# param_shift_reg_flat

===== config.mk =====
export PLATFORM = sky130hd
export DESIGN_NAME = param_shift_reg_flat
export DESIGN_NICKNAME = d
export VERILOG_FILES = /design/src/rtl/param_shift_reg_if.sv /design/src/rtl/param_shift_reg.sv /design/src/flat_wrapper.sv
export SDC_FILE = /design/constraint.sdc
export NUM_CORES = 1
export LEC_CHECK = 0
export ABC_AREA = 0
export CORE_MARGIN = 10
export CORE_UTILIZATION = 55
export CTS_BUF_LIST = sky130_fd_sc_hd__clkbuf_8
export DETAILED_ROUTE_END_ITERATION = 10
export GPL_TIMING_DRIVEN = 0
export PLACE_DENSITY = 0.75
export SLEW_MARGIN = 0
export SYNTH_ARGS = -nofsm -noshare
export SYNTH_HDL_FRONTEND = slang
export SYNTH_SLANG_ARGS = --single-unit

===== constraint.sdc =====
create_clock -name clk -period 1.8 [get_ports clk]
set_input_delay 0.36 -clock clk [delete_from_list [all_inputs] [get_ports clk]]
set_output_delay 0.36 -clock clk [all_outputs]
set_load 0.005 [all_outputs]

===== src/rtl/param_shift_reg_if.sv =====
// Control, data and status bundle for param_shift_reg.
// The master modport drives the controls; the slave modport is the shift register.
interface param_shift_reg_if #(
    parameter int unsigned WIDTH = 8,
    parameter int unsigned DEPTH = 16
);
    localparam int unsigned TAP_W = $clog2(DEPTH);
    localparam int unsigned CNT_W = $clog2(DEPTH + 1);

    logic             en_i;
    logic [1:0]       mode_i;
    logic [WIDTH-1:0] data_i;
    logic [TAP_W-1:0] tap_i;
    logic [WIDTH-1:0] data_o;
    logic [WIDTH-1:0] tap_o;
    logic             tap_valid_o;
    logic             full_o;
    logic [CNT_W-1:0] fill_o;

    modport master (
        output en_i, mode_i, data_i, tap_i,
        input  data_o, tap_o, tap_valid_o, full_o, fill_o
    );

    modport slave (
        input  en_i, mode_i, data_i, tap_i,
        output data_o, tap_o, tap_valid_o, full_o, fill_o
    );
endinterface


===== src/rtl/param_shift_reg.sv =====
// WIDTH x DEPTH delay line with shift/rotate/hold/clear modes, a run-time
// selectable tap and a saturating fill count that qualifies the tap.
module param_shift_reg #(
    parameter int unsigned WIDTH = 8,
    parameter int unsigned DEPTH = 16
) (
    input  logic               clk,
    input  logic               reset,
    param_shift_reg_if.slave   bus
);
    localparam int unsigned TAP_W = $clog2(DEPTH);
    localparam int unsigned CNT_W = $clog2(DEPTH + 1);

    typedef enum logic [1:0] {
        MODE_SHIFT  = 2'b00,
        MODE_ROTATE = 2'b01,
        MODE_HOLD   = 2'b10,
        MODE_CLEAR  = 2'b11
    } mode_e;

    logic [WIDTH-1:0] stage_q [DEPTH];
    logic [WIDTH-1:0] stage_d [DEPTH];
    logic [CNT_W-1:0] fill_q;
    logic [CNT_W-1:0] fill_d;
    logic             fill_full;
    logic             tap_in_range;
    logic [WIDTH-1:0] tap_sel;

    assign fill_full = (fill_q == CNT_W'(DEPTH));

    always_comb begin
        for (int unsigned k = 0; k < DEPTH; k++) begin
            stage_d[k] = stage_q[k];
        end
        fill_d = fill_q;
        if (bus.en_i) begin
            case (mode_e'(bus.mode_i))
                MODE_SHIFT: begin
                    stage_d[0] = bus.data_i;
                    for (int unsigned k = 1; k < DEPTH; k++) begin
                        stage_d[k] = stage_q[k-1];
                    end
                    fill_d = fill_full ? fill_q : fill_q + CNT_W'(1);
                end
                MODE_ROTATE: begin
                    stage_d[0] = stage_q[DEPTH-1];
                    for (int unsigned k = 1; k < DEPTH; k++) begin
                        stage_d[k] = stage_q[k-1];
                    end
                end
                MODE_CLEAR: begin
                    for (int unsigned k = 0; k < DEPTH; k++) begin
                        stage_d[k] = '0;
                    end
                    fill_d = '0;
                end
                default: begin
                    // MODE_HOLD keeps the defaults
                end
            endcase
        end
    end

    always_ff @(posedge clk) begin
        if (reset) begin
            for (int unsigned k = 0; k < DEPTH; k++) begin
                stage_q[k] <= '0;
            end
            fill_q <= '0;
        end else begin
            for (int unsigned k = 0; k < DEPTH; k++) begin
                stage_q[k] <= stage_d[k];
            end
            fill_q <= fill_d;
        end
    end

    // Tap mux built as a compare chain so out-of-range indices never touch the array.
    always_comb begin
        tap_sel = '0;
        for (int unsigned k = 0; k < DEPTH; k++) begin
            if (bus.tap_i == TAP_W'(k)) begin
                tap_sel = stage_q[k];
            end
        end
    end

    assign tap_in_range    = ({1'b0, bus.tap_i} < (TAP_W + 1)'(DEPTH));
    assign bus.tap_o       = tap_sel;
    assign bus.tap_valid_o = tap_in_range && (fill_q > CNT_W'(bus.tap_i));
    assign bus.data_o      = stage_q[DEPTH-1];
    assign bus.full_o      = fill_full;
    assign bus.fill_o      = fill_q;
endmodule

===== src/flat_wrapper.sv =====
// flat-port wrapper written by rule: the top's interface ports become plain ports
module param_shift_reg_flat 
#(
    parameter int unsigned WIDTH = 8,
    parameter int unsigned DEPTH = 16
)
  (clk, reset, bus_en_i, bus_mode_i, bus_data_i, bus_tap_i, bus_data_o, bus_tap_o, bus_tap_valid_o, bus_full_o, bus_fill_o);
  param_shift_reg_if #(.WIDTH(WIDTH), .DEPTH(DEPTH)) bus_i ();
  input  logic clk;
  input  logic reset;
  input wire logic [$bits(bus_i.en_i)-1:0] bus_en_i;
  input wire logic [$bits(bus_i.mode_i)-1:0] bus_mode_i;
  input wire logic [$bits(bus_i.data_i)-1:0] bus_data_i;
  input wire logic [$bits(bus_i.tap_i)-1:0] bus_tap_i;
  output wire logic [$bits(bus_i.data_o)-1:0] bus_data_o;
  output wire logic [$bits(bus_i.tap_o)-1:0] bus_tap_o;
  output wire logic [$bits(bus_i.tap_valid_o)-1:0] bus_tap_valid_o;
  output wire logic [$bits(bus_i.full_o)-1:0] bus_full_o;
  output wire logic [$bits(bus_i.fill_o)-1:0] bus_fill_o;
  assign bus_i.en_i = bus_en_i;
  assign bus_i.mode_i = bus_mode_i;
  assign bus_i.data_i = bus_data_i;
  assign bus_i.tap_i = bus_tap_i;
  assign bus_data_o = bus_i.data_o;
  assign bus_tap_o = bus_i.tap_o;
  assign bus_tap_valid_o = bus_i.tap_valid_o;
  assign bus_full_o = bus_i.full_o;
  assign bus_fill_o = bus_i.fill_o;
  param_shift_reg #(.WIDTH(WIDTH), .DEPTH(DEPTH)) u_core (.clk(clk), .reset(reset), .bus(bus_i));
endmodule

==> param_shift_reg_flat/gate_families.png <==
Bar = 20 um.
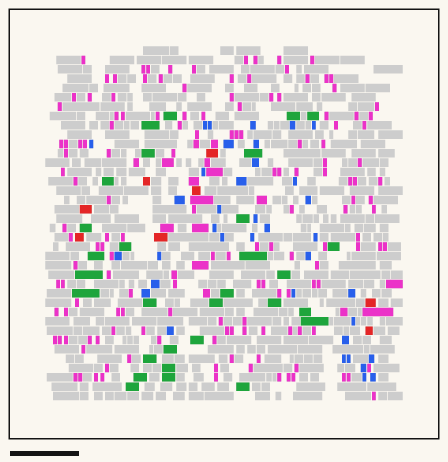
legend:
  blue:
    family: NAND gates
    cells: 37
  green:
    family: multiplexers
    cells: 30
  magenta:
    family: NOR gates
    cells: 164
    where: all over the die
  red:
    family: AND and OR gates
    cells: 8
most common logic cell in the routed design: nor2_1
Comb area share: 41.49%
Finished Layout Cells: 932

==> param_shift_reg_flat/final_placement.png <==
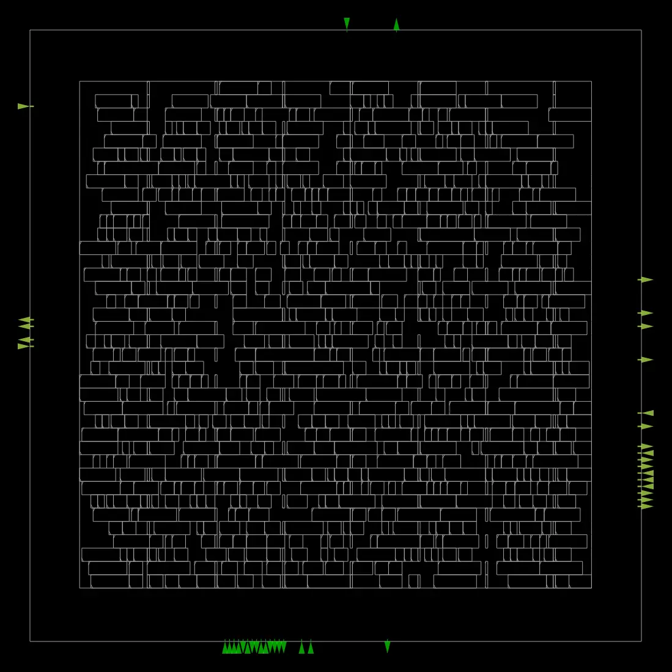
registers: 133
fill count: 816

-- stage by stage --
step                      setup TNS (ps)  utilization (%)  power (mW)  instances  setup slack (ps)
after floorplan                   -10.40                -       3.376        686            -7.559
after global placement            -91350            61.43       3.586        865             -1628
after detailed placement          -97160            61.43       3.593        865             -1659
after CTS                          -4341            71.77       6.263        931            -608.9
after global routing               -4705            72.84       6.486        932            -659.0
final                              -4232            72.84       6.286        932            -608.1
-- registers in the layout, summed over array words and instances, names as in the netlist --
| name | cells |
|---|---|
| u_core.stage_q | 128 |
| u_core.bus.fill_o | 5 |
==> summary.txt <==
run results: Synth Seq Share=44.15%, register share of total power=46.9%, clk_skew=10.52 ps, largest area contributor in the netlist=dfxtp_1, Worst Setup Slack, final=-608.1 ps, crit path buf inv count=1, Top Metal Used=met4, root buffer cell=clkbuf_8, failing checks=negative setup slack, DRT iter0 DRCs=627, Routed wire per std cell=22.12 um, crit path cell chain=mux2_4 -> a221o_1 -> nand2_2 -> a31oi_4 -> a221o_1 -> buf_2, Final Setup Violations=9, Yosys Instances=686, mean post-synth cell area=8.791 um^2, status=finished, violations left

# argmax_classifier

==> argmax_classifier/wire_density.png <==
25 x 22 tiles, from black (low) to pale yellow (high), scaled to the fullest tile. Values are wire area over tile area, all layers added.
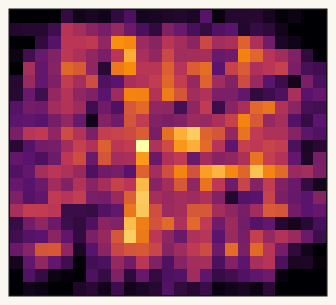
## src/rtl/argmax_classifier.sv

```systemverilog
// Argmax over a signed score vector, scanning one element per cycle; result held under valid/ready.
// Optional macro ARGMAX_MARGIN_EN adds out_margin (best minus runner-up score).
module argmax_classifier #(
    parameter  int BitSize    = 32,
    parameter  int NumClasses = 2,
    parameter  int CountBits  = 8,
    localparam int IdxBits    = (NumClasses > 1) ? $clog2(NumClasses) : 1
) (
    input  logic                                clk,
    input  logic                                res_n,
    input  logic                                in_valid,
    input  logic [NumClasses-1:0][BitSize-1:0]  in_data,
    input  logic                                in_done,
    output logic                                in_ready,
    output logic                                out_valid,
    output logic [IdxBits-1:0]                  out_class,
    output logic [BitSize-1:0]                  out_score,
    input  logic                                out_ready,
    output logic [CountBits-1:0]                out_count,
    output logic                                out_done,
`ifdef ARGMAX_MARGIN_EN
    output logic [BitSize:0]                    out_margin,
`endif
    output logic [1:0]                          dbg_state
);
    // Handshakes: a transfer happens on a rising edge where valid and ready are both 1.
    // in_ready is high only in IDLE; out_valid is high only in HOLD, where the result stays frozen.
    typedef enum logic [1:0] {IDLE = 2'd0, SCAN = 2'd1, HOLD = 2'd2} state_t;

    localparam logic [IdxBits-1:0] LastIdx = IdxBits'(NumClasses - 1);

    state_t                               state_q, state_d;
    logic [NumClasses-1:0][BitSize-1:0]   buf_q, buf_d;
    logic [BitSize-1:0]                   best_q, best_d;
    logic [IdxBits-1:0]                   best_idx_q, best_idx_d;
    logic [IdxBits-1:0]                   idx_q, idx_d;
    logic                                 done_pend_q, done_pend_d;
    logic [CountBits-1:0]                 count_q, count_d;
    logic                                 done_q, done_d;
    logic [IdxBits-1:0]                   res_class_q, res_class_d;
    logic [BitSize-1:0]                   res_score_q, res_score_d;
    logic [BitSize-1:0]                   elem;
`ifdef ARGMAX_MARGIN_EN
    localparam logic [BitSize-1:0] MostNeg = {1'b1, {(BitSize-1){1'b0}}};
    logic [BitSize-1:0]                   second_q, second_d;
    logic [BitSize:0]                     res_margin_q, res_margin_d;
`endif

    always_comb begin
        state_d     = state_q;
        buf_d       = buf_q;
        best_d      = best_q;
        best_idx_d  = best_idx_q;
        idx_d       = idx_q;
        done_pend_d = done_pend_q;
        count_d     = count_q;
        done_d      = done_q;
        res_class_d = res_class_q;
        res_score_d = res_score_q;
`ifdef ARGMAX_MARGIN_EN
        second_d     = second_q;
        res_margin_d = res_margin_q;
`endif
        elem = buf_q[idx_q];
        unique case (state_q)
            IDLE: begin
                if (in_done && !in_valid) done_d = 1'b1;
                if (in_valid) begin
                    buf_d       = in_data;
                    best_d      = in_data[0];
                    best_idx_d  = '0;
                    idx_d       = IdxBits'(1);
                    done_pend_d = in_done;
`ifdef ARGMAX_MARGIN_EN
                    second_d = MostNeg;
`endif
                    if (NumClasses == 1) begin
                        // A single class is its own winner; no scan needed.
                        state_d     = HOLD;
                        res_class_d = '0;
                        res_score_d = in_data[0];
`ifdef ARGMAX_MARGIN_EN
                        res_margin_d = '0;
`endif
                    end else begin
                        state_d = SCAN;
                    end
                end
            end
            SCAN: begin
                // Strict compare keeps the lowest index on ties.
                if ($signed(elem) > $signed(best_q)) begin
`ifdef ARGMAX_MARGIN_EN
                    second_d = best_q;
`endif
                    best_d     = elem;
                    best_idx_d = idx_q;
                end
`ifdef ARGMAX_MARGIN_EN
                else if ($signed(elem) > $signed(second_q)) begin
                    second_d = elem;
                end
`endif
                idx_d = idx_q + IdxBits'(1);
                if (idx_q == LastIdx) begin
                    state_d     = HOLD;
                    res_class_d = best_idx_d;
                    res_score_d = best_d;
`ifdef ARGMAX_MARGIN_EN
                    res_margin_d = {best_d[BitSize-1], best_d} - {second_d[BitSize-1], second_d};
`endif
                end
            end
            HOLD: begin
                if (out_ready) begin
                    state_d = IDLE;
                    count_d = count_q + CountBits'(1);
                    if (done_pend_q) done_d = 1'b1;
                end
            end
            default: state_d = IDLE;
        endcase
    end

    always_ff @(posedge clk) begin
        if (!res_n) begin
            state_q     <= IDLE;
            buf_q       <= '0;
            best_q      <= '0;
            best_idx_q  <= '0;
            idx_q       <= '0;
            done_pend_q <= 1'b0;
            count_q     <= '0;
            done_q      <= 1'b0;
            res_class_q <= '0;
            res_score_q <= '0;
`ifdef ARGMAX_MARGIN_EN
            second_q     <= '0;
            res_margin_q <= '0;
`endif
        end else begin
            state_q     <= state_d;
            buf_q       <= buf_d;
            best_q      <= best_d;
            best_idx_q  <= best_idx_d;
            idx_q       <= idx_d;
            done_pend_q <= done_pend_d;
            count_q     <= count_d;
            done_q      <= done_d;
            res_class_q <= res_class_d;
            res_score_q <= res_score_d;
`ifdef ARGMAX_MARGIN_EN
            second_q     <= second_d;
            res_margin_q <= res_margin_d;
`endif
        end
    end

    assign in_ready  = (state_q == IDLE);
    assign out_valid = (state_q == HOLD);
    assign out_class = res_class_q;
    assign out_score = res_score_q;
    assign out_count = count_q;
    assign out_done  = done_q;
    assign dbg_state = state_q;
`ifdef ARGMAX_MARGIN_EN
    assign out_margin = res_margin_q;
`endif

endmodule
```

## config.mk

```make
export PLATFORM = sky130hd
export DESIGN_NAME = argmax_classifier
export DESIGN_NICKNAME = d
export VERILOG_FILES = /design/src/rtl/argmax_classifier.sv
export SDC_FILE = /design/constraint.sdc
export NUM_CORES = 1
export LEC_CHECK = 0
export CORE_ASPECT_RATIO = 0.9
export CORE_UTILIZATION = 50
export DETAILED_ROUTE_END_ITERATION = 10
export PLACE_DENSITY_LB_ADDON = 0.08
export SLEW_MARGIN = 20
export SYNTH_ARGS = -nofsm -noshare
export SYNTH_HDL_FRONTEND = slang
export SYNTH_SLANG_ARGS = --single-unit
```

## constraint.sdc

```tcl
create_clock -name clk -period 4.4 [get_ports clk]
set_clock_uncertainty 0.2 [all_clocks]
set_input_delay 0.88 -clock clk [delete_from_list [all_inputs] [get_ports clk]]
set_output_delay 0.88 -clock clk [all_outputs]
set_load 0.01 [all_outputs]
```

==> summary.txt <==
run results: status=finished clean, Net Switching=1.015 mW, Crit Reg-Reg Endpoint=best_q[0], top post-synthesis cells by area=dfxtp_1 (44%), nand2_1 (14%), ha_1 (6.3%), most frequent cell after synthesis=nand2_1, most common logic cell in the routed design=nand2_1, setup_tns=0 ps, EDFF count, synth=0, WP depth=11, Die Wd=122.6 um, cts hold-fix bufs=0, final hold vios=0, combinational power share=21.3%, area grow syn2layout=28.32%, via/cell ratio=5.436, layout cell share with drive strength beyond 1=9.503%, Core Box Area=12,740 um^2, fmax=260.1 MHz, vias post-DR=5,811, largest delay contributor family on the critical path=multiplexers, NonClk Buf Share=15.08%, Routed wire per std cell=15.74 um, distinct lib cells=41, fin crit share=87.38%, OpenROAD warnings=26
## Picture notes: argmax_classifier/wire_density.png
mean over tiles: 0.20
densest ninth of the die: center
fullest tile: 0.57
tiles over half the peak: 22%
nearly empty tiles: 5.6%

## flip-flops by register name, indices dropped and copies added (netlist names), 2 cells and up
register and flops:
buf_q 64, out_count 8, out_score 32, best_q 32
dbg_state 2
## metal layers
metal	part of all wire [%]	wire length [um]	track usage [%]	vias to the layer above
met3	6.0	1010	6.302	26
li1	-	-	-	2858
met1	46	7673	34.61	2723
met4	2.1	361	9.431	0
met5	0	0	0	-
met2	46	7784	41.72	204

# projection_router

==> projection_router/hierarchy.png <==
Bar = 50 um. Other cells in gray.
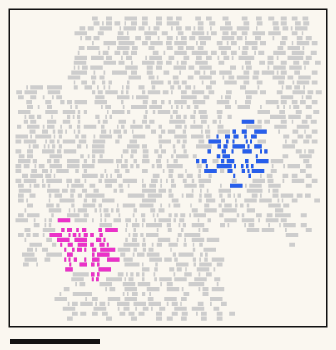
**config.mk**
```make
export PLATFORM = sky130hd
export DESIGN_NAME = projection_router
export DESIGN_NICKNAME = d
export VERILOG_FILES = /design/src/rtl/projection_router_pkg.sv /design/src/rtl/projection_router_vm_entry_counter.sv /design/src/rtl/projection_router.sv
export SDC_FILE = /design/constraint.sdc
export NUM_CORES = 1
export LEC_CHECK = 0
export ABC_AREA = 0
export CAP_MARGIN = 20
export CELL_PAD_IN_SITES_DETAIL_PLACEMENT = 1
export CELL_PAD_IN_SITES_GLOBAL_PLACEMENT = 2
export CORE_MARGIN = 2
export CORE_UTILIZATION = 31
export DETAILED_ROUTE_END_ITERATION = 8
export PLACE_DENSITY = 0.81
export SETUP_SLACK_MARGIN = 0.05
export SYNTH_ARGS = -nofsm -noshare
export SYNTH_HDL_FRONTEND = slang
export SYNTH_HIERARCHICAL = 1
export SYNTH_SLANG_ARGS = --single-unit
```
**constraint.sdc**
```tcl
create_clock -name clk -period 3.18 [get_ports clk]
set_input_delay 0.795 -clock clk [delete_from_list [all_inputs] [get_ports clk]]
set_output_delay 0.795 -clock clk [all_outputs]
set_load 0.005 [all_outputs]
```
**src/rtl/projection_router_pkg.sv**
```systemverilog
// Shared widths, projection-word field offsets and VM decode for the projection router.
package projection_router_pkg;

  localparam int unsigned PHI_BITS   = 14;
  localparam int unsigned Z_BITS     = 12;
  localparam int unsigned PHID_BITS  = 9;
  localparam int unsigned ZD_BITS    = 9;
  localparam int unsigned TKL_BITS   = 10;
  localparam int unsigned ENTRY_BITS = 6;
  localparam int unsigned BX_BITS    = 3;
  localparam int unsigned NUM_VM     = 8;

  localparam int unsigned VM_BITS    = 3;
  localparam int unsigned CNT_BITS   = ENTRY_BITS + 1;
  localparam int unsigned ADDR_BITS  = BX_BITS + ENTRY_BITS;
  localparam int unsigned PROJ_BITS  = TKL_BITS + PHI_BITS + Z_BITS + PHID_BITS + ZD_BITS;

  localparam int unsigned ZD_LSB     = 0;
  localparam int unsigned PHID_LSB   = ZD_LSB + ZD_BITS;
  localparam int unsigned Z_LSB      = PHID_LSB + PHID_BITS;
  localparam int unsigned PHI_LSB    = Z_LSB + Z_BITS;
  localparam int unsigned TKL_LSB    = PHI_LSB + PHI_BITS;

  // Two coarse phi bits select the region, the z sign bit selects the half.
  function automatic logic [VM_BITS-1:0] vm_index(input logic [PHI_BITS-1:0] phi,
                                                  input logic [Z_BITS-1:0]   z);
    return {phi[PHI_BITS-1 -: 2], z[Z_BITS-1]};
  endfunction

endpackage

```
**src/rtl/projection_router_vm_entry_counter.sv**
```systemverilog
// Per-VM saturating entry counter with sticky overflow flag for the current event.
module vm_entry_counter
  import projection_router_pkg::*;
(
  input  logic                clk,
  input  logic                reset,
  input  logic                inc,
  input  logic                clr,
  output logic [CNT_BITS-1:0] count,
  output logic                full,
  output logic                ovf
);

  localparam logic [CNT_BITS-1:0] CAPACITY = CNT_BITS'(1 << ENTRY_BITS);

  assign full = (count == CAPACITY);

  always_ff @(posedge clk) begin
    if (reset) begin
      count <= '0;
      ovf   <= 1'b0;
    end else if (clr) begin
      // A write coinciding with clr is the first entry of the new event.
      count <= {{(CNT_BITS-1){1'b0}}, inc};
      ovf   <= 1'b0;
    end else if (inc) begin
      if (full) ovf   <= 1'b1;
      else      count <= count + 1'b1;
    end
  end

endmodule

```
**src/rtl/projection_router.sv**
```systemverilog
// Routes each projection word to its VM memory at {bx, entry} and reports per-VM counts at event boundaries.
module projection_router
  import projection_router_pkg::*;
(
  input  logic                          clk,
  input  logic                          reset,
  input  logic                          start,
  input  logic [PROJ_BITS-1:0]          projection_in,
  input  logic                          proj_wr_en,
  output logic [PROJ_BITS-1:0]          proj_out,
  output logic [NUM_VM-1:0]             vm_wr_en,
  output logic [ADDR_BITS-1:0]          vm_wr_addr,
  output logic [NUM_VM*CNT_BITS-1:0]    nproj_out,
  output logic [NUM_VM-1:0]             overflow
);

  logic [BX_BITS-1:0]          bx;
  logic [BX_BITS-1:0]          bx_next;
  logic [VM_BITS-1:0]          vm;
  logic [CNT_BITS-1:0]         cnt [NUM_VM];
  logic [NUM_VM-1:0]           full;
  logic [NUM_VM-1:0]           ovf;
  logic [NUM_VM*CNT_BITS-1:0]  cnt_packed;
  logic                        accept;
  logic [BX_BITS-1:0]          wr_bx;
  logic [ENTRY_BITS-1:0]       wr_entry;

  assign bx_next = bx + 1'b1;
  assign vm      = vm_index(projection_in[PHI_LSB +: PHI_BITS], projection_in[Z_LSB +: Z_BITS]);

  for (genvar k = 0; k < NUM_VM; k++) begin : g_vm
    vm_entry_counter u_cnt (
      .clk   (clk),
      .reset (reset),
      .inc   (proj_wr_en && (vm == VM_BITS'(k))),
      .clr   (start),
      .count (cnt[k]),
      .full  (full[k]),
      .ovf   (ovf[k])
    );
  end

  always_comb begin
    cnt_packed = '0;
    for (int unsigned k = 0; k < NUM_VM; k++) begin
      cnt_packed[k*CNT_BITS +: CNT_BITS] = cnt[k];
    end
  end

  // A start-cycle write targets the freshly cleared page of the next event.
  always_comb begin
    accept   = proj_wr_en && (start || !full[vm]);
    wr_bx    = start ? bx_next : bx;
    wr_entry = start ? '0 : cnt[vm][ENTRY_BITS-1:0];
  end

  always_ff @(posedge clk) begin
    if (reset) begin
      bx         <= '0;
      proj_out   <= '0;
      vm_wr_en   <= '0;
      vm_wr_addr <= '0;
      nproj_out  <= '0;
      overflow   <= '0;
    end else begin
      vm_wr_en <= '0;
      if (proj_wr_en) proj_out <= projection_in;
      if (accept) begin
        vm_wr_en[vm] <= 1'b1;
        vm_wr_addr   <= {wr_bx, wr_entry};
      end
      if (start) begin
        nproj_out <= cnt_packed;
        overflow  <= ovf;
        bx        <= bx_next;
      end
    end
  end

endmodule

```
==> summary.txt <==
run results: status=finished clean, Simple Share, Synth=19.80%, worst path arrival time=2860 ps, register share of total power=44.1%, area grow syn2layout=34.94%, number of H-tree levels=1, Final Setup Violations=0, Setup crit start kind=flop, total wire length=27,290 um, final non-filler cell area=12,190 um^2, fin crit share=78.07%, inverter count=28, total grt overflow=0, # Taps=384, Combinational Gates=640, Req. time, crit path=3560 ps, PortBufs=192, FF-to-FF setup slack=700 ps, layout cell share with drive strength beyond 1=9.700%, Syn Inst Count=925, Commonest cells post-synth=dfxtp_1 (202), nor2_1 (162), mux2i_1 (132), Top Metal Used=met4, clk_skew=14.44 ps
## Picture notes: projection_router/hierarchy.png
legend:
  blue:
    instance: g_vm[0].u_cnt
    cells: 48
  magenta:
    instance: g_vm[4].u_cnt
    cells: 49
    where: lower left
not colored: 1,037
Util after Layout: 42.46%
Die ar.: 30,510 um^2
Finished Layout Cells: 1,518

kinds of logic after synthesis:
kind of cell,Yosys count
compound gates,127
flops,202
buf+inv,83
simple gates,332
mux,146
fa+ha+maj,17
xor+xnor,18
through the flow:
step                setup slack [ps]  hold WS [ps]  utilization (%)
floorplan                      717.5         436.6                -
global placement               249.8         463.8            39.62
detailed placement             212.0         467.5            39.62
CTS                            730.2         481.7            42.46
global route                   542.0         522.5            42.46
finish                         697.3         474.5            42.46
worst min-delay path, cell delays in order, from the launching register on:
cell and delay [ps]:
dfxtp_1 330, a31oi_1 40, nor2_1 70

# alu_sel_pipe

`config.mk`:
```
export PLATFORM = sky130hd
export DESIGN_NAME = alu_sel_pipe
export DESIGN_NICKNAME = d
export VERILOG_FILES = /design/src/rtl/alu_sel_pipe.sv
export SDC_FILE = /design/constraint.sdc
export NUM_CORES = 1
export LEC_CHECK = 0
export CORE_ASPECT_RATIO = 2
export CORE_MARGIN = 2
export CORE_UTILIZATION = 45
export CTS_CLUSTER_DIAMETER = 120
export DETAILED_ROUTE_END_ITERATION = 7
export PLACE_DENSITY = 0.77
export SKIP_LAST_GASP = 1
export SLEW_MARGIN = 25
export SYNTH_ARGS = -nofsm -noshare
export SYNTH_HDL_FRONTEND = slang
export SYNTH_SLANG_ARGS = --single-unit
export TNS_END_PERCENT = 1
```
`constraint.sdc`:
```
create_clock -name clk -period 2.4 [get_ports clk]
set_input_delay 0.6 -clock clk [delete_from_list [all_inputs] [get_ports clk]]
set_output_delay 0.6 -clock clk [all_outputs]
set_load 0.005 [all_outputs]
```
`src/rtl/alu_sel_pipe.sv`:
```
// ---------------------------------------------------------------------------
// alu_sel_pipe
//   Operand-select + ALU stage placed between the operand banks and the
//   display driver. One operand is picked from each NSRC-wide source bank.
//   The selected operation is executed either in a single EXEC cycle or as
//   a WIDTH-cycle shift-add multiply. The result and flags are returned over
//   a valid/ready pair.
//
// Parameters
//   WIDTH  operand/result width (>=2)
//   NSRC   sources per operand bank (>=2)
//
// Ports
//   clk        rising-edge clock
//   rst        asynchronous active-low reset
//   en         global enable; low freezes every register and blocks handshakes
//   a_bus      operand bank A, source k at [k*WIDTH +: WIDTH]
//   b_bus      operand bank B, same packing
//   sel_a      A source select (out-of-range selects source 0)
//   sel_b      B source select (out-of-range selects source 0)
//   op         000 ADD, 001 SUB, 010 AND, 011 OR, 100 XOR, 101 SHL1,
//              110 CMPLT, 111 MUL
//   in_valid   request valid
//   in_ready   request accepted on an edge where in_valid & in_ready
//   out_valid  result/flags valid
//   out_ready  consumer takes the result on an edge where out_valid & out_ready
//   result     registered result
//   carry      carry / borrow / shift-out flag
//   zero       result == 0
//   ovf        signed overflow (ADD/SUB) or product overflow (MUL)
//   busy       high while in EXEC or MUL
// ---------------------------------------------------------------------------
module alu_sel_pipe #(
  parameter int WIDTH = 4,
  parameter int NSRC  = 4,
  localparam int SEL_W = $clog2(NSRC)
) (
  input  logic                   clk,
  input  logic                   rst,
  input  logic                   en,
  input  logic [NSRC*WIDTH-1:0]  a_bus,
  input  logic [NSRC*WIDTH-1:0]  b_bus,
  input  logic [SEL_W-1:0]       sel_a,
  input  logic [SEL_W-1:0]       sel_b,
  input  logic [2:0]             op,
  input  logic                   in_valid,
  output logic                   in_ready,
  output logic                   out_valid,
  input  logic                   out_ready,
  output logic [WIDTH-1:0]       result,
  output logic                   carry,
  output logic                   zero,
  output logic                   ovf,
  output logic                   busy
);

  localparam int CNT_W = (WIDTH > 1) ? $clog2(WIDTH) : 1;
  localparam logic [CNT_W-1:0] CNT_LAST = CNT_W'(WIDTH - 1);

  typedef enum logic [1:0] {
    S_IDLE,
    S_EXEC,
    S_MUL,
    S_DONE
  } state_t;

  typedef enum logic [2:0] {
    OP_ADD   = 3'b000,
    OP_SUB   = 3'b001,
    OP_AND   = 3'b010,
    OP_OR    = 3'b011,
    OP_XOR   = 3'b100,
    OP_SHL1  = 3'b101,
    OP_CMPLT = 3'b110,
    OP_MUL   = 3'b111
  } op_t;

  state_t state, state_nx;

  logic                 accept;
  logic [WIDTH-1:0]     a_sel, b_sel;

  // Captured request
  logic [WIDTH-1:0]     opa, opb;
  logic [2:0]           op_r;

  // Single-cycle execution results
  logic [WIDTH:0]       sum, diff;
  logic [WIDTH-1:0]     ex_res;
  logic                 ex_carry, ex_ovf;

  // Shift-add multiplier state
  logic [2*WIDTH-1:0]   acc, mcand, acc_nx;
  logic [WIDTH-1:0]     mplier;
  logic [CNT_W-1:0]     cnt;

  // -------------------------------------------------------------------------
  // Source selection: slot 0 is the default, so any select value that does
  // not name an existing source (possible when NSRC is not a power of two)
  // falls through to source 0.
  // -------------------------------------------------------------------------
  always_comb begin
    a_sel = a_bus[WIDTH-1:0];
    b_sel = b_bus[WIDTH-1:0];
    for (int unsigned k = 1; k < NSRC; k++) begin
      if (sel_a == SEL_W'(k)) a_sel = a_bus[k*WIDTH +: WIDTH];
      if (sel_b == SEL_W'(k)) b_sel = b_bus[k*WIDTH +: WIDTH];
    end
  end

  // -------------------------------------------------------------------------
  // FSM: state register
  // -------------------------------------------------------------------------
  always_ff @(posedge clk or negedge rst) begin
    if (!rst) begin
      state <= S_IDLE;
    end else if (en) begin
      state <= state_nx;
    end
  end

  // -------------------------------------------------------------------------
  // FSM: next-state logic
  // -------------------------------------------------------------------------
  always_comb begin
    state_nx = state;
    unique case (state)
      S_IDLE: begin
        if (in_valid) state_nx = (op == OP_MUL) ? S_MUL : S_EXEC;
      end
      S_EXEC: begin
        state_nx = S_DONE;
      end
      S_MUL: begin
        if (cnt == CNT_LAST) state_nx = S_DONE;
      end
      S_DONE: begin
        if (out_ready) begin
          if (in_valid) state_nx = (op == OP_MUL) ? S_MUL : S_EXEC;
          else          state_nx = S_IDLE;
        end
      end
      default: state_nx = S_IDLE;
    endcase
  end

  // -------------------------------------------------------------------------
  // FSM: output decode (the only unregistered outputs)
  // -------------------------------------------------------------------------
  always_comb begin
    in_ready  = en & ((state == S_IDLE) | ((state == S_DONE) & out_ready));
    out_valid = en & (state == S_DONE);
    accept    = in_valid & in_ready;
  end

  // -------------------------------------------------------------------------
  // Single-cycle ALU on the captured operands
  // -------------------------------------------------------------------------
  always_comb begin
    sum      = {1'b0, opa} + {1'b0, opb};
    diff     = {1'b0, opa} - {1'b0, opb};
    ex_res   = '0;
    ex_carry = 1'b0;
    ex_ovf   = 1'b0;
    case (op_r)
      OP_ADD: begin
        ex_res   = sum[WIDTH-1:0];
        ex_carry = sum[WIDTH];
        ex_ovf   = (opa[WIDTH-1] == opb[WIDTH-1]) &&
                   (sum[WIDTH-1] != opa[WIDTH-1]);
      end
      OP_SUB: begin
        ex_res   = diff[WIDTH-1:0];
        ex_carry = diff[WIDTH];            // borrow: A < B unsigned
        ex_ovf   = (opa[WIDTH-1] != opb[WIDTH-1]) &&
                   (diff[WIDTH-1] != opa[WIDTH-1]);
      end
      OP_AND:  ex_res = opa & opb;
      OP_OR:   ex_res = opa | opb;
      OP_XOR:  ex_res = opa ^ opb;
      OP_SHL1: begin
        ex_res   = {opa[WIDTH-2:0], 1'b0};
        ex_carry = opa[WIDTH-1];
      end
      OP_CMPLT: ex_res = {{(WIDTH-1){1'b0}}, diff[WIDTH]};
      default: begin
        ex_res   = '0;
        ex_carry = 1'b0;
        ex_ovf   = 1'b0;
      end
    endcase
  end

  // One multiplier bit per iteration; the final iteration's sum is written
  // straight to the outputs so the product appears on the same edge.
  always_comb begin
    acc_nx = acc + (mplier[0] ? mcand : '0);
  end

  // -------------------------------------------------------------------------
  // Datapath and registered outputs
  // -------------------------------------------------------------------------
  always_ff @(posedge clk or negedge rst) begin
    if (!rst) begin
      opa    <= '0;
      opb    <= '0;
      op_r   <= '0;
      acc    <= '0;
      mcand  <= '0;
      mplier <= '0;
      cnt    <= '0;
      result <= '0;
      carry  <= 1'b0;
      zero   <= 1'b0;
      ovf    <= 1'b0;
      busy   <= 1'b0;
    end else if (en) begin
      if (accept) begin
        opa    <= a_sel;
        opb    <= b_sel;
        op_r   <= op;
        acc    <= '0;
        mcand  <= {{WIDTH{1'b0}}, a_sel};
        mplier <= b_sel;
        cnt    <= '0;
      end

      if (state == S_EXEC) begin
        result <= ex_res;
        carry  <= ex_carry;
        zero   <= (ex_res == '0);
        ovf    <= ex_ovf;
      end

      if (state == S_MUL) begin
        acc    <= acc_nx;
        mcand  <= mcand << 1;
        mplier <= mplier >> 1;
        cnt    <= cnt + 1'b1;
        if (cnt == CNT_LAST) begin
          result <= acc_nx[WIDTH-1:0];
          carry  <= 1'b0;
          zero   <= (acc_nx[WIDTH-1:0] == '0);
          ovf    <= |acc_nx[2*WIDTH-1:WIDTH];
        end
      end

      busy <= (state_nx == S_EXEC) || (state_nx == S_MUL);
    end
  end

endmodule

```
==> summary.txt <==
run results: xor/xnor share=2.386%, pwr/cell area=1107 nW/um^2, dpl cells=458, Clock Path Buffers=2, registers=43, Yosys Instances=316, post-route ant nets=0, status=finished clean, first-pass GRT wire length=12,100 um, most used flip-flop cell after synthesis=dfrtp_1, flop share of the area=28.10%, vias post-DR=2,565, Clock Pin Slew Worst Setup and Hold Paths=60 ps, Final Max Slew Viols=0, number of H-tree levels=2, MUX share of area=8.990%, met3 GRT Util=3.501%, DRC=0, most common logic cell in the routed design=clkdlybuf4s50_1, distinct lib cells=51, clk_skew=3.877 ps, fmax=430.1 MHz, top post-synthesis cells by area=dfrtp_1 (37%), ha_1 (8.5%), mux4_2 (6.1%), via/cell ratio=5.493, comb area leader=AND-OR/OR-AND gates, Placer Congestion=0.9834, Comb area share=45.90%, crit path cell chain=clkdlybuf4s50_1 -> and3_1 -> clkdlybuf4s50_1, most frequent cells in the layout=clkdlybuf4s50_1 (51), dfrtp_1 (43), nand2_1 (40), o21ai_0 (24), a21oi_1 (21)
-- report_power, final --
part / switching (mW) / internal [mW] / leakage (nW)
Sequential: 0.316 / 1.03 / 0.547
Clock: 0.284 / 0.384 / 0.0669
Combinational: 1.14 / 1.09 / 1.10
Total: 1.74 / 2.51 / 1.71
-- sequential cells by signal, indices dropped and copies added, names as in the netlist --
register / count
ovf: 1
opa: 4
mcand: 8
cnt: 2
result: 4
carry: 1
zero: 1
opb: 4
busy: 1
state: 2
mplier: 4
op_r: 3
acc: 8
==> alu_sel_pipe/zoom.png <==
Bar = 10 um. Window x 18 to 43, y 23 to 48 um. Cells in gray, sequential cells in the stronger gray; small squares are vias.
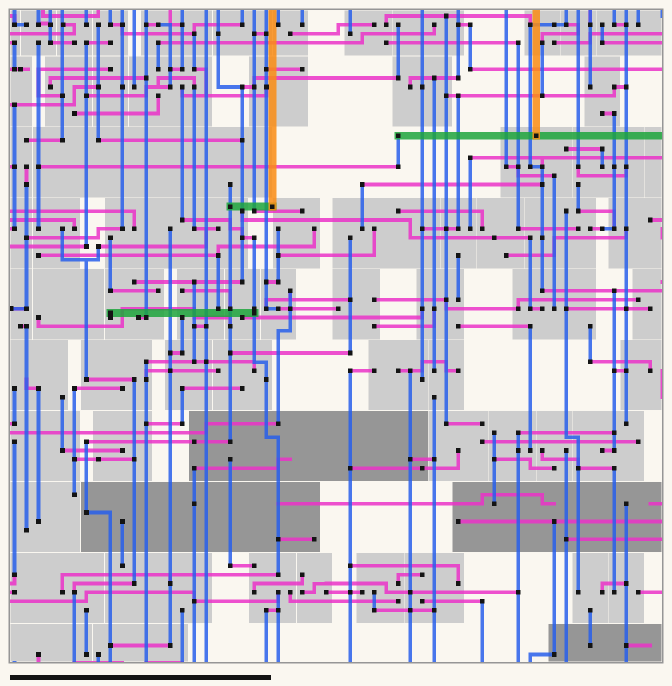
legend:
  green:
    layer: met3
  blue:
    layer: met2
  orange:
    layer: met4
  magenta:
    layer: met1
most frequent: nor2_1 (10), nand2_1 (6)
sequential cells in the window: 3
cells with their middle in the window: 63


# wrr_pop_scheduler

## config.mk

```make
export PLATFORM = sky130hd
export DESIGN_NAME = wrr_pop_scheduler
export DESIGN_NICKNAME = d
export VERILOG_FILES = /design/src/rtl/tcl_sched_pkg.sv /design/src/rtl/sched_delay_line.sv /design/src/rtl/wrr_pop_scheduler.sv
export SDC_FILE = /design/constraint.sdc
export NUM_CORES = 1
export LEC_CHECK = 0
export CAP_MARGIN = 20
export CORE_MARGIN = 2
export CORE_UTILIZATION = 35
export CTS_BUF_LIST = sky130_fd_sc_hd__clkbuf_16
export CTS_CLUSTER_DIAMETER = 40
export DETAILED_ROUTE_END_ITERATION = 7
export DONT_BUFFER_PORTS = 1
export PLACE_DENSITY_LB_ADDON = 0.08
export SYNTH_ARGS = -nofsm -noshare
export SYNTH_HDL_FRONTEND = slang
export SYNTH_SLANG_ARGS = --single-unit
```

## constraint.sdc

```tcl
create_clock -name clk -period 6.4 [get_ports clk]
set_clock_uncertainty 0.15 [all_clocks]
set_input_delay 0.96 -clock clk [delete_from_list [all_inputs] [get_ports clk]]
set_output_delay 0.96 -clock clk [all_outputs]
set_load 0.01 [all_outputs]
```

## src/rtl/tcl_sched_pkg.sv

```systemverilog
// Shared types and helpers for the transaction-layer pop scheduler.
package tcl_sched_pkg;

  typedef enum logic [1:0] {
    IDLE   = 2'd0,
    CONFIG = 2'd1,
    RUN    = 2'd2
  } sched_state_e;

  localparam int N_PORTS = 4;
  localparam int DATA_W  = 12;

  function automatic logic [1:0] next_port(input logic [1:0] port);
    return port + 2'd1;
  endfunction

endpackage

```

## src/rtl/sched_delay_line.sv

```systemverilog
// Fixed-depth shift register carrying {valid, idx} from a pop to its matching push.
module sched_delay_line #(
  parameter int DEPTH = 1
) (
  input  logic       clk,
  input  logic       reset,
  input  logic       in_valid,
  input  logic [1:0] in_idx,
  output logic       out_valid,
  output logic [1:0] out_idx,
  output logic       busy
);

  logic [DEPTH-1:0] valid_r;
  logic [1:0]       idx_r [DEPTH];

  // shift stage 0 toward stage DEPTH-1; reset discards anything in flight
  always_ff @(posedge clk or posedge reset) begin
    if (reset) begin
      valid_r <= {DEPTH{1'b0}};
      for (int i = 0; i < DEPTH; i++) begin
        idx_r[i] <= 2'd0;
      end
    end else begin
      valid_r[0] <= in_valid;
      idx_r[0]   <= in_idx;
      for (int i = 1; i < DEPTH; i++) begin
        valid_r[i] <= valid_r[i-1];
        idx_r[i]   <= idx_r[i-1];
      end
    end
  end

  assign out_valid = valid_r[DEPTH-1];
  assign out_idx   = idx_r[DEPTH-1];
  assign busy      = |valid_r;

endmodule

```

## src/rtl/wrr_pop_scheduler.sv

```systemverilog
// Weighted round-robin pop scheduler: pops one input FIFO per cycle and pushes
// the word into the same port's output FIFO POP_LATENCY cycles later.
module wrr_pop_scheduler #(
  parameter int DATA_W      = 12,
  parameter int WEIGHT_W    = 3,
  parameter int POP_LATENCY = 1
) (
  input  logic                  clk,
  input  logic                  reset,
  input  logic                  init,
  input  logic                  enable,
  input  logic [4*WEIGHT_W-1:0] weights,
  input  logic [3:0]            empty,
  input  logic [3:0]            almost_full,
  input  logic [4*DATA_W-1:0]   data_in,
  output logic [3:0]            pop,
  output logic [3:0]            push,
  output logic [DATA_W-1:0]     data_out,
  output logic [1:0]            grant_idx,
  output logic                  busy
);

  import tcl_sched_pkg::*;

  sched_state_e          state_r;
  sched_state_e          state_nxt_s;
  logic [1:0]            ptr_r;
  logic [1:0]            ptr_nxt_s;
  logic [WEIGHT_W-1:0]   credit_r;
  logic [WEIGHT_W-1:0]   weight_r [N_PORTS];
  logic [N_PORTS-1:0]    elig_s;
  logic                  sched_s;
  logic [3:0]            pop_s;
  logic [1:0]            grant_idx_r;
  logic                  dl_valid_s;
  logic [1:0]            dl_idx_s;
  logic                  dl_busy_s;
  logic [3:0]            push_s;
  logic [DATA_W-1:0]     data_out_s;

  assign ptr_nxt_s = next_port(ptr_r);
  // init outranks enable, so a pending reconfiguration blocks new pops at once
  assign sched_s   = (state_r == RUN) && enable && !init;

  // per-port eligibility; a zero weight permanently disables the port
  always_comb begin
    elig_s = 4'b0000;
    for (int i = 0; i < N_PORTS; i++) begin
      elig_s[i] = !empty[i] && !almost_full[i] && (weight_r[i] != {WEIGHT_W{1'b0}});
    end
  end

  // Mealy pop of the port under the pointer
  always_comb begin
    pop_s = 4'b0000;
    if (sched_s && elig_s[ptr_r]) begin
      pop_s = 4'b0001 << ptr_r;
    end else begin
      pop_s = 4'b0000;
    end
  end

  // next-state logic: init from any state wins
  always_comb begin
    state_nxt_s = state_r;
    if (init) begin
      state_nxt_s = CONFIG;
    end else begin
      case (state_r)
        IDLE:    state_nxt_s = IDLE;
        CONFIG:  state_nxt_s = RUN;
        RUN:     state_nxt_s = RUN;
        default: state_nxt_s = IDLE;
      endcase
    end
  end

  // state register
  always_ff @(posedge clk or posedge reset) begin
    if (reset) begin
      state_r <= IDLE;
    end else begin
      state_r <= state_nxt_s;
    end
  end

  // weight latch plus pointer/credit walk; credit is reloaded at 1 so it never wraps
  always_ff @(posedge clk or posedge reset) begin
    if (reset) begin
      ptr_r    <= 2'd0;
      credit_r <= {WEIGHT_W{1'b0}};
      for (int i = 0; i < N_PORTS; i++) begin
        weight_r[i] <= WEIGHT_W'(1);
      end
    end else if (state_r == CONFIG) begin
      for (int i = 0; i < N_PORTS; i++) begin
        weight_r[i] <= weights[i*WEIGHT_W +: WEIGHT_W];
      end
      ptr_r    <= 2'd0;
      credit_r <= weights[WEIGHT_W-1:0];
    end else if (sched_s) begin
      if (elig_s[ptr_r] && (credit_r > WEIGHT_W'(1))) begin
        credit_r <= credit_r - WEIGHT_W'(1);
      end else begin
        ptr_r    <= ptr_nxt_s;
        credit_r <= weight_r[ptr_nxt_s];
      end
    end
  end

  // most recent granted port
  always_ff @(posedge clk or posedge reset) begin
    if (reset) begin
      grant_idx_r <= 2'd0;
    end else if (pop_s != 4'b0000) begin
      grant_idx_r <= ptr_r;
    end
  end

  sched_delay_line #(
    .DEPTH (POP_LATENCY)
  ) u_delay_line (
    .clk       (clk),
    .reset     (reset),
    .in_valid  (pop_s != 4'b0000),
    .in_idx    (ptr_r),
    .out_valid (dl_valid_s),
    .out_idx   (dl_idx_s),
    .busy      (dl_busy_s)
  );

  // push decode and data mux; data is forced to zero when nothing is pushed
  always_comb begin
    push_s     = 4'b0000;
    data_out_s = {DATA_W{1'b0}};
    if (dl_valid_s) begin
      push_s     = 4'b0001 << dl_idx_s;
      data_out_s = data_in[dl_idx_s*DATA_W +: DATA_W];
    end else begin
      push_s     = 4'b0000;
      data_out_s = {DATA_W{1'b0}};
    end
  end

  assign pop       = pop_s;
  assign push      = push_s;
  assign data_out  = data_out_s;
  assign grant_idx = grant_idx_r;
  assign busy      = dl_busy_s;

endmodule

```

==> wrr_pop_scheduler/gate_families.png <==
Bar = 20 um.
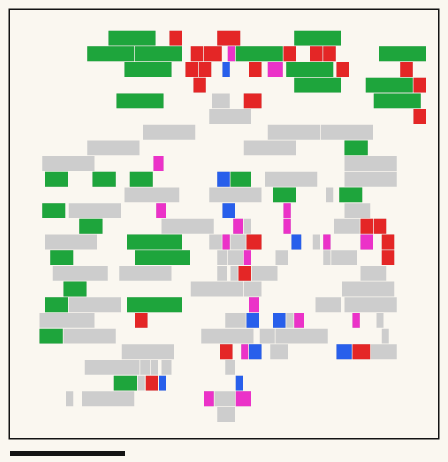
legend:
  red:
    family: AND and OR gates
    cells: 26
  blue:
    family: NAND gates
    cells: 10
  magenta:
    family: NOR gates
    cells: 17
  green:
    family: multiplexers
    cells: 29

==> summary.txt <==
run results: Yosys Instances=149, Critical-path top delay cell=or3b_1, Hold Path Stages=2, initial antenna violation count=0, sw frac=25.53%, nets=224, VDD IR-drop max=0.1552 mV, RSZ-0062 raised after global routing=no, Commonest cells post-synth=dfrtp_1 (20), and2_1 (16), mux2_2 (12), mux4_2 (12), inv_1 (10), Die ar.=5511 um^2, Worst Setup Slack, final=3094 ps, YS warnings=0, final non-filler cell area=1847 um^2, mean post-synth cell area=11.59 um^2, crit path buf inv count=0, status=finished clean, reg2reg path depth=5, Clock Pin Slew Worst Setup and Hold Paths=60 ps, Tot GR Track Use=13.54%, total wire length=3995 um, fmax=302.4 MHz
==> wrr_pop_scheduler/final_placement.png <==
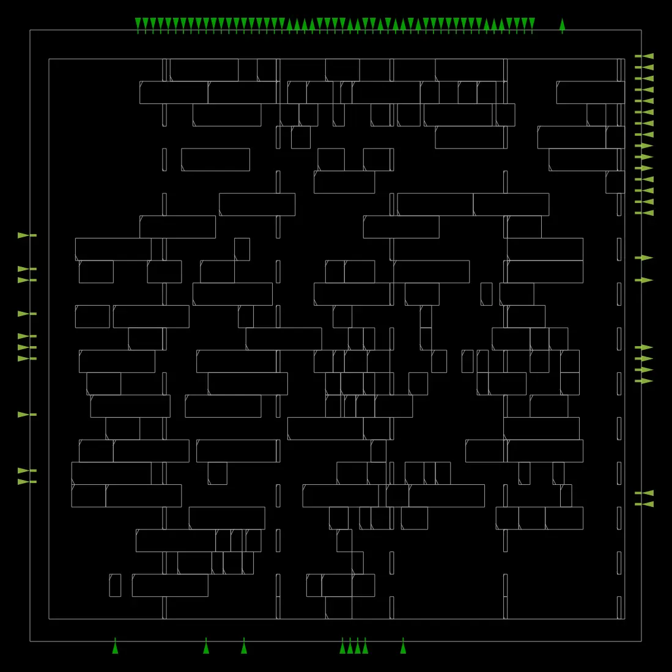
registers: 24
Core Box Area: 4755 um^2
Util after Layout: 38.84%
fill count: 483

[final cells by class]
type / instances / area, um^2 / area share [%]
clock buffers: 3 / 75.07 / 4.065
clock inverters: 1 / 3.754 / 0.2033
inverters: 10 / 37.54 / 2.033
multi-input cells: 106 / 1041 / 56.37
flip-flops and latches: 24 / 605.6 / 32.79
well taps: 67 / 83.83 / 4.539
[flip-flops by register name (all words and copies together) (netlist names)]
| register | flops |
|---|---|
| weight_r | 12 |
| credit_r | 3 |
| grant_idx | 2 |
| ptr_r | 2 |
| state_r | 2 |
| u_delay_line.out_idx | 2 |
| u_delay_line.busy | 1 |

# bc_poly

$ cat src/rtl/bc_pkg.sv
// Shared definitions for the polynomial sequencer bc_poly.
//   - state_t : 3-bit FSM state encoding
//   - ctrl_t  : 11-bit control word driven to the datapath
//   - SEL0_*/SEL1_*/SEL2_* : operand mux select codes
//   - H_ADD_DEF/H_MUL_DEF  : default ALU function codes
package bc_pkg;

  localparam logic H_ADD_DEF = 1'b0;
  localparam logic H_MUL_DEF = 1'b1;

  typedef enum logic [2:0] {
    IDLE = 3'd0,
    LDX  = 3'd1,
    MXX  = 3'd2,
    MAH  = 3'd3,
    MBX  = 3'd4,
    ASH  = 3'd5,
    ASC  = 3'd6,
    DONE = 3'd7
  } state_t;

  // mux0: constant operand source
  localparam logic [1:0] SEL0_ZERO = 2'b00;
  localparam logic [1:0] SEL0_A    = 2'b01;
  localparam logic [1:0] SEL0_B    = 2'b10;
  localparam logic [1:0] SEL0_C    = 2'b11;

  // mux1: second ALU operand
  localparam logic [1:0] SEL1_M0 = 2'b00;
  localparam logic [1:0] SEL1_RX = 2'b01;
  localparam logic [1:0] SEL1_RS = 2'b10;
  localparam logic [1:0] SEL1_RH = 2'b11;

  // mux2: first ALU operand
  localparam logic [1:0] SEL2_RX = 2'b00;
  localparam logic [1:0] SEL2_M0 = 2'b01;
  localparam logic [1:0] SEL2_RS = 2'b10;
  localparam logic [1:0] SEL2_RH = 2'b11;

  typedef struct packed {
    logic       lx;
    logic       ls;
    logic       lh;
    logic       h;
    logic [1:0] m0;
    logic [1:0] m1;
    logic [1:0] m2;
    logic       done;
  } ctrl_t;

endpackage

$ cat src/rtl/bc_poly_rom.sv
// Combinational state-to-control-word decode for bc_poly.
//   state : current FSM state
//   ctrl  : {LX, LS, LH, H, M0, M1, M2, done}
// ALU operand order is (mux2, mux1); each step below names its result.
module bc_poly_rom
  import bc_pkg::*;
#(
  parameter logic H_ADD = H_ADD_DEF,
  parameter logic H_MUL = H_MUL_DEF
) (
  input  state_t state,
  output ctrl_t  ctrl
);

  always_comb begin
    ctrl   = '0;
    ctrl.h = H_ADD;
    case (state)
      LDX: ctrl.lx = 1'b1;
      MXX: begin                      // RH <= X*X
        ctrl.m2 = SEL2_RX;
        ctrl.m1 = SEL1_RX;
        ctrl.h  = H_MUL;
        ctrl.lh = 1'b1;
      end
      MAH: begin                      // RH <= A*RH
        ctrl.m0 = SEL0_A;
        ctrl.m2 = SEL2_M0;
        ctrl.m1 = SEL1_RH;
        ctrl.h  = H_MUL;
        ctrl.lh = 1'b1;
      end
      MBX: begin                      // RS <= B*X
        ctrl.m0 = SEL0_B;
        ctrl.m2 = SEL2_M0;
        ctrl.m1 = SEL1_RX;
        ctrl.h  = H_MUL;
        ctrl.ls = 1'b1;
      end
      ASH: begin                      // RS <= RS+RH
        ctrl.m2 = SEL2_RS;
        ctrl.m1 = SEL1_RH;
        ctrl.h  = H_ADD;
        ctrl.ls = 1'b1;
      end
      ASC: begin                      // RS <= C+RS
        ctrl.m0 = SEL0_C;
        ctrl.m2 = SEL2_M0;
        ctrl.m1 = SEL1_RS;
        ctrl.h  = H_ADD;
        ctrl.ls = 1'b1;
      end
      DONE: ctrl.done = 1'b1;
      default: ;
    endcase
  end

endmodule

$ cat src/rtl/bc_poly.sv
// Sequencer for Resultado = A*X^2 + B*X + C on the X/S/H datapath.
//   clk, rst_n         : clock, async active-low reset
//   start              : request an evaluation (sampled in IDLE only)
//   ovf_in             : datapath overflow for the current ALU operands
//   LX, LS, LH         : register load enables
//   H                  : ALU function select
//   M0, M1, M2         : operand mux selects
//   busy, done, err    : status; err is sticky per evaluation
//
// state | meaning
// IDLE  | waiting for start
// LDX   | capture X
// MXX   | RH <= X*X
// MAH   | RH <= A*RH
// MBX   | RS <= B*X
// ASH   | RS <= RS+RH
// ASC   | RS <= RS+C
// DONE  | result valid, one cycle
module bc_poly
  import bc_pkg::*;
#(
  parameter logic H_ADD = H_ADD_DEF,
  parameter logic H_MUL = H_MUL_DEF
) (
  input  logic       clk,
  input  logic       rst_n,
  input  logic       start,
  input  logic       ovf_in,
  output logic       LX,
  output logic       LS,
  output logic       LH,
  output logic       H,
  output logic [1:0] M0,
  output logic [1:0] M1,
  output logic [1:0] M2,
  output logic       busy,
  output logic       done,
  output logic       err
);

  state_t state, state_nxt;
  ctrl_t  ctrl;
  logic   arith_state;

  always_ff @(posedge clk or negedge rst_n) begin
    if (!rst_n) state <= IDLE;
    else        state <= state_nxt;
  end

  always_comb begin
    state_nxt = IDLE;
    case (state)
      IDLE:    state_nxt = start ? LDX : IDLE;
      LDX:     state_nxt = MXX;
      MXX:     state_nxt = MAH;
      MAH:     state_nxt = MBX;
      MBX:     state_nxt = ASH;
      ASH:     state_nxt = ASC;
      ASC:     state_nxt = DONE;
      DONE:    state_nxt = IDLE;
      default: state_nxt = IDLE;
    endcase
  end

  // ovf_in is only meaningful while the ALU result is being loaded.
  assign arith_state = (state == MXX) || (state == MAH) || (state == MBX) ||
                       (state == ASH) || (state == ASC);

  always_ff @(posedge clk or negedge rst_n) begin
    if (!rst_n)                     err <= 1'b0;
    else if (state == IDLE && start) err <= 1'b0;
    else if (arith_state)           err <= err | ovf_in;
  end

  bc_poly_rom #(.H_ADD(H_ADD), .H_MUL(H_MUL)) u_rom (
    .state (state),
    .ctrl  (ctrl)
  );

  assign LX   = ctrl.lx;
  assign LS   = ctrl.ls;
  assign LH   = ctrl.lh;
  assign H    = ctrl.h;
  assign M0   = ctrl.m0;
  assign M1   = ctrl.m1;
  assign M2   = ctrl.m2;
  assign done = ctrl.done;
  assign busy = (state != IDLE);

endmodule

$ cat config.mk
export PLATFORM = sky130hd
export DESIGN_NAME = bc_poly
export DESIGN_NICKNAME = d
export VERILOG_FILES = /design/src/rtl/bc_pkg.sv /design/src/rtl/bc_poly_rom.sv /design/src/rtl/bc_poly.sv
export SDC_FILE = /design/constraint.sdc
export NUM_CORES = 1
export LEC_CHECK = 0
export ABC_AREA = 1
export CORE_AREA = 10 10 47 49
export DETAILED_ROUTE_END_ITERATION = 6
export DIE_AREA = 0 0 57 59
export SYNTH_ARGS = -nofsm -noshare
export SYNTH_HDL_FRONTEND = slang
export SYNTH_SLANG_ARGS = --single-unit
$ cat constraint.sdc
create_clock -name clk -period 1.4 [get_ports clk]
set_input_delay 0.14 -clock clk [delete_from_list [all_inputs] [get_ports clk]]
set_output_delay 0.14 -clock clk [all_outputs]
set_load 0.02 [all_outputs]
==> bc_poly/clock_map.png <==
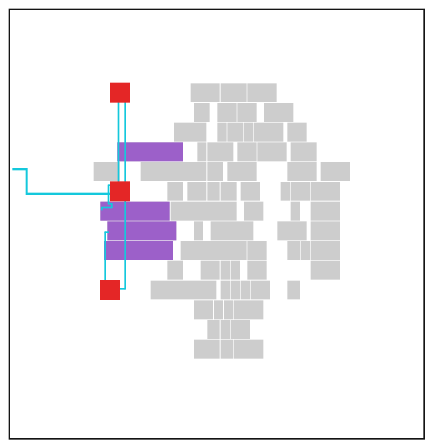
legend:
  red:
    item: cells driving clock nets
    count: 3
  cyan:
    item: clock wires
    length: 75.5 um
  purple:
    item: flip-flops
    count: 4
routed clock nets: 4

==> bc_poly/gate_families.png <==
Bar = 20 um.
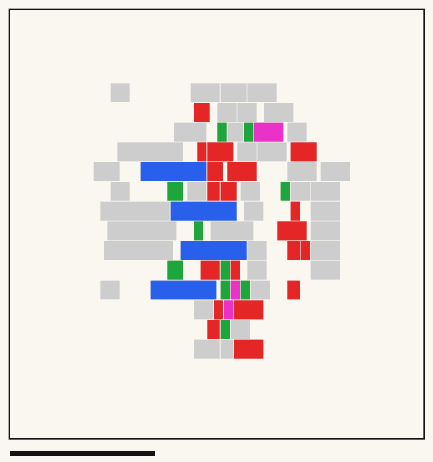
legend:
  magenta:
    family: NOR gates
    cells: 3
  green:
    family: inverters
    cells: 10
  blue:
    family: adder and majority cells
    cells: 4
    where: center
  red:
    family: NAND gates
    cells: 19
    where: center
Comb area share: 37.22%
Finished Layout Cells: 90
most common logic cell in the routed design: buf_4

==> summary.txt <==
run results: status=finished, violations left, failing checks=negative setup slack, root buffer cell=clkbuf_4, Clock Path Buffers=2, Util after Layout=52.05%, vias in the first global route=437, Top Metal Used=met3, first-pass GRT wire length=1821 um, Placer Congestion=0.6562, Worst Setup Slack, final=-57.77 ps, ys flops=4, registers=4, die height=59 um, fa+ha+maj area frac=15.56%, layout cell share with drive strength beyond 1=71.62%, Final Setup Violations=8, Combinational Gates=28, PortBufs=16, clk_skew=3.105 ps, Worst-Margin Slew=238.5 ps, crit path buf inv count=3, Final Max Slew Viols=0, flop share of the area=14.24%, FF+latch area=103.9 um^2, layout clock buffer count=3
cell usage in the layout (no fill, tap or decap), drive strengths merged:
cell	n
nand3	6
nand3b	1
inv	10
ha	4
nand2	11
dfrtp	4
dlymetal6s2s	1
o21ai	1
clkbuf	4
nand4	1
buf	24
clkdlybuf4s50	3
or2	1
nor2	3
state kept, by name (all words and copies together) (netlist names):
| signal | flops |
|---|---|
| err | 1 |
| state | 3 |

# fwd_hazard_tracker

`src/rtl/fwd_pkg.sv`:
```
// ============================================================================
// fwd_pkg : shared types and helpers for the forwarding/hazard tracker
// Rev 1.0 : initial release
// ============================================================================
`default_nettype none

package fwd_pkg;

    // Widest register index the entry record can hold; narrower indices are zero-extended.
    localparam int RD_MAX_W = 8;

    localparam int SEL_RF = 0;

    typedef struct packed {
        logic                vld;
        logic [RD_MAX_W-1:0] rd;
        logic                is_load;
    } fwd_entry_t;

    function automatic int calc_sel_w(input int fwd_stages);
        return (fwd_stages < 1) ? 1 : $clog2(fwd_stages + 1);
    endfunction

endpackage

`default_nettype wire

```
`src/rtl/fwd_src_match.sv`:
```
// ============================================================================
// fwd_src_match : priority matcher of one source operand against the entry array
// Rev 1.0 : initial release
// ============================================================================
`default_nettype none

module fwd_src_match
    import fwd_pkg::*;
#(
    parameter  int REG_ADDR_W = 5,
    parameter  int FWD_STAGES = 2,
    parameter  int LOAD_LAT   = 1,
    localparam int SEL_W      = calc_sel_w(FWD_STAGES)
) (
    input  fwd_entry_t [FWD_STAGES:0] entries_i,
    input  logic [REG_ADDR_W-1:0]     ex_rs_i,
    input  logic [REG_ADDR_W-1:0]     id_rs_i,
    input  logic                      id_rs_used_i,
    output logic [SEL_W-1:0]          sel_o,
    output logic                      load_hit_o
);

    logic [RD_MAX_W-1:0] ex_rs_ext;
    logic [RD_MAX_W-1:0] id_rs_ext;

    assign ex_rs_ext = RD_MAX_W'(ex_rs_i);
    assign id_rs_ext = RD_MAX_W'(id_rs_i);

    // Scan oldest to youngest so the youngest matching writer is the last assignment.
    always_comb begin
        sel_o = SEL_W'(SEL_RF);
        for (int k = FWD_STAGES; k >= 1; k--) begin
            if (entries_i[k].vld && (entries_i[k].rd == ex_rs_ext) &&
                !(entries_i[k].is_load && (k < LOAD_LAT + 1))) begin
                sel_o = SEL_W'(k);
            end
        end
    end

    always_comb begin
        load_hit_o = 1'b0;
        for (int k = 0; k < LOAD_LAT; k++) begin
            if (id_rs_used_i && entries_i[k].vld && entries_i[k].is_load &&
                (entries_i[k].rd == id_rs_ext)) begin
                load_hit_o = 1'b1;
            end
        end
    end

endmodule

`default_nettype wire

```
`src/rtl/fwd_hazard_tracker.sv`:
```
// ============================================================================
// fwd_hazard_tracker : in-flight writer tracking, EX forwarding selects, load-use stall
// Rev 1.0 : initial release
// ============================================================================
`default_nettype none

module fwd_hazard_tracker
    import fwd_pkg::*;
#(
    parameter  int REG_ADDR_W = 5,
    parameter  int NUM_SRC    = 2,
    parameter  int FWD_STAGES = 2,
    parameter  int LOAD_LAT   = 1,
    parameter  int CNT_W      = 16,
    localparam int SEL_W      = calc_sel_w(FWD_STAGES)
) (
    input  logic                          clk_i,
    input  logic                          rst_i,
    input  logic                          issue_valid_i,
    input  logic [REG_ADDR_W-1:0]         issue_rd_i,
    input  logic                          issue_regwrite_i,
    input  logic                          issue_memread_i,
    input  logic [NUM_SRC*REG_ADDR_W-1:0] id_rs_i,
    input  logic [NUM_SRC-1:0]            id_rs_used_i,
    input  logic [NUM_SRC*REG_ADDR_W-1:0] ex_rs_i,
    input  logic                          flush_i,
    input  logic                          pipe_hold_i,
    output logic [NUM_SRC*SEL_W-1:0]      fwd_sel_o,
    output logic                          stall_o,
    output logic [CNT_W-1:0]              stall_cnt_o
);

    fwd_entry_t [FWD_STAGES:0] entries_q;
    fwd_entry_t [FWD_STAGES:0] entries_d;
    logic [CNT_W-1:0]          stall_cnt_q;
    logic [CNT_W-1:0]          stall_cnt_d;
    logic [NUM_SRC-1:0]        load_hit;
    fwd_entry_t                issue_entry;

    for (genvar s = 0; s < NUM_SRC; s++) begin : g_src
        fwd_src_match #(
            .REG_ADDR_W (REG_ADDR_W),
            .FWD_STAGES (FWD_STAGES),
            .LOAD_LAT   (LOAD_LAT)
        ) u_match (
            .entries_i    (entries_q),
            .ex_rs_i      (ex_rs_i[s*REG_ADDR_W +: REG_ADDR_W]),
            .id_rs_i      (id_rs_i[s*REG_ADDR_W +: REG_ADDR_W]),
            .id_rs_used_i (id_rs_used_i[s]),
            .sel_o        (fwd_sel_o[s*SEL_W +: SEL_W]),
            .load_hit_o   (load_hit[s])
        );
    end

    assign stall_o     = |load_hit;
    assign stall_cnt_o = stall_cnt_q;

    // x0 writers and squashed/stalled issues enter EX as bubbles.
    always_comb begin
        issue_entry = '0;
        if (issue_valid_i && !flush_i && !stall_o && issue_regwrite_i &&
            (issue_rd_i != '0)) begin
            issue_entry.vld     = 1'b1;
            issue_entry.rd      = RD_MAX_W'(issue_rd_i);
            issue_entry.is_load = issue_memread_i;
        end
    end

    always_comb begin
        entries_d   = entries_q;
        stall_cnt_d = stall_cnt_q;
        if (!pipe_hold_i) begin
            entries_d[0] = issue_entry;
            for (int k = 1; k <= FWD_STAGES; k++) begin
                entries_d[k] = entries_q[k-1];
            end
            if (stall_o && (stall_cnt_q != '1)) begin
                stall_cnt_d = stall_cnt_q + CNT_W'(1);
            end
        end
    end

    always_ff @(posedge clk_i) begin
        if (!rst_i) begin
            entries_q   <= '0;
            stall_cnt_q <= '0;
        end else begin
            entries_q   <= entries_d;
            stall_cnt_q <= stall_cnt_d;
        end
    end

endmodule

`default_nettype wire
```
`config.mk`:
```
export PLATFORM = sky130hd
export DESIGN_NAME = fwd_hazard_tracker
export DESIGN_NICKNAME = d
export VERILOG_FILES = /design/src/rtl/fwd_pkg.sv /design/src/rtl/fwd_src_match.sv /design/src/rtl/fwd_hazard_tracker.sv
export SDC_FILE = /design/constraint.sdc
export NUM_CORES = 1
export LEC_CHECK = 0
export ABC_AREA = 1
export CORE_MARGIN = 3
export CORE_UTILIZATION = 44
export CTS_CLUSTER_DIAMETER = 150
export DETAILED_ROUTE_END_ITERATION = 10
export HOLD_SLACK_MARGIN = 0.03
export PLACE_DENSITY_LB_ADDON = 0.25
export SYNTH_ARGS = -nofsm -noshare
export SYNTH_HDL_FRONTEND = slang
export SYNTH_SLANG_ARGS = --single-unit
```
`constraint.sdc`:
```
create_clock -name clk_i -period 1.4 [get_ports clk_i]
set_input_delay 0.28 -clock clk_i [delete_from_list [all_inputs] [get_ports clk_i]]
set_output_delay 0.28 -clock clk_i [all_outputs]
set_load 0.01 [all_outputs]
```
==> fwd_hazard_tracker/zoom.png <==
Bar = 10 um. Window x 26 to 51, y 10 to 35 um. Cells in gray, sequential cells in the stronger gray; small squares are vias.
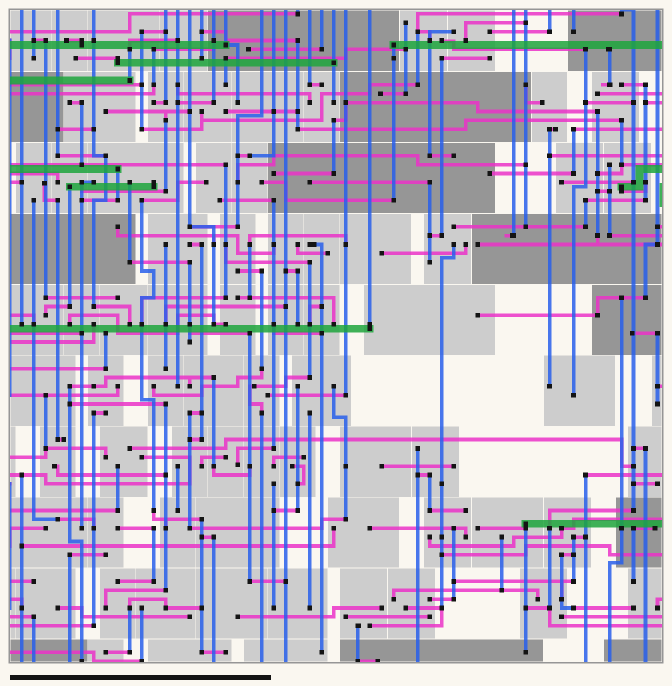
legend:
  magenta:
    layer: met1
  blue:
    layer: met2
  green:
    layer: met3
most frequent: nand2_1 (16), o21ai_0 (9), buf_4 (9)
netlist names of flops here include: entries_q (5)
sequential cells in the window: 5
cells with their middle in the window: 72

==> fwd_hazard_tracker/wire_density.png <==
15 x 15 tiles, from black (low) to pale yellow (high), scaled to the fullest tile. Values are wire area over tile area, all layers added.
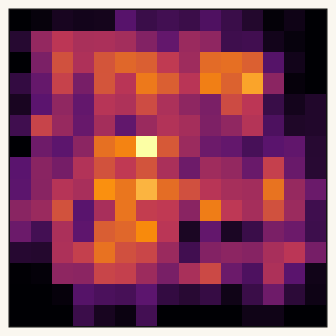
nearly empty tiles: 11%
fullest tile: 0.58
tiles over half the peak: 22%
densest ninth of the die: center
mean over tiles: 0.19

==> summary.txt <==
run results: Ant. Diodes=0, WP depth=6, Util after Layout=77.20%, Final Setup Violations=28, Compound Share, Synth=10.15%, clock share of power=36.6%, Tot GR Track Use=23.03%, combinational power share=17.0%, OpenROAD warnings=29, status=finished, violations left, Clock Path Buffers=2, failing checks=negative setup slack, layout cell share with drive strength beyond 1=35.82%, Detailed Place HPWL=4464 um, registers=36, Worst Setup Slack, final=-284.6 ps, RR Startpoint=entries_q[1], dpl cells=500, Comb area share=39.69%
## routing by layer
metal	up-vias	share of wire [%]	GRT usage [%]	wire, um
li1	1313	-	-	-
met1	1223	42	28.12	2991
met2	82	53	42.09	3759
met3	2	4.9	4.255	350
met4	0	0.41	4.348	29
met5	-	0	0	0
## flip-flops by register name (all words and copies together) (netlist names)
register and cells:
entries_q 20, stall_cnt_o 16
## timing repair
item | in CTS | in global routing
pin swaps | 31 | 45
gates resized | 102 | 46
endpoints found under the hold margin | 0 | 0
setup endpoints to repair | 44 | 28
setup buffers | 9 | 5
gates cloned | 5 | 1

# ascon_aead_ctrl_flat

**config.mk**
```make
export PLATFORM = sky130hd
export DESIGN_NAME = ascon_aead_ctrl_flat
export DESIGN_NICKNAME = d
export VERILOG_FILES = /design/src/rtl/ascon_aead_ctrl_if.sv /design/src/rtl/ascon_aead_ctrl.sv /design/src/flat_wrapper.sv
export SDC_FILE = /design/constraint.sdc
export NUM_CORES = 1
export LEC_CHECK = 0
export CORE_AREA = 3 3 46 48
export CTS_BUF_LIST = sky130_fd_sc_hd__clkbuf_4 sky130_fd_sc_hd__clkbuf_8 sky130_fd_sc_hd__clkbuf_16
export DETAILED_ROUTE_END_ITERATION = 10
export DIE_AREA = 0 0 49 51
export GPL_TIMING_DRIVEN = 0
export PLACE_DENSITY = 0.75
export SYNTH_ARGS = -nofsm -noshare
export SYNTH_HDL_FRONTEND = slang
export SYNTH_SLANG_ARGS = --single-unit
```
**constraint.sdc**
```tcl
create_clock -name CLK -period 2.1 [get_ports CLK]
set_clock_uncertainty 0.15 [all_clocks]
set_input_delay 0.42 -clock CLK [delete_from_list [all_inputs] [get_ports CLK]]
set_output_delay 0.42 -clock CLK [all_outputs]
set_load 0.01 [all_outputs]
```
**src/rtl/ascon_aead_ctrl_if.sv**
```systemverilog
// ascon_aead_ctrl_if: handshake and strobe bundle between the encrypt wrapper and
// the Ascon-128 sequencing controller.
//   start/no_ad            message start request, latched AD-absence flag
//   ad_valid/ad_last/ad_ready   AD block stream handshake
//   pt_valid/pt_last/pt_ready   PT block stream handshake
//   ld_init, perm_en, rnd_idx, key_xor_init, xor_ad, dom_sep, xor_pt, key_xor_fin
//                          datapath control strobes
//   ct_valid/tag_valid     output qualifiers; busy covers LOAD..TAG
// Modport master: the side that requests messages and observes strobes.
// Modport slave: the controller itself.
interface ascon_aead_ctrl_if;
    logic       start;
    logic       no_ad;
    logic       ad_valid;
    logic       ad_last;
    logic       ad_ready;
    logic       pt_valid;
    logic       pt_last;
    logic       pt_ready;
    logic       ld_init;
    logic       perm_en;
    logic [3:0] rnd_idx;
    logic       key_xor_init;
    logic       xor_ad;
    logic       dom_sep;
    logic       xor_pt;
    logic       key_xor_fin;
    logic       ct_valid;
    logic       tag_valid;
    logic       busy;

    modport master (
        output start, no_ad, ad_valid, ad_last, pt_valid, pt_last,
        input  ad_ready, pt_ready, ld_init, perm_en, rnd_idx, key_xor_init, xor_ad,
               dom_sep, xor_pt, key_xor_fin, ct_valid, tag_valid, busy
    );

    modport slave (
        input  start, no_ad, ad_valid, ad_last, pt_valid, pt_last,
        output ad_ready, pt_ready, ld_init, perm_en, rnd_idx, key_xor_init, xor_ad,
               dom_sep, xor_pt, key_xor_fin, ct_valid, tag_valid, busy
    );
endinterface

```
**src/rtl/ascon_aead_ctrl.sv**
```systemverilog
// ascon_aead_ctrl: sequencing FSM for an Ascon-128 encryption datapath with a
// one-round-per-cycle permutation. Steps through init, AD absorb, domain
// separation, PT encrypt and finalization, pacing AD/PT blocks by handshake.
// Ports:
//   CLK  rising-edge clock
//   RST  synchronous active-low reset
//   bus  ascon_aead_ctrl_if.slave: start/no_ad, AD and PT handshakes, datapath
//        strobes, ct_valid/tag_valid/busy
module ascon_aead_ctrl #(
    parameter int unsigned A_ROUNDS = 12,
    parameter int unsigned B_ROUNDS = 6
) (
    input logic              CLK,
    input logic              RST,
    ascon_aead_ctrl_if.slave bus
);

    typedef enum logic [3:0] {
        StIdle, StLoad, StInitP, StInitK, StAdWait, StAdP,
        StDsep, StPtWait, StPtP, StFinK, StFinP, StTag
    } state_e;

    // Reduced-round variants use the tail of the 12-entry constant table.
    localparam logic [3:0] ABase = 4'(12 - A_ROUNDS);
    localparam logic [3:0] BBase = 4'(12 - B_ROUNDS);
    localparam logic [3:0] ALast = 4'(A_ROUNDS - 1);
    localparam logic [3:0] BLast = 4'(B_ROUNDS - 1);

    state_e     state_q, state_d;
    logic [3:0] cnt_q, cnt_d;
    logic       no_ad_q, no_ad_d;
    logic       ad_last_q, ad_last_d;

    always_ff @(posedge CLK) begin
        if (!RST) begin
            state_q   <= StIdle;
            cnt_q     <= 4'd0;
            no_ad_q   <= 1'b0;
            ad_last_q <= 1'b0;
        end else begin
            state_q   <= state_d;
            cnt_q     <= cnt_d;
            no_ad_q   <= no_ad_d;
            ad_last_q <= ad_last_d;
        end
    end

    always_comb begin
        state_d          = state_q;
        cnt_d            = 4'd0;  // counter clears outside and on exit of round states
        no_ad_d          = no_ad_q;
        ad_last_d        = ad_last_q;
        bus.ad_ready     = 1'b0;
        bus.pt_ready     = 1'b0;
        bus.ld_init      = 1'b0;
        bus.perm_en      = 1'b0;
        bus.rnd_idx      = 4'd0;
        bus.key_xor_init = 1'b0;
        bus.xor_ad       = 1'b0;
        bus.dom_sep      = 1'b0;
        bus.xor_pt       = 1'b0;
        bus.key_xor_fin  = 1'b0;
        bus.ct_valid     = 1'b0;
        bus.tag_valid    = 1'b0;
        bus.busy         = (state_q != StIdle);

        unique case (state_q)
            StIdle: begin
                if (bus.start) begin
                    state_d = StLoad;
                    no_ad_d = bus.no_ad;
                end
            end
            StLoad: begin
                bus.ld_init = 1'b1;
                state_d     = StInitP;
            end
            StInitP: begin
                bus.perm_en = 1'b1;
                bus.rnd_idx = ABase + cnt_q;
                if (cnt_q == ALast) state_d = StInitK;
                else                cnt_d   = cnt_q + 4'd1;
            end
            StInitK: begin
                bus.key_xor_init = 1'b1;
                state_d          = no_ad_q ? StDsep : StAdWait;
            end
            StAdWait: begin
                bus.ad_ready = 1'b1;
                if (bus.ad_valid) begin
                    bus.xor_ad = 1'b1;
                    ad_last_d  = bus.ad_last;
                    state_d    = StAdP;
                end
            end
            StAdP: begin
                bus.perm_en = 1'b1;
                bus.rnd_idx = BBase + cnt_q;
                if (cnt_q == BLast) state_d = ad_last_q ? StDsep : StAdWait;
                else                cnt_d   = cnt_q + 4'd1;
            end
            StDsep: begin
                bus.dom_sep = 1'b1;
                state_d     = StPtWait;
            end
            StPtWait: begin
                bus.pt_ready = 1'b1;
                if (bus.pt_valid) begin
                    bus.xor_pt   = 1'b1;
                    bus.ct_valid = 1'b1;
                    state_d      = bus.pt_last ? StFinK : StPtP;
                end
            end
            StPtP: begin
                bus.perm_en = 1'b1;
                bus.rnd_idx = BBase + cnt_q;
                if (cnt_q == BLast) state_d = StPtWait;
                else                cnt_d   = cnt_q + 4'd1;
            end
            StFinK: begin
                bus.key_xor_fin = 1'b1;
                state_d         = StFinP;
            end
            StFinP: begin
                bus.perm_en = 1'b1;
                bus.rnd_idx = ABase + cnt_q;
                if (cnt_q == ALast) state_d = StTag;
                else                cnt_d   = cnt_q + 4'd1;
            end
            StTag: begin
                bus.tag_valid = 1'b1;
                state_d       = StIdle;
            end
            default: state_d = StIdle;
        endcase
    end

endmodule

```
**src/flat_wrapper.sv**
```systemverilog
// flat-port wrapper written by rule: the top's interface ports become plain ports
module ascon_aead_ctrl_flat 
#(
    parameter int unsigned A_ROUNDS = 12,
    parameter int unsigned B_ROUNDS = 6
)
  (CLK, RST, bus_start, bus_no_ad, bus_ad_valid, bus_ad_last, bus_pt_valid, bus_pt_last, bus_ad_ready, bus_pt_ready, bus_ld_init, bus_perm_en, bus_rnd_idx, bus_key_xor_init, bus_xor_ad, bus_dom_sep, bus_xor_pt, bus_key_xor_fin, bus_ct_valid, bus_tag_valid, bus_busy);
  ascon_aead_ctrl_if bus_i ();
  input logic CLK;
  input logic RST;
  input wire logic [$bits(bus_i.start)-1:0] bus_start;
  input wire logic [$bits(bus_i.no_ad)-1:0] bus_no_ad;
  input wire logic [$bits(bus_i.ad_valid)-1:0] bus_ad_valid;
  input wire logic [$bits(bus_i.ad_last)-1:0] bus_ad_last;
  input wire logic [$bits(bus_i.pt_valid)-1:0] bus_pt_valid;
  input wire logic [$bits(bus_i.pt_last)-1:0] bus_pt_last;
  output wire logic [$bits(bus_i.ad_ready)-1:0] bus_ad_ready;
  output wire logic [$bits(bus_i.pt_ready)-1:0] bus_pt_ready;
  output wire logic [$bits(bus_i.ld_init)-1:0] bus_ld_init;
  output wire logic [$bits(bus_i.perm_en)-1:0] bus_perm_en;
  output wire logic [$bits(bus_i.rnd_idx)-1:0] bus_rnd_idx;
  output wire logic [$bits(bus_i.key_xor_init)-1:0] bus_key_xor_init;
  output wire logic [$bits(bus_i.xor_ad)-1:0] bus_xor_ad;
  output wire logic [$bits(bus_i.dom_sep)-1:0] bus_dom_sep;
  output wire logic [$bits(bus_i.xor_pt)-1:0] bus_xor_pt;
  output wire logic [$bits(bus_i.key_xor_fin)-1:0] bus_key_xor_fin;
  output wire logic [$bits(bus_i.ct_valid)-1:0] bus_ct_valid;
  output wire logic [$bits(bus_i.tag_valid)-1:0] bus_tag_valid;
  output wire logic [$bits(bus_i.busy)-1:0] bus_busy;
  assign bus_i.start = bus_start;
  assign bus_i.no_ad = bus_no_ad;
  assign bus_i.ad_valid = bus_ad_valid;
  assign bus_i.ad_last = bus_ad_last;
  assign bus_i.pt_valid = bus_pt_valid;
  assign bus_i.pt_last = bus_pt_last;
  assign bus_ad_ready = bus_i.ad_ready;
  assign bus_pt_ready = bus_i.pt_ready;
  assign bus_ld_init = bus_i.ld_init;
  assign bus_perm_en = bus_i.perm_en;
  assign bus_rnd_idx = bus_i.rnd_idx;
  assign bus_key_xor_init = bus_i.key_xor_init;
  assign bus_xor_ad = bus_i.xor_ad;
  assign bus_dom_sep = bus_i.dom_sep;
  assign bus_xor_pt = bus_i.xor_pt;
  assign bus_key_xor_fin = bus_i.key_xor_fin;
  assign bus_ct_valid = bus_i.ct_valid;
  assign bus_tag_valid = bus_i.tag_valid;
  assign bus_busy = bus_i.busy;
  ascon_aead_ctrl #(.A_ROUNDS(A_ROUNDS), .B_ROUNDS(B_ROUNDS)) u_core (.CLK(CLK), .RST(RST), .bus(bus_i));
endmodule
```
==> ascon_aead_ctrl_flat/wire_density.png <==
10 x 10 tiles, from black (low) to pale yellow (high), scaled to the fullest tile. Values are wire area over tile area, all layers added.
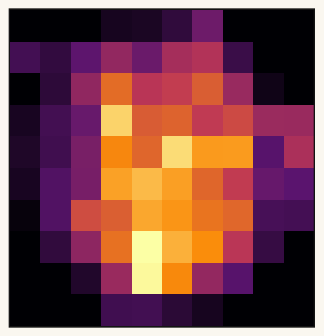
fullest tile: 0.42
mean over tiles: 0.14
tiles over half the peak: 30%
emptiest ninth of the die: lower left

==> ascon_aead_ctrl_flat/clock_map.png <==
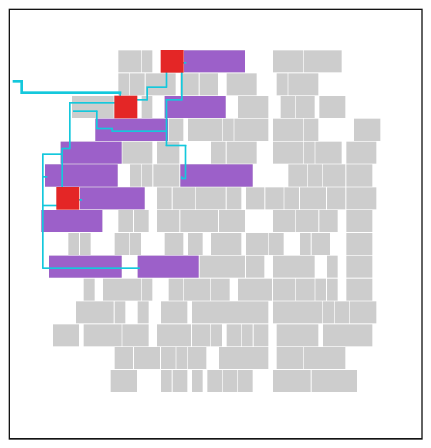
legend:
  red:
    item: cells driving clock nets
    count: 3
  purple:
    item: flip-flops
    count: 10
  cyan:
    item: clock wires
    length: 108 um
routed clock nets: 4

==> summary.txt <==
run results: status=finished clean, Worst Setup EP=bus_rnd_idx[0], Die Wd=49 um, Final Max Slew Viols=0, clk ins delay skew pair=260 ps, Setup Fix Bufs, Post-CTS=2, DP Area=1037 um^2, fill count=144, final non-filler cell area=1222 um^2, vias in the first global route=860, Util after Layout=70.04%, first-pass GRT wire length=3753 um, largest power group=combinational logic, register share of total power=24.4%, Syn Inst Count=107
==> ascon_aead_ctrl_flat/zoom.png <==
Bar = 10 um. Window x 12 to 37, y 3 to 28 um. Cells in gray, sequential cells in the stronger gray; small squares are vias.
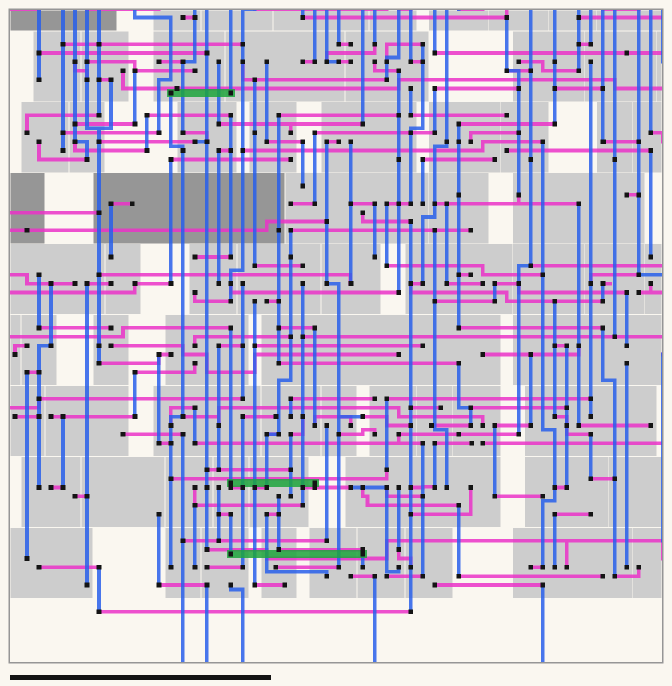
legend:
  green:
    layer: met3
  magenta:
    layer: met1
  blue:
    layer: met2
cells with their middle in the window: 55
sequential cells in the window: 1
netlist names of flops here include: u_core.cnt_q (1)
most frequent: a21oi_1 (6), nor2_1 (4)

## state kept, by name (all words and copies together), names as in the netlist
register / count
u_core.state_q: 4
u_core.ad_last_q: 1
u_core.no_ad_q: 1
u_core.cnt_q: 4
## cells by family after synthesis
logic type	count (synthesis)	share of synthesized area, %
XOR/XNOR	3	3.345
flip-flops	10	25.48
buffers and inverters	13	7.007
adder cells (fa/ha/maj)	4	6.370
AND/OR/NAND/NOR	50	33.44
AND-OR/OR-AND	25	21.82
multiplexers	2	2.548

# cpu_sequencer

`src/rtl/cpu_sequencer.sv`:
```
//------------------------------------------------------------------------------
// cpu_sequencer
// Multi-cycle CPU control sequencer: FETCH/DECODE/EXEC/MEM/WB with halt,
// memory-wait timeout to a terminal bus-error state and a retire counter.
// Rev 1.0 - initial release
//------------------------------------------------------------------------------
`default_nettype none
`timescale 1ns/1ps

module cpu_sequencer #(
  parameter int unsigned MEM_TIMEOUT = 15
) (
  input  logic        clk,
  input  logic        rst_n,
  input  logic        start,
  input  logic        haltReq,
  input  logic        isLoad,
  input  logic        isStore,
  input  logic        regsWEnDec,
  input  logic        memReady,
  output logic        irWEn,
  output logic        pcWEn,
  output logic        regsWEn,
  output logic        ramReq,
  output logic        ramWrite,
  output logic [2:0]  state,
  output logic        busy,
  output logic        halted,
  output logic        busErr,
  output logic [31:0] instRetired
);

  typedef enum logic [2:0] {
    S_IDLE   = 3'd0,
    S_FETCH  = 3'd1,
    S_DECODE = 3'd2,
    S_EXEC   = 3'd3,
    S_MEM    = 3'd4,
    S_WB     = 3'd5,
    S_HALT   = 3'd6,
    S_ERR    = 3'd7
  } state_t;

  // Counter value seen on the last permitted MEM cycle (counter holds the
  // number of MEM cycles already spent before the current one).
  localparam logic [7:0] C_LAST_WAIT = 8'(MEM_TIMEOUT - 1);

  state_t      state_q, state_d;
  logic        load_q, load_d;
  logic        store_q, store_d;
  logic        wen_q, wen_d;
  logic [7:0]  waitCnt_q, waitCnt_d;
  logic [31:0] retired_q, retired_d;

  // Next-state, class latch, wait counter and retire counter
  always_comb begin
    state_d   = state_q;
    load_d    = load_q;
    store_d   = store_q;
    wen_d     = wen_q;
    waitCnt_d = waitCnt_q;
    retired_d = retired_q;
    case (state_q)
      S_IDLE: begin
        if (start) state_d = S_FETCH;
      end
      S_FETCH: begin
        state_d = S_DECODE;
      end
      S_DECODE: begin
        load_d  = isLoad;
        store_d = isStore;
        wen_d   = regsWEnDec;
        state_d = (isLoad && isStore) ? S_ERR : S_EXEC;
      end
      S_EXEC: begin
        // Clearing here means the counter is zero on the first MEM cycle.
        waitCnt_d = 8'd0;
        state_d   = (load_q || store_q) ? S_MEM : S_WB;
      end
      S_MEM: begin
        waitCnt_d = waitCnt_q + 8'd1;
        if (memReady)                       state_d = S_WB;
        else if (waitCnt_q == C_LAST_WAIT)  state_d = S_ERR;
      end
      S_WB: begin
        retired_d = retired_q + 32'd1;
        state_d   = haltReq ? S_HALT : S_FETCH;
      end
      S_HALT: begin
        if (start) state_d = S_FETCH;
      end
      S_ERR: begin
        state_d = S_ERR;
      end
      default: begin
        state_d = S_IDLE;
      end
    endcase
  end

  // State and datapath registers with synchronous active-low reset
  always_ff @(posedge clk) begin
    if (!rst_n) begin
      state_q   <= S_IDLE;
      load_q    <= 1'b0;
      store_q   <= 1'b0;
      wen_q     <= 1'b0;
      waitCnt_q <= 8'd0;
      retired_q <= 32'd0;
    end else begin
      state_q   <= state_d;
      load_q    <= load_d;
      store_q   <= store_d;
      wen_q     <= wen_d;
      waitCnt_q <= waitCnt_d;
      retired_q <= retired_d;
    end
  end

  // Moore outputs decoded only from registered state and latched class bits
  always_comb begin
    irWEn    = 1'b0;
    pcWEn    = 1'b0;
    regsWEn  = 1'b0;
    ramReq   = 1'b0;
    ramWrite = 1'b0;
    busy     = 1'b0;
    halted   = 1'b0;
    busErr   = 1'b0;
    case (state_q)
      S_FETCH:  begin irWEn = 1'b1; busy = 1'b1; end
      S_DECODE: begin busy = 1'b1; end
      S_EXEC:   begin busy = 1'b1; end
      S_MEM: begin
        ramReq   = 1'b1;
        ramWrite = store_q;
        busy     = 1'b1;
      end
      S_WB: begin
        pcWEn   = 1'b1;
        regsWEn = wen_q & ~store_q;
        busy    = 1'b1;
      end
      S_HALT:   halted = 1'b1;
      S_ERR:    busErr = 1'b1;
      default:  ;
    endcase
  end

  assign state       = state_q;
  assign instRetired = retired_q;

endmodule

`default_nettype wire

```
`config.mk`:
```
export PLATFORM = sky130hd
export DESIGN_NAME = cpu_sequencer
export DESIGN_NICKNAME = d
export VERILOG_FILES = /design/src/rtl/cpu_sequencer.sv
export SDC_FILE = /design/constraint.sdc
export NUM_CORES = 1
export LEC_CHECK = 0
export ABC_AREA = 0
export CAP_MARGIN = 5
export CORE_MARGIN = 1.5
export CORE_UTILIZATION = 35
export DETAILED_ROUTE_END_ITERATION = 10
export HOLD_SLACK_MARGIN = 0.02
export PLACE_DENSITY = 0.62
export SYNTH_ARGS = -nofsm -noshare
export SYNTH_HDL_FRONTEND = slang
export SYNTH_SLANG_ARGS = --single-unit
```
`constraint.sdc`:
```
create_clock -name clk -period 2.37 [get_ports clk]
set_input_delay 0.474 -clock clk [delete_from_list [all_inputs] [get_ports clk]]
set_output_delay 0.474 -clock clk [all_outputs]
set_load 0.01 [all_outputs]
```
==> cpu_sequencer/zoom.png <==
Bar = 10 um. Window x 30 to 55, y 13 to 38 um. Cells in gray, sequential cells in the stronger gray; small squares are vias.
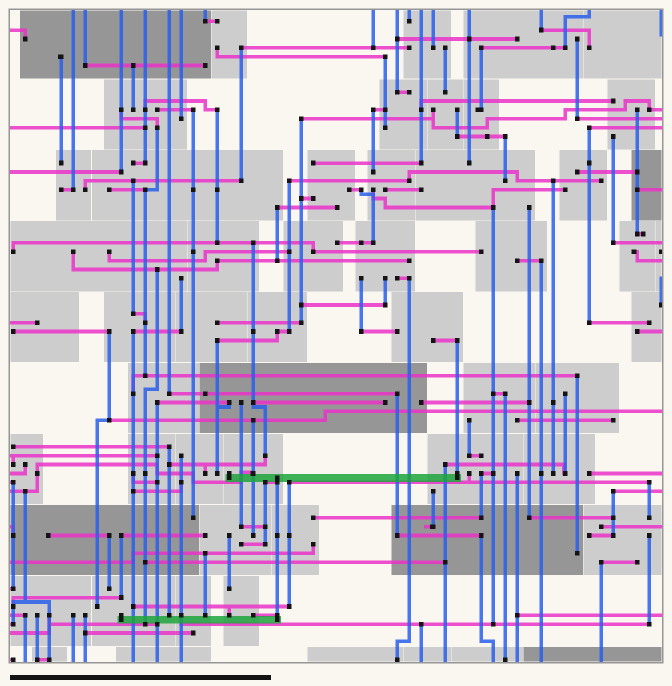
legend:
  magenta:
    layer: met1
  green:
    layer: met3
  blue:
    layer: met2
netlist names of flops here include: state (3), instRetired (1)
sequential cells in the window: 4
cells with their middle in the window: 47
most frequent: buf_4 (7), a21oi_1 (5), nor2_1 (4)

==> cpu_sequencer/wire_density.png <==
17 x 17 tiles, from black (low) to pale yellow (high), scaled to the fullest tile. Values are wire area over tile area, all layers added.
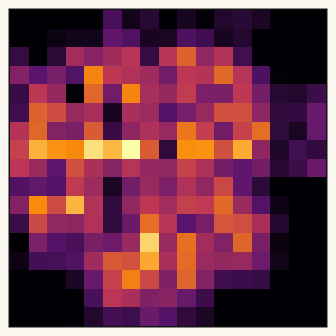
nearly empty tiles: 22%
emptiest ninth of the die: lower right
mean over tiles: 0.12
fullest tile: 0.42
Tot GR Track Use: 15.67%
vias post-DR: 2,271
Routed wire per std cell: 13.47 um
total wire length: 5550 um

==> cpu_sequencer/clock_map.png <==
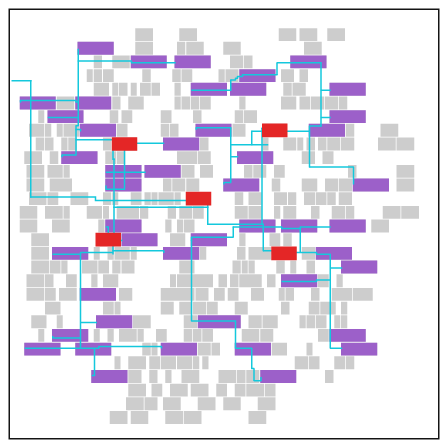
legend:
  cyan:
    item: clock wires
    length: 578 um
  red:
    item: cells driving clock nets
    count: 5
  purple:
    item: flip-flops
    count: 46
flops lie: all over the die
routed clock nets: 6
clock share of power: 23.3%
Power Clock: 0.451 mW
clk ins delay skew pair: 300 ps
clk_skew: 6.126 ps

[path summary, 6_finish.rpt]
kind	to	slack (ps)	depth (start not counted)
max	halted	100	4
min	waitCnt_q[2]	490	1
min reg2reg	waitCnt_q[2]	490	1
max reg2reg	instRetired[28]	310	4
[metal layers]
metal | GRT usage [%] | vias to the layer above | wire length [um]
met5 | 0 | - | 0
met1 | 20.92 | 1074 | 2734
met4 | 4.471 | 0 | 57
li1 | - | 1146 | -
met2 | 25.61 | 44 | 2531
met3 | 3.307 | 7 | 226
[repair_timing]
action,in CTS,in global routing
setup endpoints to repair,1,2
resized,1,2
hold buffers,0,0
==> summary.txt <==
run results: final hold vios=0, worst path arrival time=1790 ps, distinct lib cells=46, fill count=650, failing checks=design-rule violations, status=finished, violations left, Setup crit start kind=flop, most frequent cell after synthesis=dfxtp_1, layout cell share with drive strength beyond 1=7.164%, # Taps=77, mapped cell area=2361 um^2, largest area contributor in the netlist=dfxtp_1, largest delay contributor family on the critical path=buffers and inverters, Ant. Diodes=0, largest power group=sequential cells, DRC=2

# exibidor_sequencia

==> exibidor_sequencia/zoom.png <==
Bar = 10 um. Window x 25 to 50, y 10 to 35 um. Cells in gray, sequential cells in the stronger gray; small squares are vias.
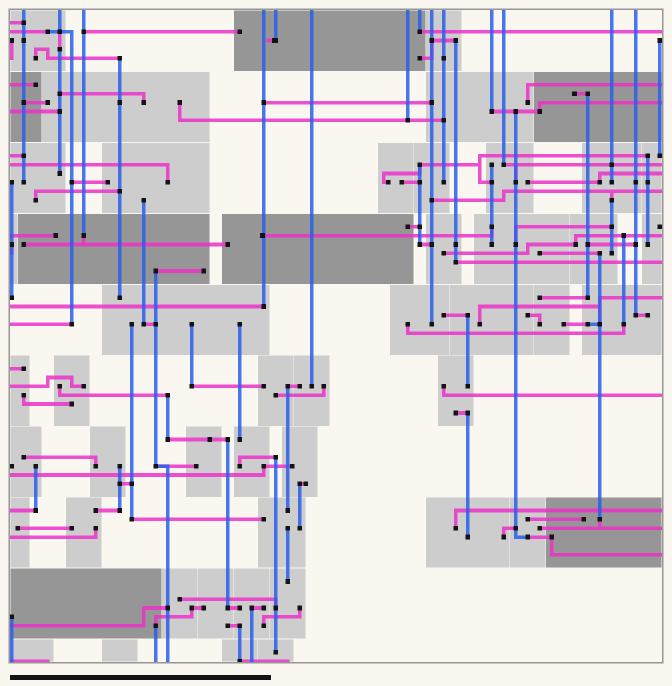
==> exibidor_sequencia/gate_families.png <==
Bar = 20 um.
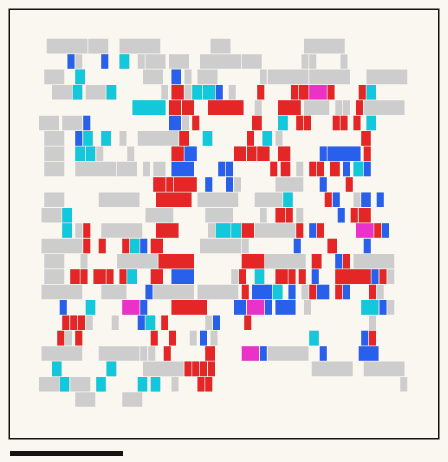
===== src/rtl/exibidor_pkg.sv =====
// Shared definitions for the sequence playback engine: state encoding,
// default timing constants and a small helper used by the tone generator.
package exibidor_pkg;

    typedef enum logic [2:0] {
        OCIOSO   = 3'd0,
        ENDERECA = 3'd1,
        CAPTURA  = 3'd2,
        ACESO    = 3'd3,
        APAGADO  = 3'd4,
        FIM      = 3'd5
    } estadoT;

    localparam int ON_CYCLES_DEF  = 5000;
    localparam int OFF_CYCLES_DEF = 2500;
    localparam int TOM_BASE_DEF   = 4;

    // Index of the highest set bit; 0 for an all-zero value.
    function automatic logic [1:0] bitMaisAlto(input logic [3:0] valor);
        logic [1:0] p;
        p = 2'd0;
        for (int i = 0; i < 4; i++) begin
            if (valor[i]) begin
                p = 2'(i);
            end
        end
        return p;
    endfunction

endpackage


===== src/rtl/exibidor_sequencia_gerador_tom.sv =====
// Square-wave tone generator for the buzzer. While enabled with a non-zero
// value, the output toggles every TOM_BASE*(p+1) cycles, where p is the
// highest set bit of the value. Dropping enable clears the divider, so each
// new lit window starts the tone from a known phase.
module gerador_tom
    import exibidor_pkg::*;
#(
    parameter int TOM_BASE = TOM_BASE_DEF
) (
    input  logic       clock,
    input  logic       reset,
    input  logic       enable,
    input  logic [3:0] valor,
    output logic       pulso
);

    localparam int MAX_HALF = TOM_BASE * 4;
    localparam int CW       = (MAX_HALF > 1) ? $clog2(MAX_HALF) : 1;

    logic [CW-1:0] contagem;
    logic [CW-1:0] limite;
    logic          nivel;
    logic          ativo;

    // Last count of the current half-period, derived from the entry value.
    always_comb begin
        limite = CW'(TOM_BASE * (int'(bitMaisAlto(valor)) + 1) - 1);
        ativo  = enable && (valor != 4'd0);
    end

    // Divider: count up to the half-period limit, then flip the output level.
    always_ff @(posedge clock) begin
        if (!reset || !ativo) begin
            contagem <= '0;
            nivel    <= 1'b0;
        end else if (contagem == limite) begin
            contagem <= '0;
            nivel    <= ~nivel;
        end else begin
            contagem <= contagem + 1'b1;
        end
    end

    assign pulso = nivel & ativo;

endmodule


===== src/rtl/exibidor_sequencia.sv =====
// Playback engine for the memory game. On request it walks the game RAM from
// address 0 to the latched last index, lighting each entry for ON_CYCLES and
// then going dark for OFF_CYCLES, and pulses pronto when the sequence is done.
// Optional buzzer tone is built only when EXIBIDOR_BUZZER_EN is defined;
// otherwise pulso_buzzer is tied low.
module exibidor_sequencia
    import exibidor_pkg::*;
#(
    parameter int ON_CYCLES  = ON_CYCLES_DEF,
    parameter int OFF_CYCLES = OFF_CYCLES_DEF,
    parameter int TOM_BASE   = TOM_BASE_DEF
) (
    input  logic       clock,
    input  logic       reset,
    input  logic       iniciar,
    input  logic       cancela,
    input  logic [3:0] ultimo,
    output logic [3:0] mem_addr,
    input  logic [3:0] mem_data,
    output logic [3:0] leds,
    output logic       ocupado,
    output logic       pronto,
    output logic       pulso_buzzer,
    output logic [2:0] db_estado
);

    localparam int MAX_CYCLES = (ON_CYCLES > OFF_CYCLES) ? ON_CYCLES : OFF_CYCLES;
    localparam int TIMER_W    = (MAX_CYCLES > 1) ? $clog2(MAX_CYCLES) : 1;
    localparam logic [TIMER_W-1:0] ON_LAST  = TIMER_W'(ON_CYCLES - 1);
    localparam logic [TIMER_W-1:0] OFF_LAST = TIMER_W'(OFF_CYCLES - 1);

    if (ON_CYCLES < 1 || OFF_CYCLES < 1 || TOM_BASE < 1) begin : gParamInvalido
        $error("exibidor_sequencia: ON_CYCLES, OFF_CYCLES and TOM_BASE must all be >= 1");
    end

    estadoT               estado;
    logic [3:0]           indice;
    logic [3:0]           ultimoReg;
    logic [3:0]           dadoReg;
    logic [TIMER_W-1:0]   timer;

    // Playback sequencer: address, capture, lit window, dark gap, repeat until
    // the latched last index, then a one-cycle done state. Abort wins anywhere.
    always_ff @(posedge clock) begin
        if (!reset) begin
            estado    <= OCIOSO;
            indice    <= 4'd0;
            ultimoReg <= 4'd0;
            dadoReg   <= 4'd0;
            timer     <= '0;
        end else if (cancela && estado != OCIOSO) begin
            estado <= OCIOSO;
            timer  <= '0;
        end else begin
            case (estado)
                OCIOSO: begin
                    if (iniciar && !cancela) begin
                        ultimoReg <= ultimo;
                        indice    <= 4'd0;
                        timer     <= '0;
                        estado    <= ENDERECA;
                    end
                end
                ENDERECA: begin
                    timer  <= '0;
                    estado <= CAPTURA;
                end
                CAPTURA: begin
                    dadoReg <= mem_data;
                    timer   <= '0;
                    estado  <= ACESO;
                end
                ACESO: begin
                    if (timer == ON_LAST) begin
                        timer  <= '0;
                        estado <= APAGADO;
                    end else begin
                        timer <= timer + 1'b1;
                    end
                end
                APAGADO: begin
                    if (timer == OFF_LAST) begin
                        timer <= '0;
                        if (indice == ultimoReg) begin
                            estado <= FIM;
                        end else begin
                            indice <= indice + 4'd1;
                            estado <= ENDERECA;
                        end
                    end else begin
                        timer <= timer + 1'b1;
                    end
                end
                FIM: begin
                    timer  <= '0;
                    estado <= OCIOSO;
                end
                default: begin
                    timer  <= '0;
                    estado <= OCIOSO;
                end
            endcase
        end
    end

    assign mem_addr  = indice;
    assign leds      = (estado == ACESO) ? dadoReg : 4'd0;
    assign ocupado   = (estado != OCIOSO);
    assign pronto    = (estado == FIM);
    assign db_estado = estado;

`ifdef EXIBIDOR_BUZZER_EN
    gerador_tom #(
        .TOM_BASE (TOM_BASE)
    ) uGeradorTom (
        .clock  (clock),
        .reset  (reset),
        .enable (estado == ACESO),
        .valor  (dadoReg),
        .pulso  (pulso_buzzer)
    );
`else
    assign pulso_buzzer = 1'b0;
`endif

endmodule


===== config.mk =====
export PLATFORM = sky130hd
export DESIGN_NAME = exibidor_sequencia
export DESIGN_NICKNAME = d
export VERILOG_FILES = /design/src/rtl/exibidor_pkg.sv /design/src/rtl/exibidor_sequencia_gerador_tom.sv /design/src/rtl/exibidor_sequencia.sv
export SDC_FILE = /design/constraint.sdc
export NUM_CORES = 1
export LEC_CHECK = 0
export ABC_AREA = 1
export CAP_MARGIN = 10
export CELL_PAD_IN_SITES_DETAIL_PLACEMENT = 0
export CELL_PAD_IN_SITES_GLOBAL_PLACEMENT = 1
export CORE_MARGIN = 5
export CORE_UTILIZATION = 41
export CTS_CLUSTER_DIAMETER = 80
export CTS_CLUSTER_SIZE = 10
export DETAILED_ROUTE_END_ITERATION = 6
export GPL_ROUTABILITY_DRIVEN = 0
export PLACE_DENSITY_LB_ADDON = 0.1
export SYNTH_ARGS = -nofsm -noshare
export SYNTH_HDL_FRONTEND = slang
export SYNTH_HIERARCHICAL = 1
export SYNTH_SLANG_ARGS = --single-unit

===== constraint.sdc =====
create_clock -name clock -period 3.2 [get_ports clock]
set_input_delay 0.48 -clock clock [delete_from_list [all_inputs] [get_ports clock]]
set_output_delay 0.48 -clock clock [all_outputs]
set_load 0.02 [all_outputs]

==> summary.txt <==
run results: register share of total power=38.7%, status=finished clean, most frequent cell after synthesis=nand2_1, leakage dissipation=0.8318 nW, Setup crit start kind=flop, vias in the first global route=1,455, inverter count=45, Synth Seq Share=31.62%, largest area contributor in the netlist=dfxtp_1, sw frac=40.36%, Yosys Instances=261, Rows=24, Hold WC Path Type=flop to flop, Clock Pin Slew Worst Setup and Hold Paths=100 ps, Area leader share=31.62%, WL met3=113 um, DRT met1 WL=1938 um, setup_tns=0 ps, clock-cell share of area=2.621%, Power Clock=0.222 mW, worst path arrival time=1930 ps, Crit Reg-Reg Endpoint=timer[8], Compound Share, Synth=11.22%, reg2reg path depth=8, MUX share of area=0%, Routed wire per std cell=11.59 um, Final Setup Violations=0, clock share of power=19.9%
Notes on exibidor_sequencia/zoom.png above:
legend:
  blue:
    layer: met2
  magenta:
    layer: met1
netlist names of flops here include: timer (4)
most frequent: nand2_1 (12), dfxtp_1 (6), nor2_1 (5)
sequential cells in the window: 6
cells with their middle in the window: 44

Notes on exibidor_sequencia/gate_families.png above:
legend:
  blue:
    family: NOR gates
    cells: 49
  cyan:
    family: inverting AOI/OAI gates
    cells: 36
    where: all over the die
  magenta:
    family: XOR/XNOR gates
    cells: 5
  red:
    family: NAND gates
    cells: 92
Finished Layout Cells: 338
Comb area share: 48.01%
most common logic cell in the routed design: nand2_1

-- per-stage QoR --
stage	cell area [um^2]	utilization, %	power, mW	setup slack (ps)	hold slack, ps
3_5_place_dp	2046	47.98	0.9064	1108	451.1
4_1_cts	2101	49.27	1.133	773.6	467.3
3_3_place_gp	2046	47.98	0.9051	1145	449.1
2_1_floorplan	1773	-	0.7994	1493	429.7
6_report	2101	49.27	1.115	789.2	463.9
5_1_grt	2101	49.27	1.194	614.3	481.5
-- state kept, by name, summed over array words and instances (netlist names) --
name and flops:
dadoReg 4, db_estado 3, mem_addr 4, timer 13, ultimoReg 4

# tt_um_seq_ctrl

--- src/rtl/tt_um_seq_ctrl.sv ---
// Sequencer for the ternary matrix-vector engine: weight load, compute strobe and result drain.
// Define SEQ_ERR_FLAG_EN to add the err_sticky protocol-violation flag.
module tt_um_seq_ctrl #(
    parameter int unsigned MAX_IN_LEN  = 16,
    parameter int unsigned MAX_OUT_LEN = 8,
    parameter int unsigned WIDTH       = 2,
    parameter int unsigned LOAD_CYCLES = WIDTH * MAX_OUT_LEN,
    parameter int unsigned CNT_BITS    = $clog2(LOAD_CYCLES),
    parameter int unsigned SEL_BITS    = $clog2(MAX_OUT_LEN)
) (
    input  logic                clk,
    input  logic                rst_n,
    input  logic                ena,
    input  logic                start_load,
    input  logic                in_valid,
    output logic                load_en,
    output logic [CNT_BITS-1:0] load_count,
    output logic                load_done,
    output logic                weights_valid,
    output logic                compute_en,
    output logic                out_valid,
    output logic [SEL_BITS-1:0] out_sel,
`ifdef SEQ_ERR_FLAG_EN
    output logic                err_sticky,
`endif
    output logic                busy
);

    localparam logic [CNT_BITS-1:0] LastCnt = CNT_BITS'(LOAD_CYCLES - 1);
    localparam logic [SEL_BITS-1:0] LastSel = SEL_BITS'(MAX_OUT_LEN - 1);

    if (MAX_IN_LEN == 0 || MAX_OUT_LEN < 2 || LOAD_CYCLES < 2) begin : gen_bad_params
        $error("tt_um_seq_ctrl: unsupported parameter set");
    end

    typedef enum logic [2:0] {
        StIdle,
        StLoad,
        StReady,
        StCompute,
        StDrain
    } state_e;

    state_e              state_q, state_d;
    logic [CNT_BITS-1:0] cnt_q, cnt_d;
    logic [SEL_BITS-1:0] sel_q, sel_d;
    logic                wv_q, wv_d;
    logic                pend_q, pend_d;
    logic                go_load;

    always_comb begin
        state_d = state_q;
        cnt_d   = cnt_q;
        sel_d   = sel_q;
        wv_d    = wv_q;
        pend_d  = pend_q;
        go_load = 1'b0;
        if (ena) begin
            unique case (state_q)
                StIdle: go_load = start_load;
                StLoad: begin
                    if (cnt_q == LastCnt) begin
                        state_d = StReady;
                        cnt_d   = '0;
                        wv_d    = 1'b1;
                    end else begin
                        cnt_d = cnt_q + CNT_BITS'(1);
                    end
                end
                StReady: begin
                    if (start_load) begin
                        go_load = 1'b1;
                    end else if (in_valid) begin
                        state_d = StCompute;
                    end
                end
                StCompute: begin
                    state_d = StDrain;
                    sel_d   = '0;
                    if (start_load) pend_d = 1'b1;
                end
                StDrain: begin
                    if (start_load) pend_d = 1'b1;
                    if (sel_q == LastSel) begin
                        sel_d = '0;
                        // A request arriving on the final beat still counts as pending.
                        if (pend_q || start_load) begin
                            go_load = 1'b1;
                        end else begin
                            state_d = StReady;
                        end
                    end else begin
                        sel_d = sel_q + SEL_BITS'(1);
                    end
                end
                default: state_d = StIdle;
            endcase
        end
        if (go_load) begin
            state_d = StLoad;
            cnt_d   = '0;
            wv_d    = 1'b0;
            pend_d  = 1'b0;
        end
    end

    always_ff @(posedge clk or negedge rst_n) begin
        if (!rst_n) begin
            state_q <= StIdle;
            cnt_q   <= '0;
            sel_q   <= '0;
            wv_q    <= 1'b0;
            pend_q  <= 1'b0;
        end else begin
            state_q <= state_d;
            cnt_q   <= cnt_d;
            sel_q   <= sel_d;
            wv_q    <= wv_d;
            pend_q  <= pend_d;
        end
    end

    // Strobes are gated by ena so a frozen tile never shifts or latches.
    always_comb begin
        load_en       = ena && (state_q == StLoad);
        load_done     = load_en && (cnt_q == LastCnt);
        compute_en    = ena && (state_q == StCompute);
        out_valid     = ena && (state_q == StDrain);
        busy          = (state_q != StIdle) && (state_q != StReady);
        load_count    = cnt_q;
        out_sel       = sel_q;
        weights_valid = wv_q;
    end

`ifdef SEQ_ERR_FLAG_EN
    logic err_q, err_d;

    always_comb begin
        err_d = err_q;
        if (ena) begin
            if (in_valid && (state_q != StReady)) err_d = 1'b1;
            if (start_load && (state_q == StLoad)) err_d = 1'b1;
        end
    end

    always_ff @(posedge clk or negedge rst_n) begin
        if (!rst_n) begin
            err_q <= 1'b0;
        end else begin
            err_q <= err_d;
        end
    end

    assign err_sticky = err_q;
`endif

endmodule
--- config.mk ---
export PLATFORM = sky130hd
export DESIGN_NAME = tt_um_seq_ctrl
export DESIGN_NICKNAME = d
export VERILOG_FILES = /design/src/rtl/tt_um_seq_ctrl.sv
export SDC_FILE = /design/constraint.sdc
export NUM_CORES = 1
export LEC_CHECK = 0
export CAP_MARGIN = 10
export CORE_ASPECT_RATIO = 1.4
export CORE_MARGIN = 2
export CORE_UTILIZATION = 35
export DETAILED_ROUTE_END_ITERATION = 10
export HOLD_SLACK_MARGIN = 0.06
export SYNTH_ARGS = -nofsm -noshare
export SYNTH_HDL_FRONTEND = slang
export SYNTH_SLANG_ARGS = --single-unit
export TNS_END_PERCENT = 100
--- constraint.sdc ---
create_clock -name clk -period 4.1 [get_ports clk]
set_input_delay 0.41 -clock clk [delete_from_list [all_inputs] [get_ports clk]]
set_output_delay 0.41 -clock clk [all_outputs]
set_load 0.01 [all_outputs]
==> tt_um_seq_ctrl/wire_density.png <==
8 x 11 tiles, from black (low) to pale yellow (high), scaled to the fullest tile. Values are wire area over tile area, all layers added.
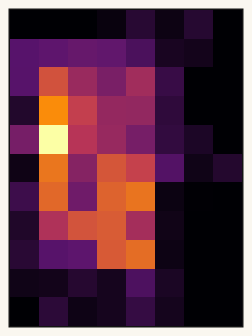
tiles over half the peak: 16%
fullest tile: 0.44
nearly empty tiles: 24%
mean over tiles: 0.094

==> tt_um_seq_ctrl/gate_families.png <==
Bar = 10 um.
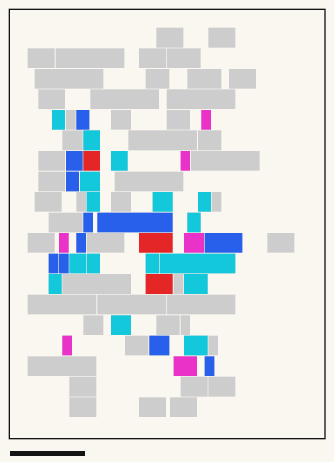
legend:
  red:
    family: AND and OR gates
    cells: 3
  blue:
    family: NAND gates
    cells: 11
  magenta:
    family: NOR gates
    cells: 6
  cyan:
    family: inverting AOI/OAI gates
    cells: 16

==> tt_um_seq_ctrl/final_placement.png <==
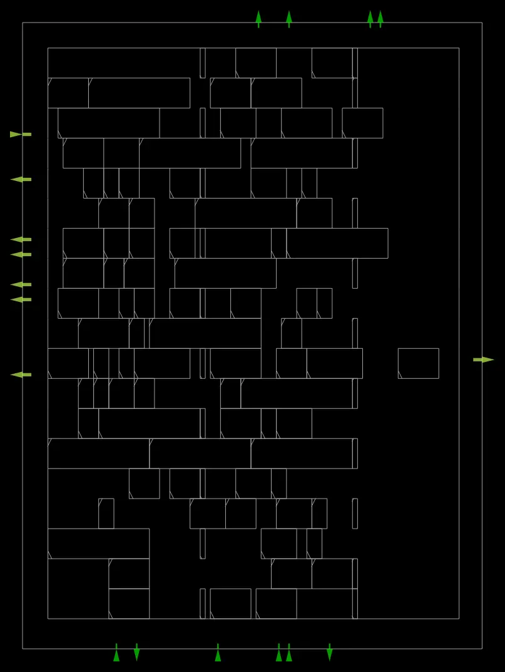
# Taps: 21
Finished Layout Cells: 105
flop share of the area: 33.01%
Util after Layout: 47.24%
fill count: 185

==> summary.txt <==
run results: die height=56.71 um, WL met3=45 um, FF+latch area=300.3 um^2, Synth Seq Share=43.24%, largest power group=sequential cells, crit path cell chain=clkdlybuf4s50_1 -> nand4bb_4 -> inv_1 -> clkdlybuf4s50_1, Worst Setup Slack, final=1692 ps, YS warnings=0, cts hold-fix bufs=0, setup_tns=0 ps, Crit Reg-Reg Endpoint=load_count[3], status=finished clean, MUX share of area=0%, Flop+latch power=0.214 mW, max_cap viols=0, layout cell share with drive strength beyond 1=9.524%, grt met2 use=25.89%, total grt overflow=0, clk_skew=1.071 ps, Min Hold Slack=477.8 ps, xor/xnor share=0%, # clock sinks=12, Syn Inst Count=66, Pre-Place Util=36.06%, root buffer cell=clkbuf_4, Core Box Area=1926 um^2, area grow syn2layout=30.99%, final hold vios=0
## registers in the layout, indices dropped and copies added, names as in the netlist
register       cells
load_count         4
out_sel            3
state_q            3
pend_q             1
weights_valid      1
## Yosys cell counts (2+ instances only)
library cell / instances / area, um^2
nand2_1: 5 / 18.77
a22o_1: 3 / 26.28
o31ai_1: 2 / 15.01
dfrtp_1: 12 / 300.3
a21oi_1: 5 / 25.02
buf_2: 2 / 10.01
inv_1: 6 / 22.52
ha_1: 3 / 37.54
o21ai_0: 2 / 10.01
nor2_1: 4 / 15.01
o22ai_1: 3 / 18.77
nand3_1: 2 / 10.01

# rr_counter_scheduler

==> rr_counter_scheduler/clock_map.png <==
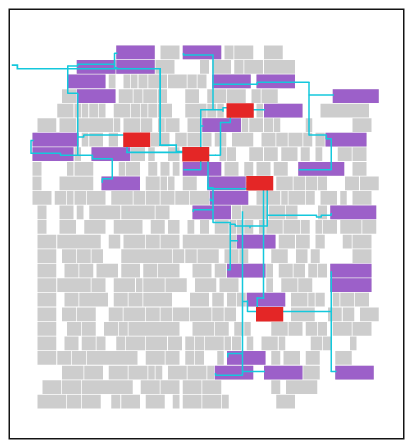
==> rr_counter_scheduler/zoom.png <==
Bar = 10 um. Window x 24 to 49, y 11 to 36 um. Cells in gray, sequential cells in the stronger gray; small squares are vias.
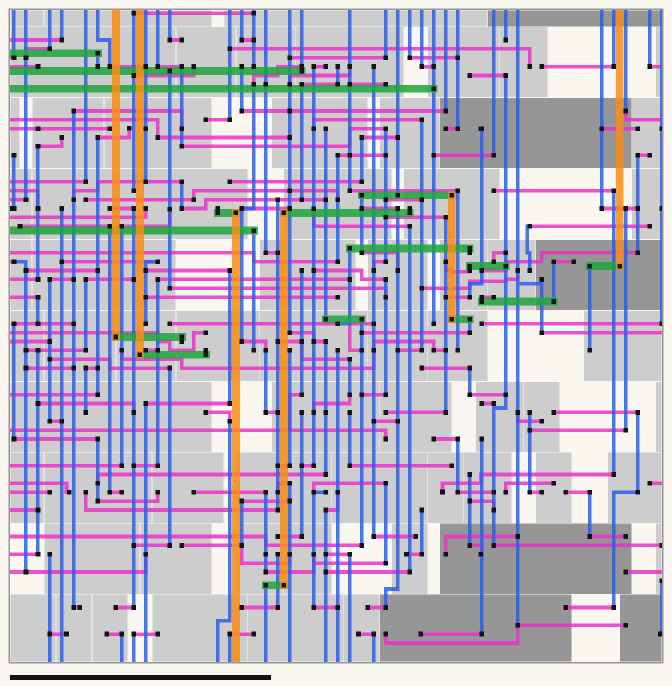
==> config.mk <==
export PLATFORM = sky130hd
export DESIGN_NAME = rr_counter_scheduler
export DESIGN_NICKNAME = d
export VERILOG_FILES = /design/src/rtl/rr_counter_scheduler.sv
export SDC_FILE = /design/constraint.sdc
export NUM_CORES = 1
export LEC_CHECK = 0
export ABC_AREA = 0
export CAP_MARGIN = 25
export CORE_ASPECT_RATIO = 1.1
export CORE_MARGIN = 4
export CORE_UTILIZATION = 44
export CTS_CLUSTER_DIAMETER = 60
export DETAILED_ROUTE_END_ITERATION = 10
export PLACE_DENSITY = 0.79
export SLEW_MARGIN = 20
export SYNTH_ARGS = -nofsm -noshare
export SYNTH_HDL_FRONTEND = slang
export SYNTH_SLANG_ARGS = --single-unit
==> constraint.sdc <==
create_clock -name clk -period 2.5 [get_ports clk]
set_clock_uncertainty 0.1 [all_clocks]
set_input_delay 0.5 -clock clk [delete_from_list [all_inputs] [get_ports clk]]
set_output_delay 0.5 -clock clk [all_outputs]
set_load 0.05 [all_outputs]
==> src/rtl/rr_counter_scheduler.sv <==
// Purpose: round-robin arbiter sharing one W-bit up-counter among N requesters; done pulses when a grant's interval expires.
// Latency: grant one cycle after a request is seen in IDLE; done L enabled cycles later; one IDLE cycle between grants.
// Backpressure: en low freezes the running interval; non-granted requests wait while their req stays high.
module rr_counter_scheduler #(
    parameter int N = 4,
    parameter int W = 8
) (
    input  logic           clk,
    input  logic           rst,
    input  logic [N-1:0]   req,
    input  logic [N*W-1:0] len,
    input  logic           en,
    output logic [N-1:0]   gnt,
    output logic [N-1:0]   done,
    output logic           busy,
    output logic [W-1:0]   count
);

    localparam int IW = (N > 1) ? $clog2(N) : 1;

    typedef enum logic [1:0] {
        IDLE = 2'd0,
        RUN  = 2'd1,
        DONE = 2'd2
    } state_t;

    state_t        state;
    logic [IW-1:0] ptr;       // last requester served; search starts just after it
    logic [IW-1:0] idx;       // requester currently holding the counter
    logic [W-1:0]  lim;       // interval length latched at grant time

    logic          found;
    logic [IW-1:0] pick;
    logic [IW-1:0] cand;
    logic [N-1:0]  pick_oh;
    logic [W-1:0]  pick_len;
    logic [W-1:0]  count_inc;

    // Rotating priority search: first set req bit at ptr+1, ptr+2, ... modulo N.
    always_comb begin
        found = 1'b0;
        pick  = '0;
        cand  = '0;
        for (int k = 1; k <= N; k++) begin
            cand = IW'((int'(ptr) + k) % N);
            if (!found && req[cand]) begin
                found = 1'b1;
                pick  = cand;
            end
        end
    end

    // Decode the winner into a grant vector and fetch its length.
    always_comb begin
        pick_oh       = '0;
        pick_oh[pick] = 1'b1;
        pick_len      = len[int'(pick)*W +: W];
        count_inc     = count + W'(1);
    end

    // Scheduler state machine; every output is a register updated alongside the state.
    always_ff @(posedge clk) begin
        if (rst) begin
            state <= IDLE;
            ptr   <= IW'(N - 1);
            idx   <= '0;
            lim   <= '0;
            gnt   <= '0;
            done  <= '0;
            busy  <= 1'b0;
            count <= '0;
        end else begin
            case (state)
                IDLE: begin
                    if (found) begin
                        idx   <= pick;
                        lim   <= pick_len;
                        gnt   <= pick_oh;
                        busy  <= 1'b1;
                        count <= '0;
                        // A zero-length interval completes immediately.
                        if (pick_len == '0) begin
                            state <= DONE;
                            done  <= pick_oh;
                        end else begin
                            state <= RUN;
                        end
                    end
                end
                RUN: begin
                    // Abort wins over counting: release without a done pulse.
                    if (!req[idx]) begin
                        state <= IDLE;
                        ptr   <= idx;
                        gnt   <= '0;
                        busy  <= 1'b0;
                        count <= '0;
                    end else if (en) begin
                        count <= count_inc;
                        if (count_inc == lim) begin
                            state <= DONE;
                            done  <= gnt;
                        end
                    end
                end
                DONE: begin
                    state <= IDLE;
                    ptr   <= idx;
                    gnt   <= '0;
                    done  <= '0;
                    busy  <= 1'b0;
                    count <= '0;
                end
                default: begin
                    state <= IDLE;
                    gnt   <= '0;
                    done  <= '0;
                    busy  <= 1'b0;
                    count <= '0;
                end
            endcase
        end
    end

endmodule

==> summary.txt <==
run results: total grt overflow=0, DRC=0, ys flops=31, PortBufs=55, Yosys Instances=257, Net Switching=0.7928 mW, cts hold-fix bufs=0, Final Setup Violations=0, DRT iter0 DRCs=89, die height=80.00 um, largest area contributor in the netlist=dfxtp_1, Syn Inst Count=257, most frequent cells in the layout=clkdlybuf4s50_1 (51), buf_4 (49), a21oi_1 (24), nor2_1 (23), dfxtp_1 (23), Commonest cells post-synth=dfxtp_1 (31), a21oi_1 (26), nor2_1 (23), most used flip-flop cell after synthesis=dfxtp_1, Util after Layout=74.95%, DP Area=2995 um^2, metal2 WL=3626 um, status=finished clean, Flop+latch power=0.623 mW, Cell Int Power=1.285 mW, Detailed Place HPWL=4859 um, FF+latch area=640.6 um^2, Comb area=1518 um^2, Worst Setup Slack, final=8.939 ps, fin crit share=99.64%, Final Max Slew Viols=0, post-route ant nets=0, post-CTS resize count=43, async set-or-reset flop fraction in the synthesized netlist=0%
About rr_counter_scheduler/clock_map.png:
legend:
  red:
    item: cells driving clock nets
    count: 5
  purple:
    item: flip-flops
    count: 31
  cyan:
    item: clock wires
    length: 423 um
flops lie: all over the die
routed clock nets: 6
clock share of power: 19.6%
Power Clock: 0.407 mW

About rr_counter_scheduler/zoom.png:
legend:
  orange:
    layer: met4
  green:
    layer: met3
  magenta:
    layer: met1
  blue:
    layer: met2
cells with their middle in the window: 57
netlist names of flops here include: lim (4)
most frequent: o221a_2 (8), inv_1 (6), or3_1 (6)
sequential cells in the window: 4

-- final cells by class --
cell class                 count  area share [%]
multi-input combinational    199           45.91
timing repair buffer         108           28.54
sequential                    31           19.38
clock buffer                   7           2.612
tap                           54           2.044
inverter                      12           1.363
clock inverter                 1          0.1514
-- final timing paths --
kind,slack [ps],start,cells after the start,end
worst min-delay path,380,lim[3],2,lim[3]
worst max register to register,9,ptr[1],9,done[1]
worst min register to register,380,lim[3],2,lim[3]
worst max-delay path,9,ptr[1],9,done[1]
-- tightest hold or removal path, cell delays in order (launching register included) --
cell and delay [ps]:
dfxtp_1 320, nand2_1 60, a21oi_1 50


## Gallery

Clock wires, drivers and flops.
Plate I
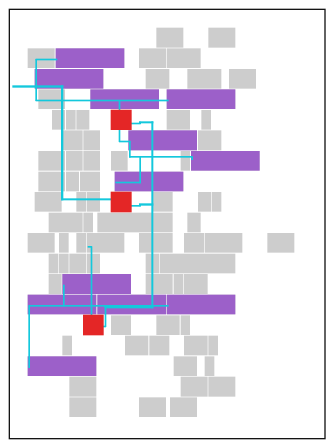
Plate II
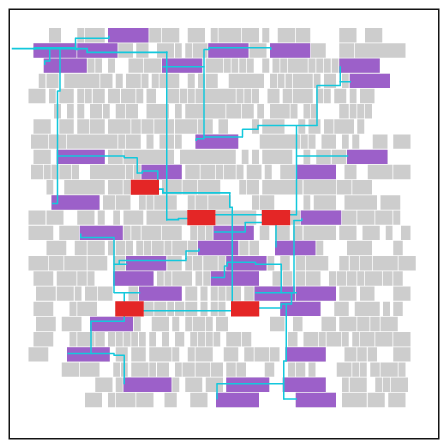
Plate III
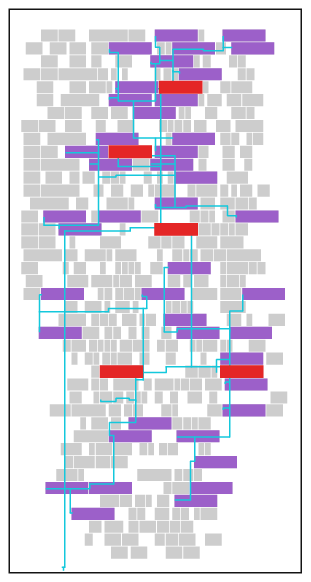
Plate IV
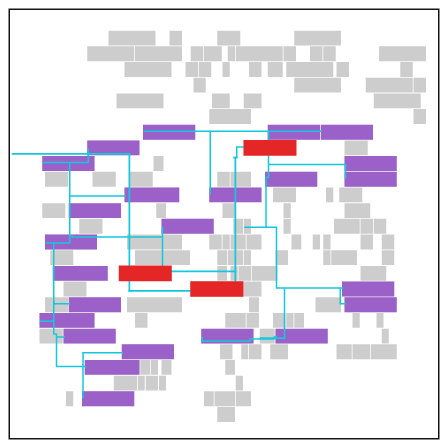
Plate V
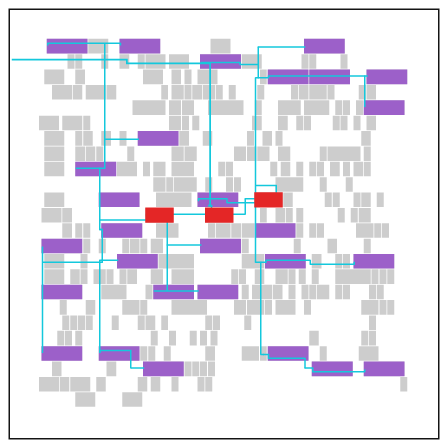
Plate VI
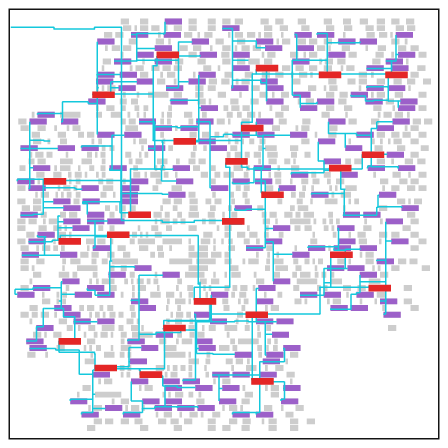
Plate VI -> projection_router
Plate IV -> wrr_pop_scheduler
Plate V -> exibidor_sequencia
Plate I -> tt_um_seq_ctrl
Plate II -> fwd_hazard_tracker
Plate III -> alu_sel_pipe
- fewest sequential cells: Plate I
- most sequential cells: Plate VI

Key to Plate II:
legend:
  cyan:
    item: clock wires
    length: 493 um
  purple:
    item: flip-flops
    count: 36
  red:
    item: cells driving clock nets
    count: 5
routed clock nets: 6


## Gallery

Placed standard cells.
shot_01.png
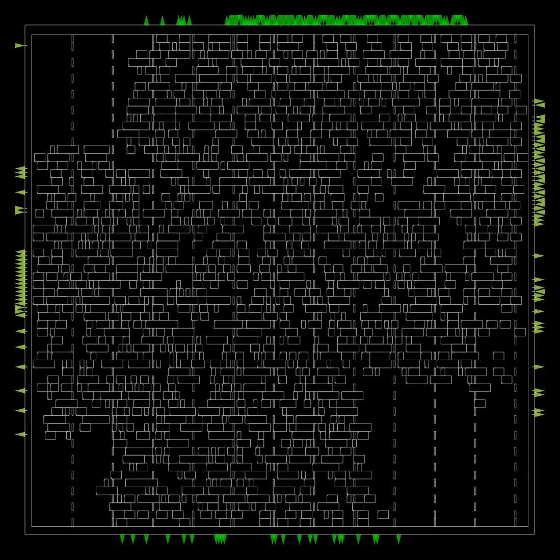
shot_02.png
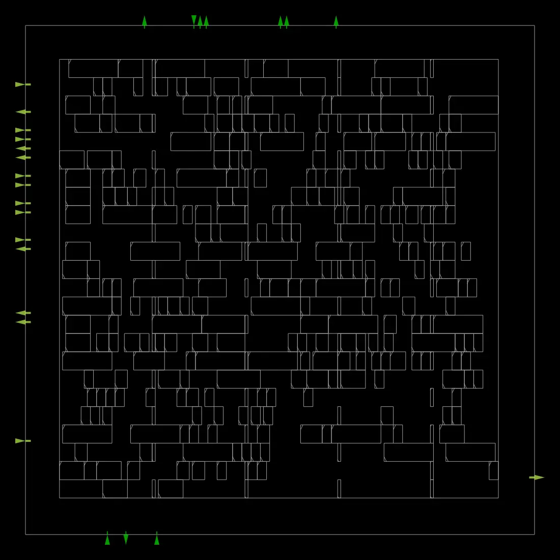
shot_03.png
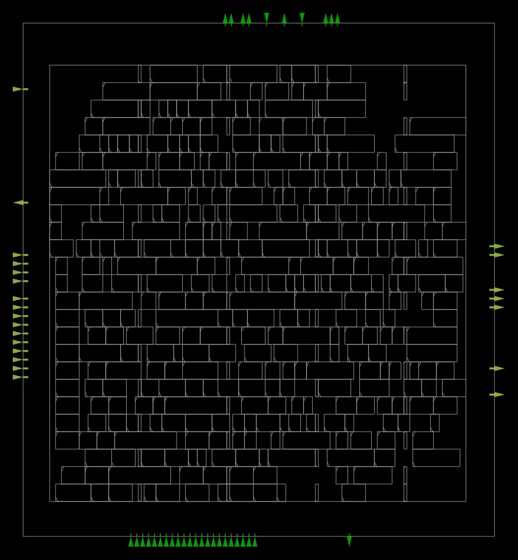
shot_04.png
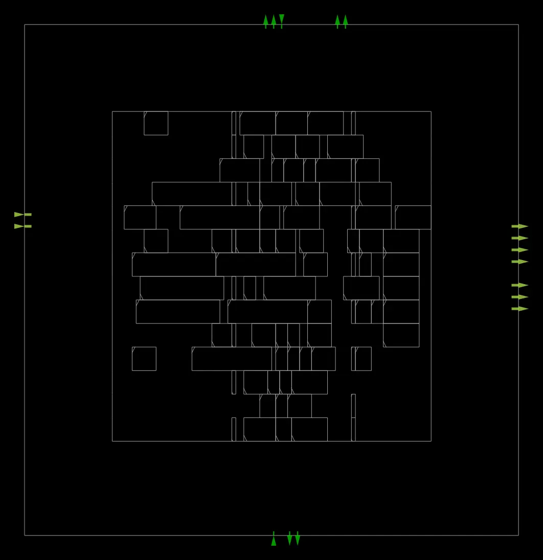
shot_05.png
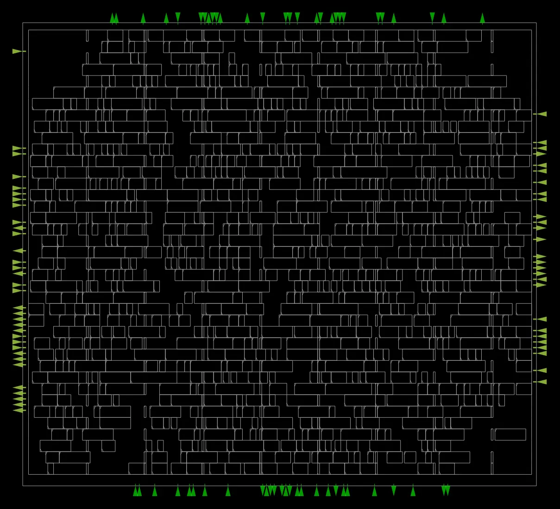
shot_06.png
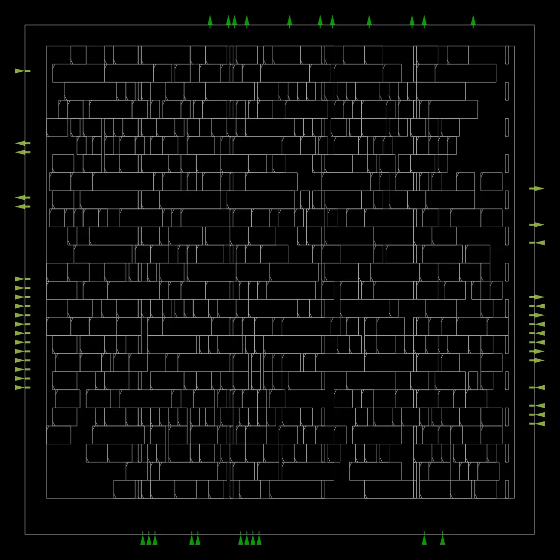
| picture | from |
|---|---|
| shot_04.png | bc_poly |
| shot_02.png | exibidor_sequencia |
| shot_06.png | fwd_hazard_tracker |
| shot_05.png | argmax_classifier |
| shot_01.png | projection_router |
| shot_03.png | rr_counter_scheduler |
Of these, most cells: shot_01.png
Of these, fewest cells: shot_04.png

Power figures rest on the tool's default switching activity, not on a simulated workload.
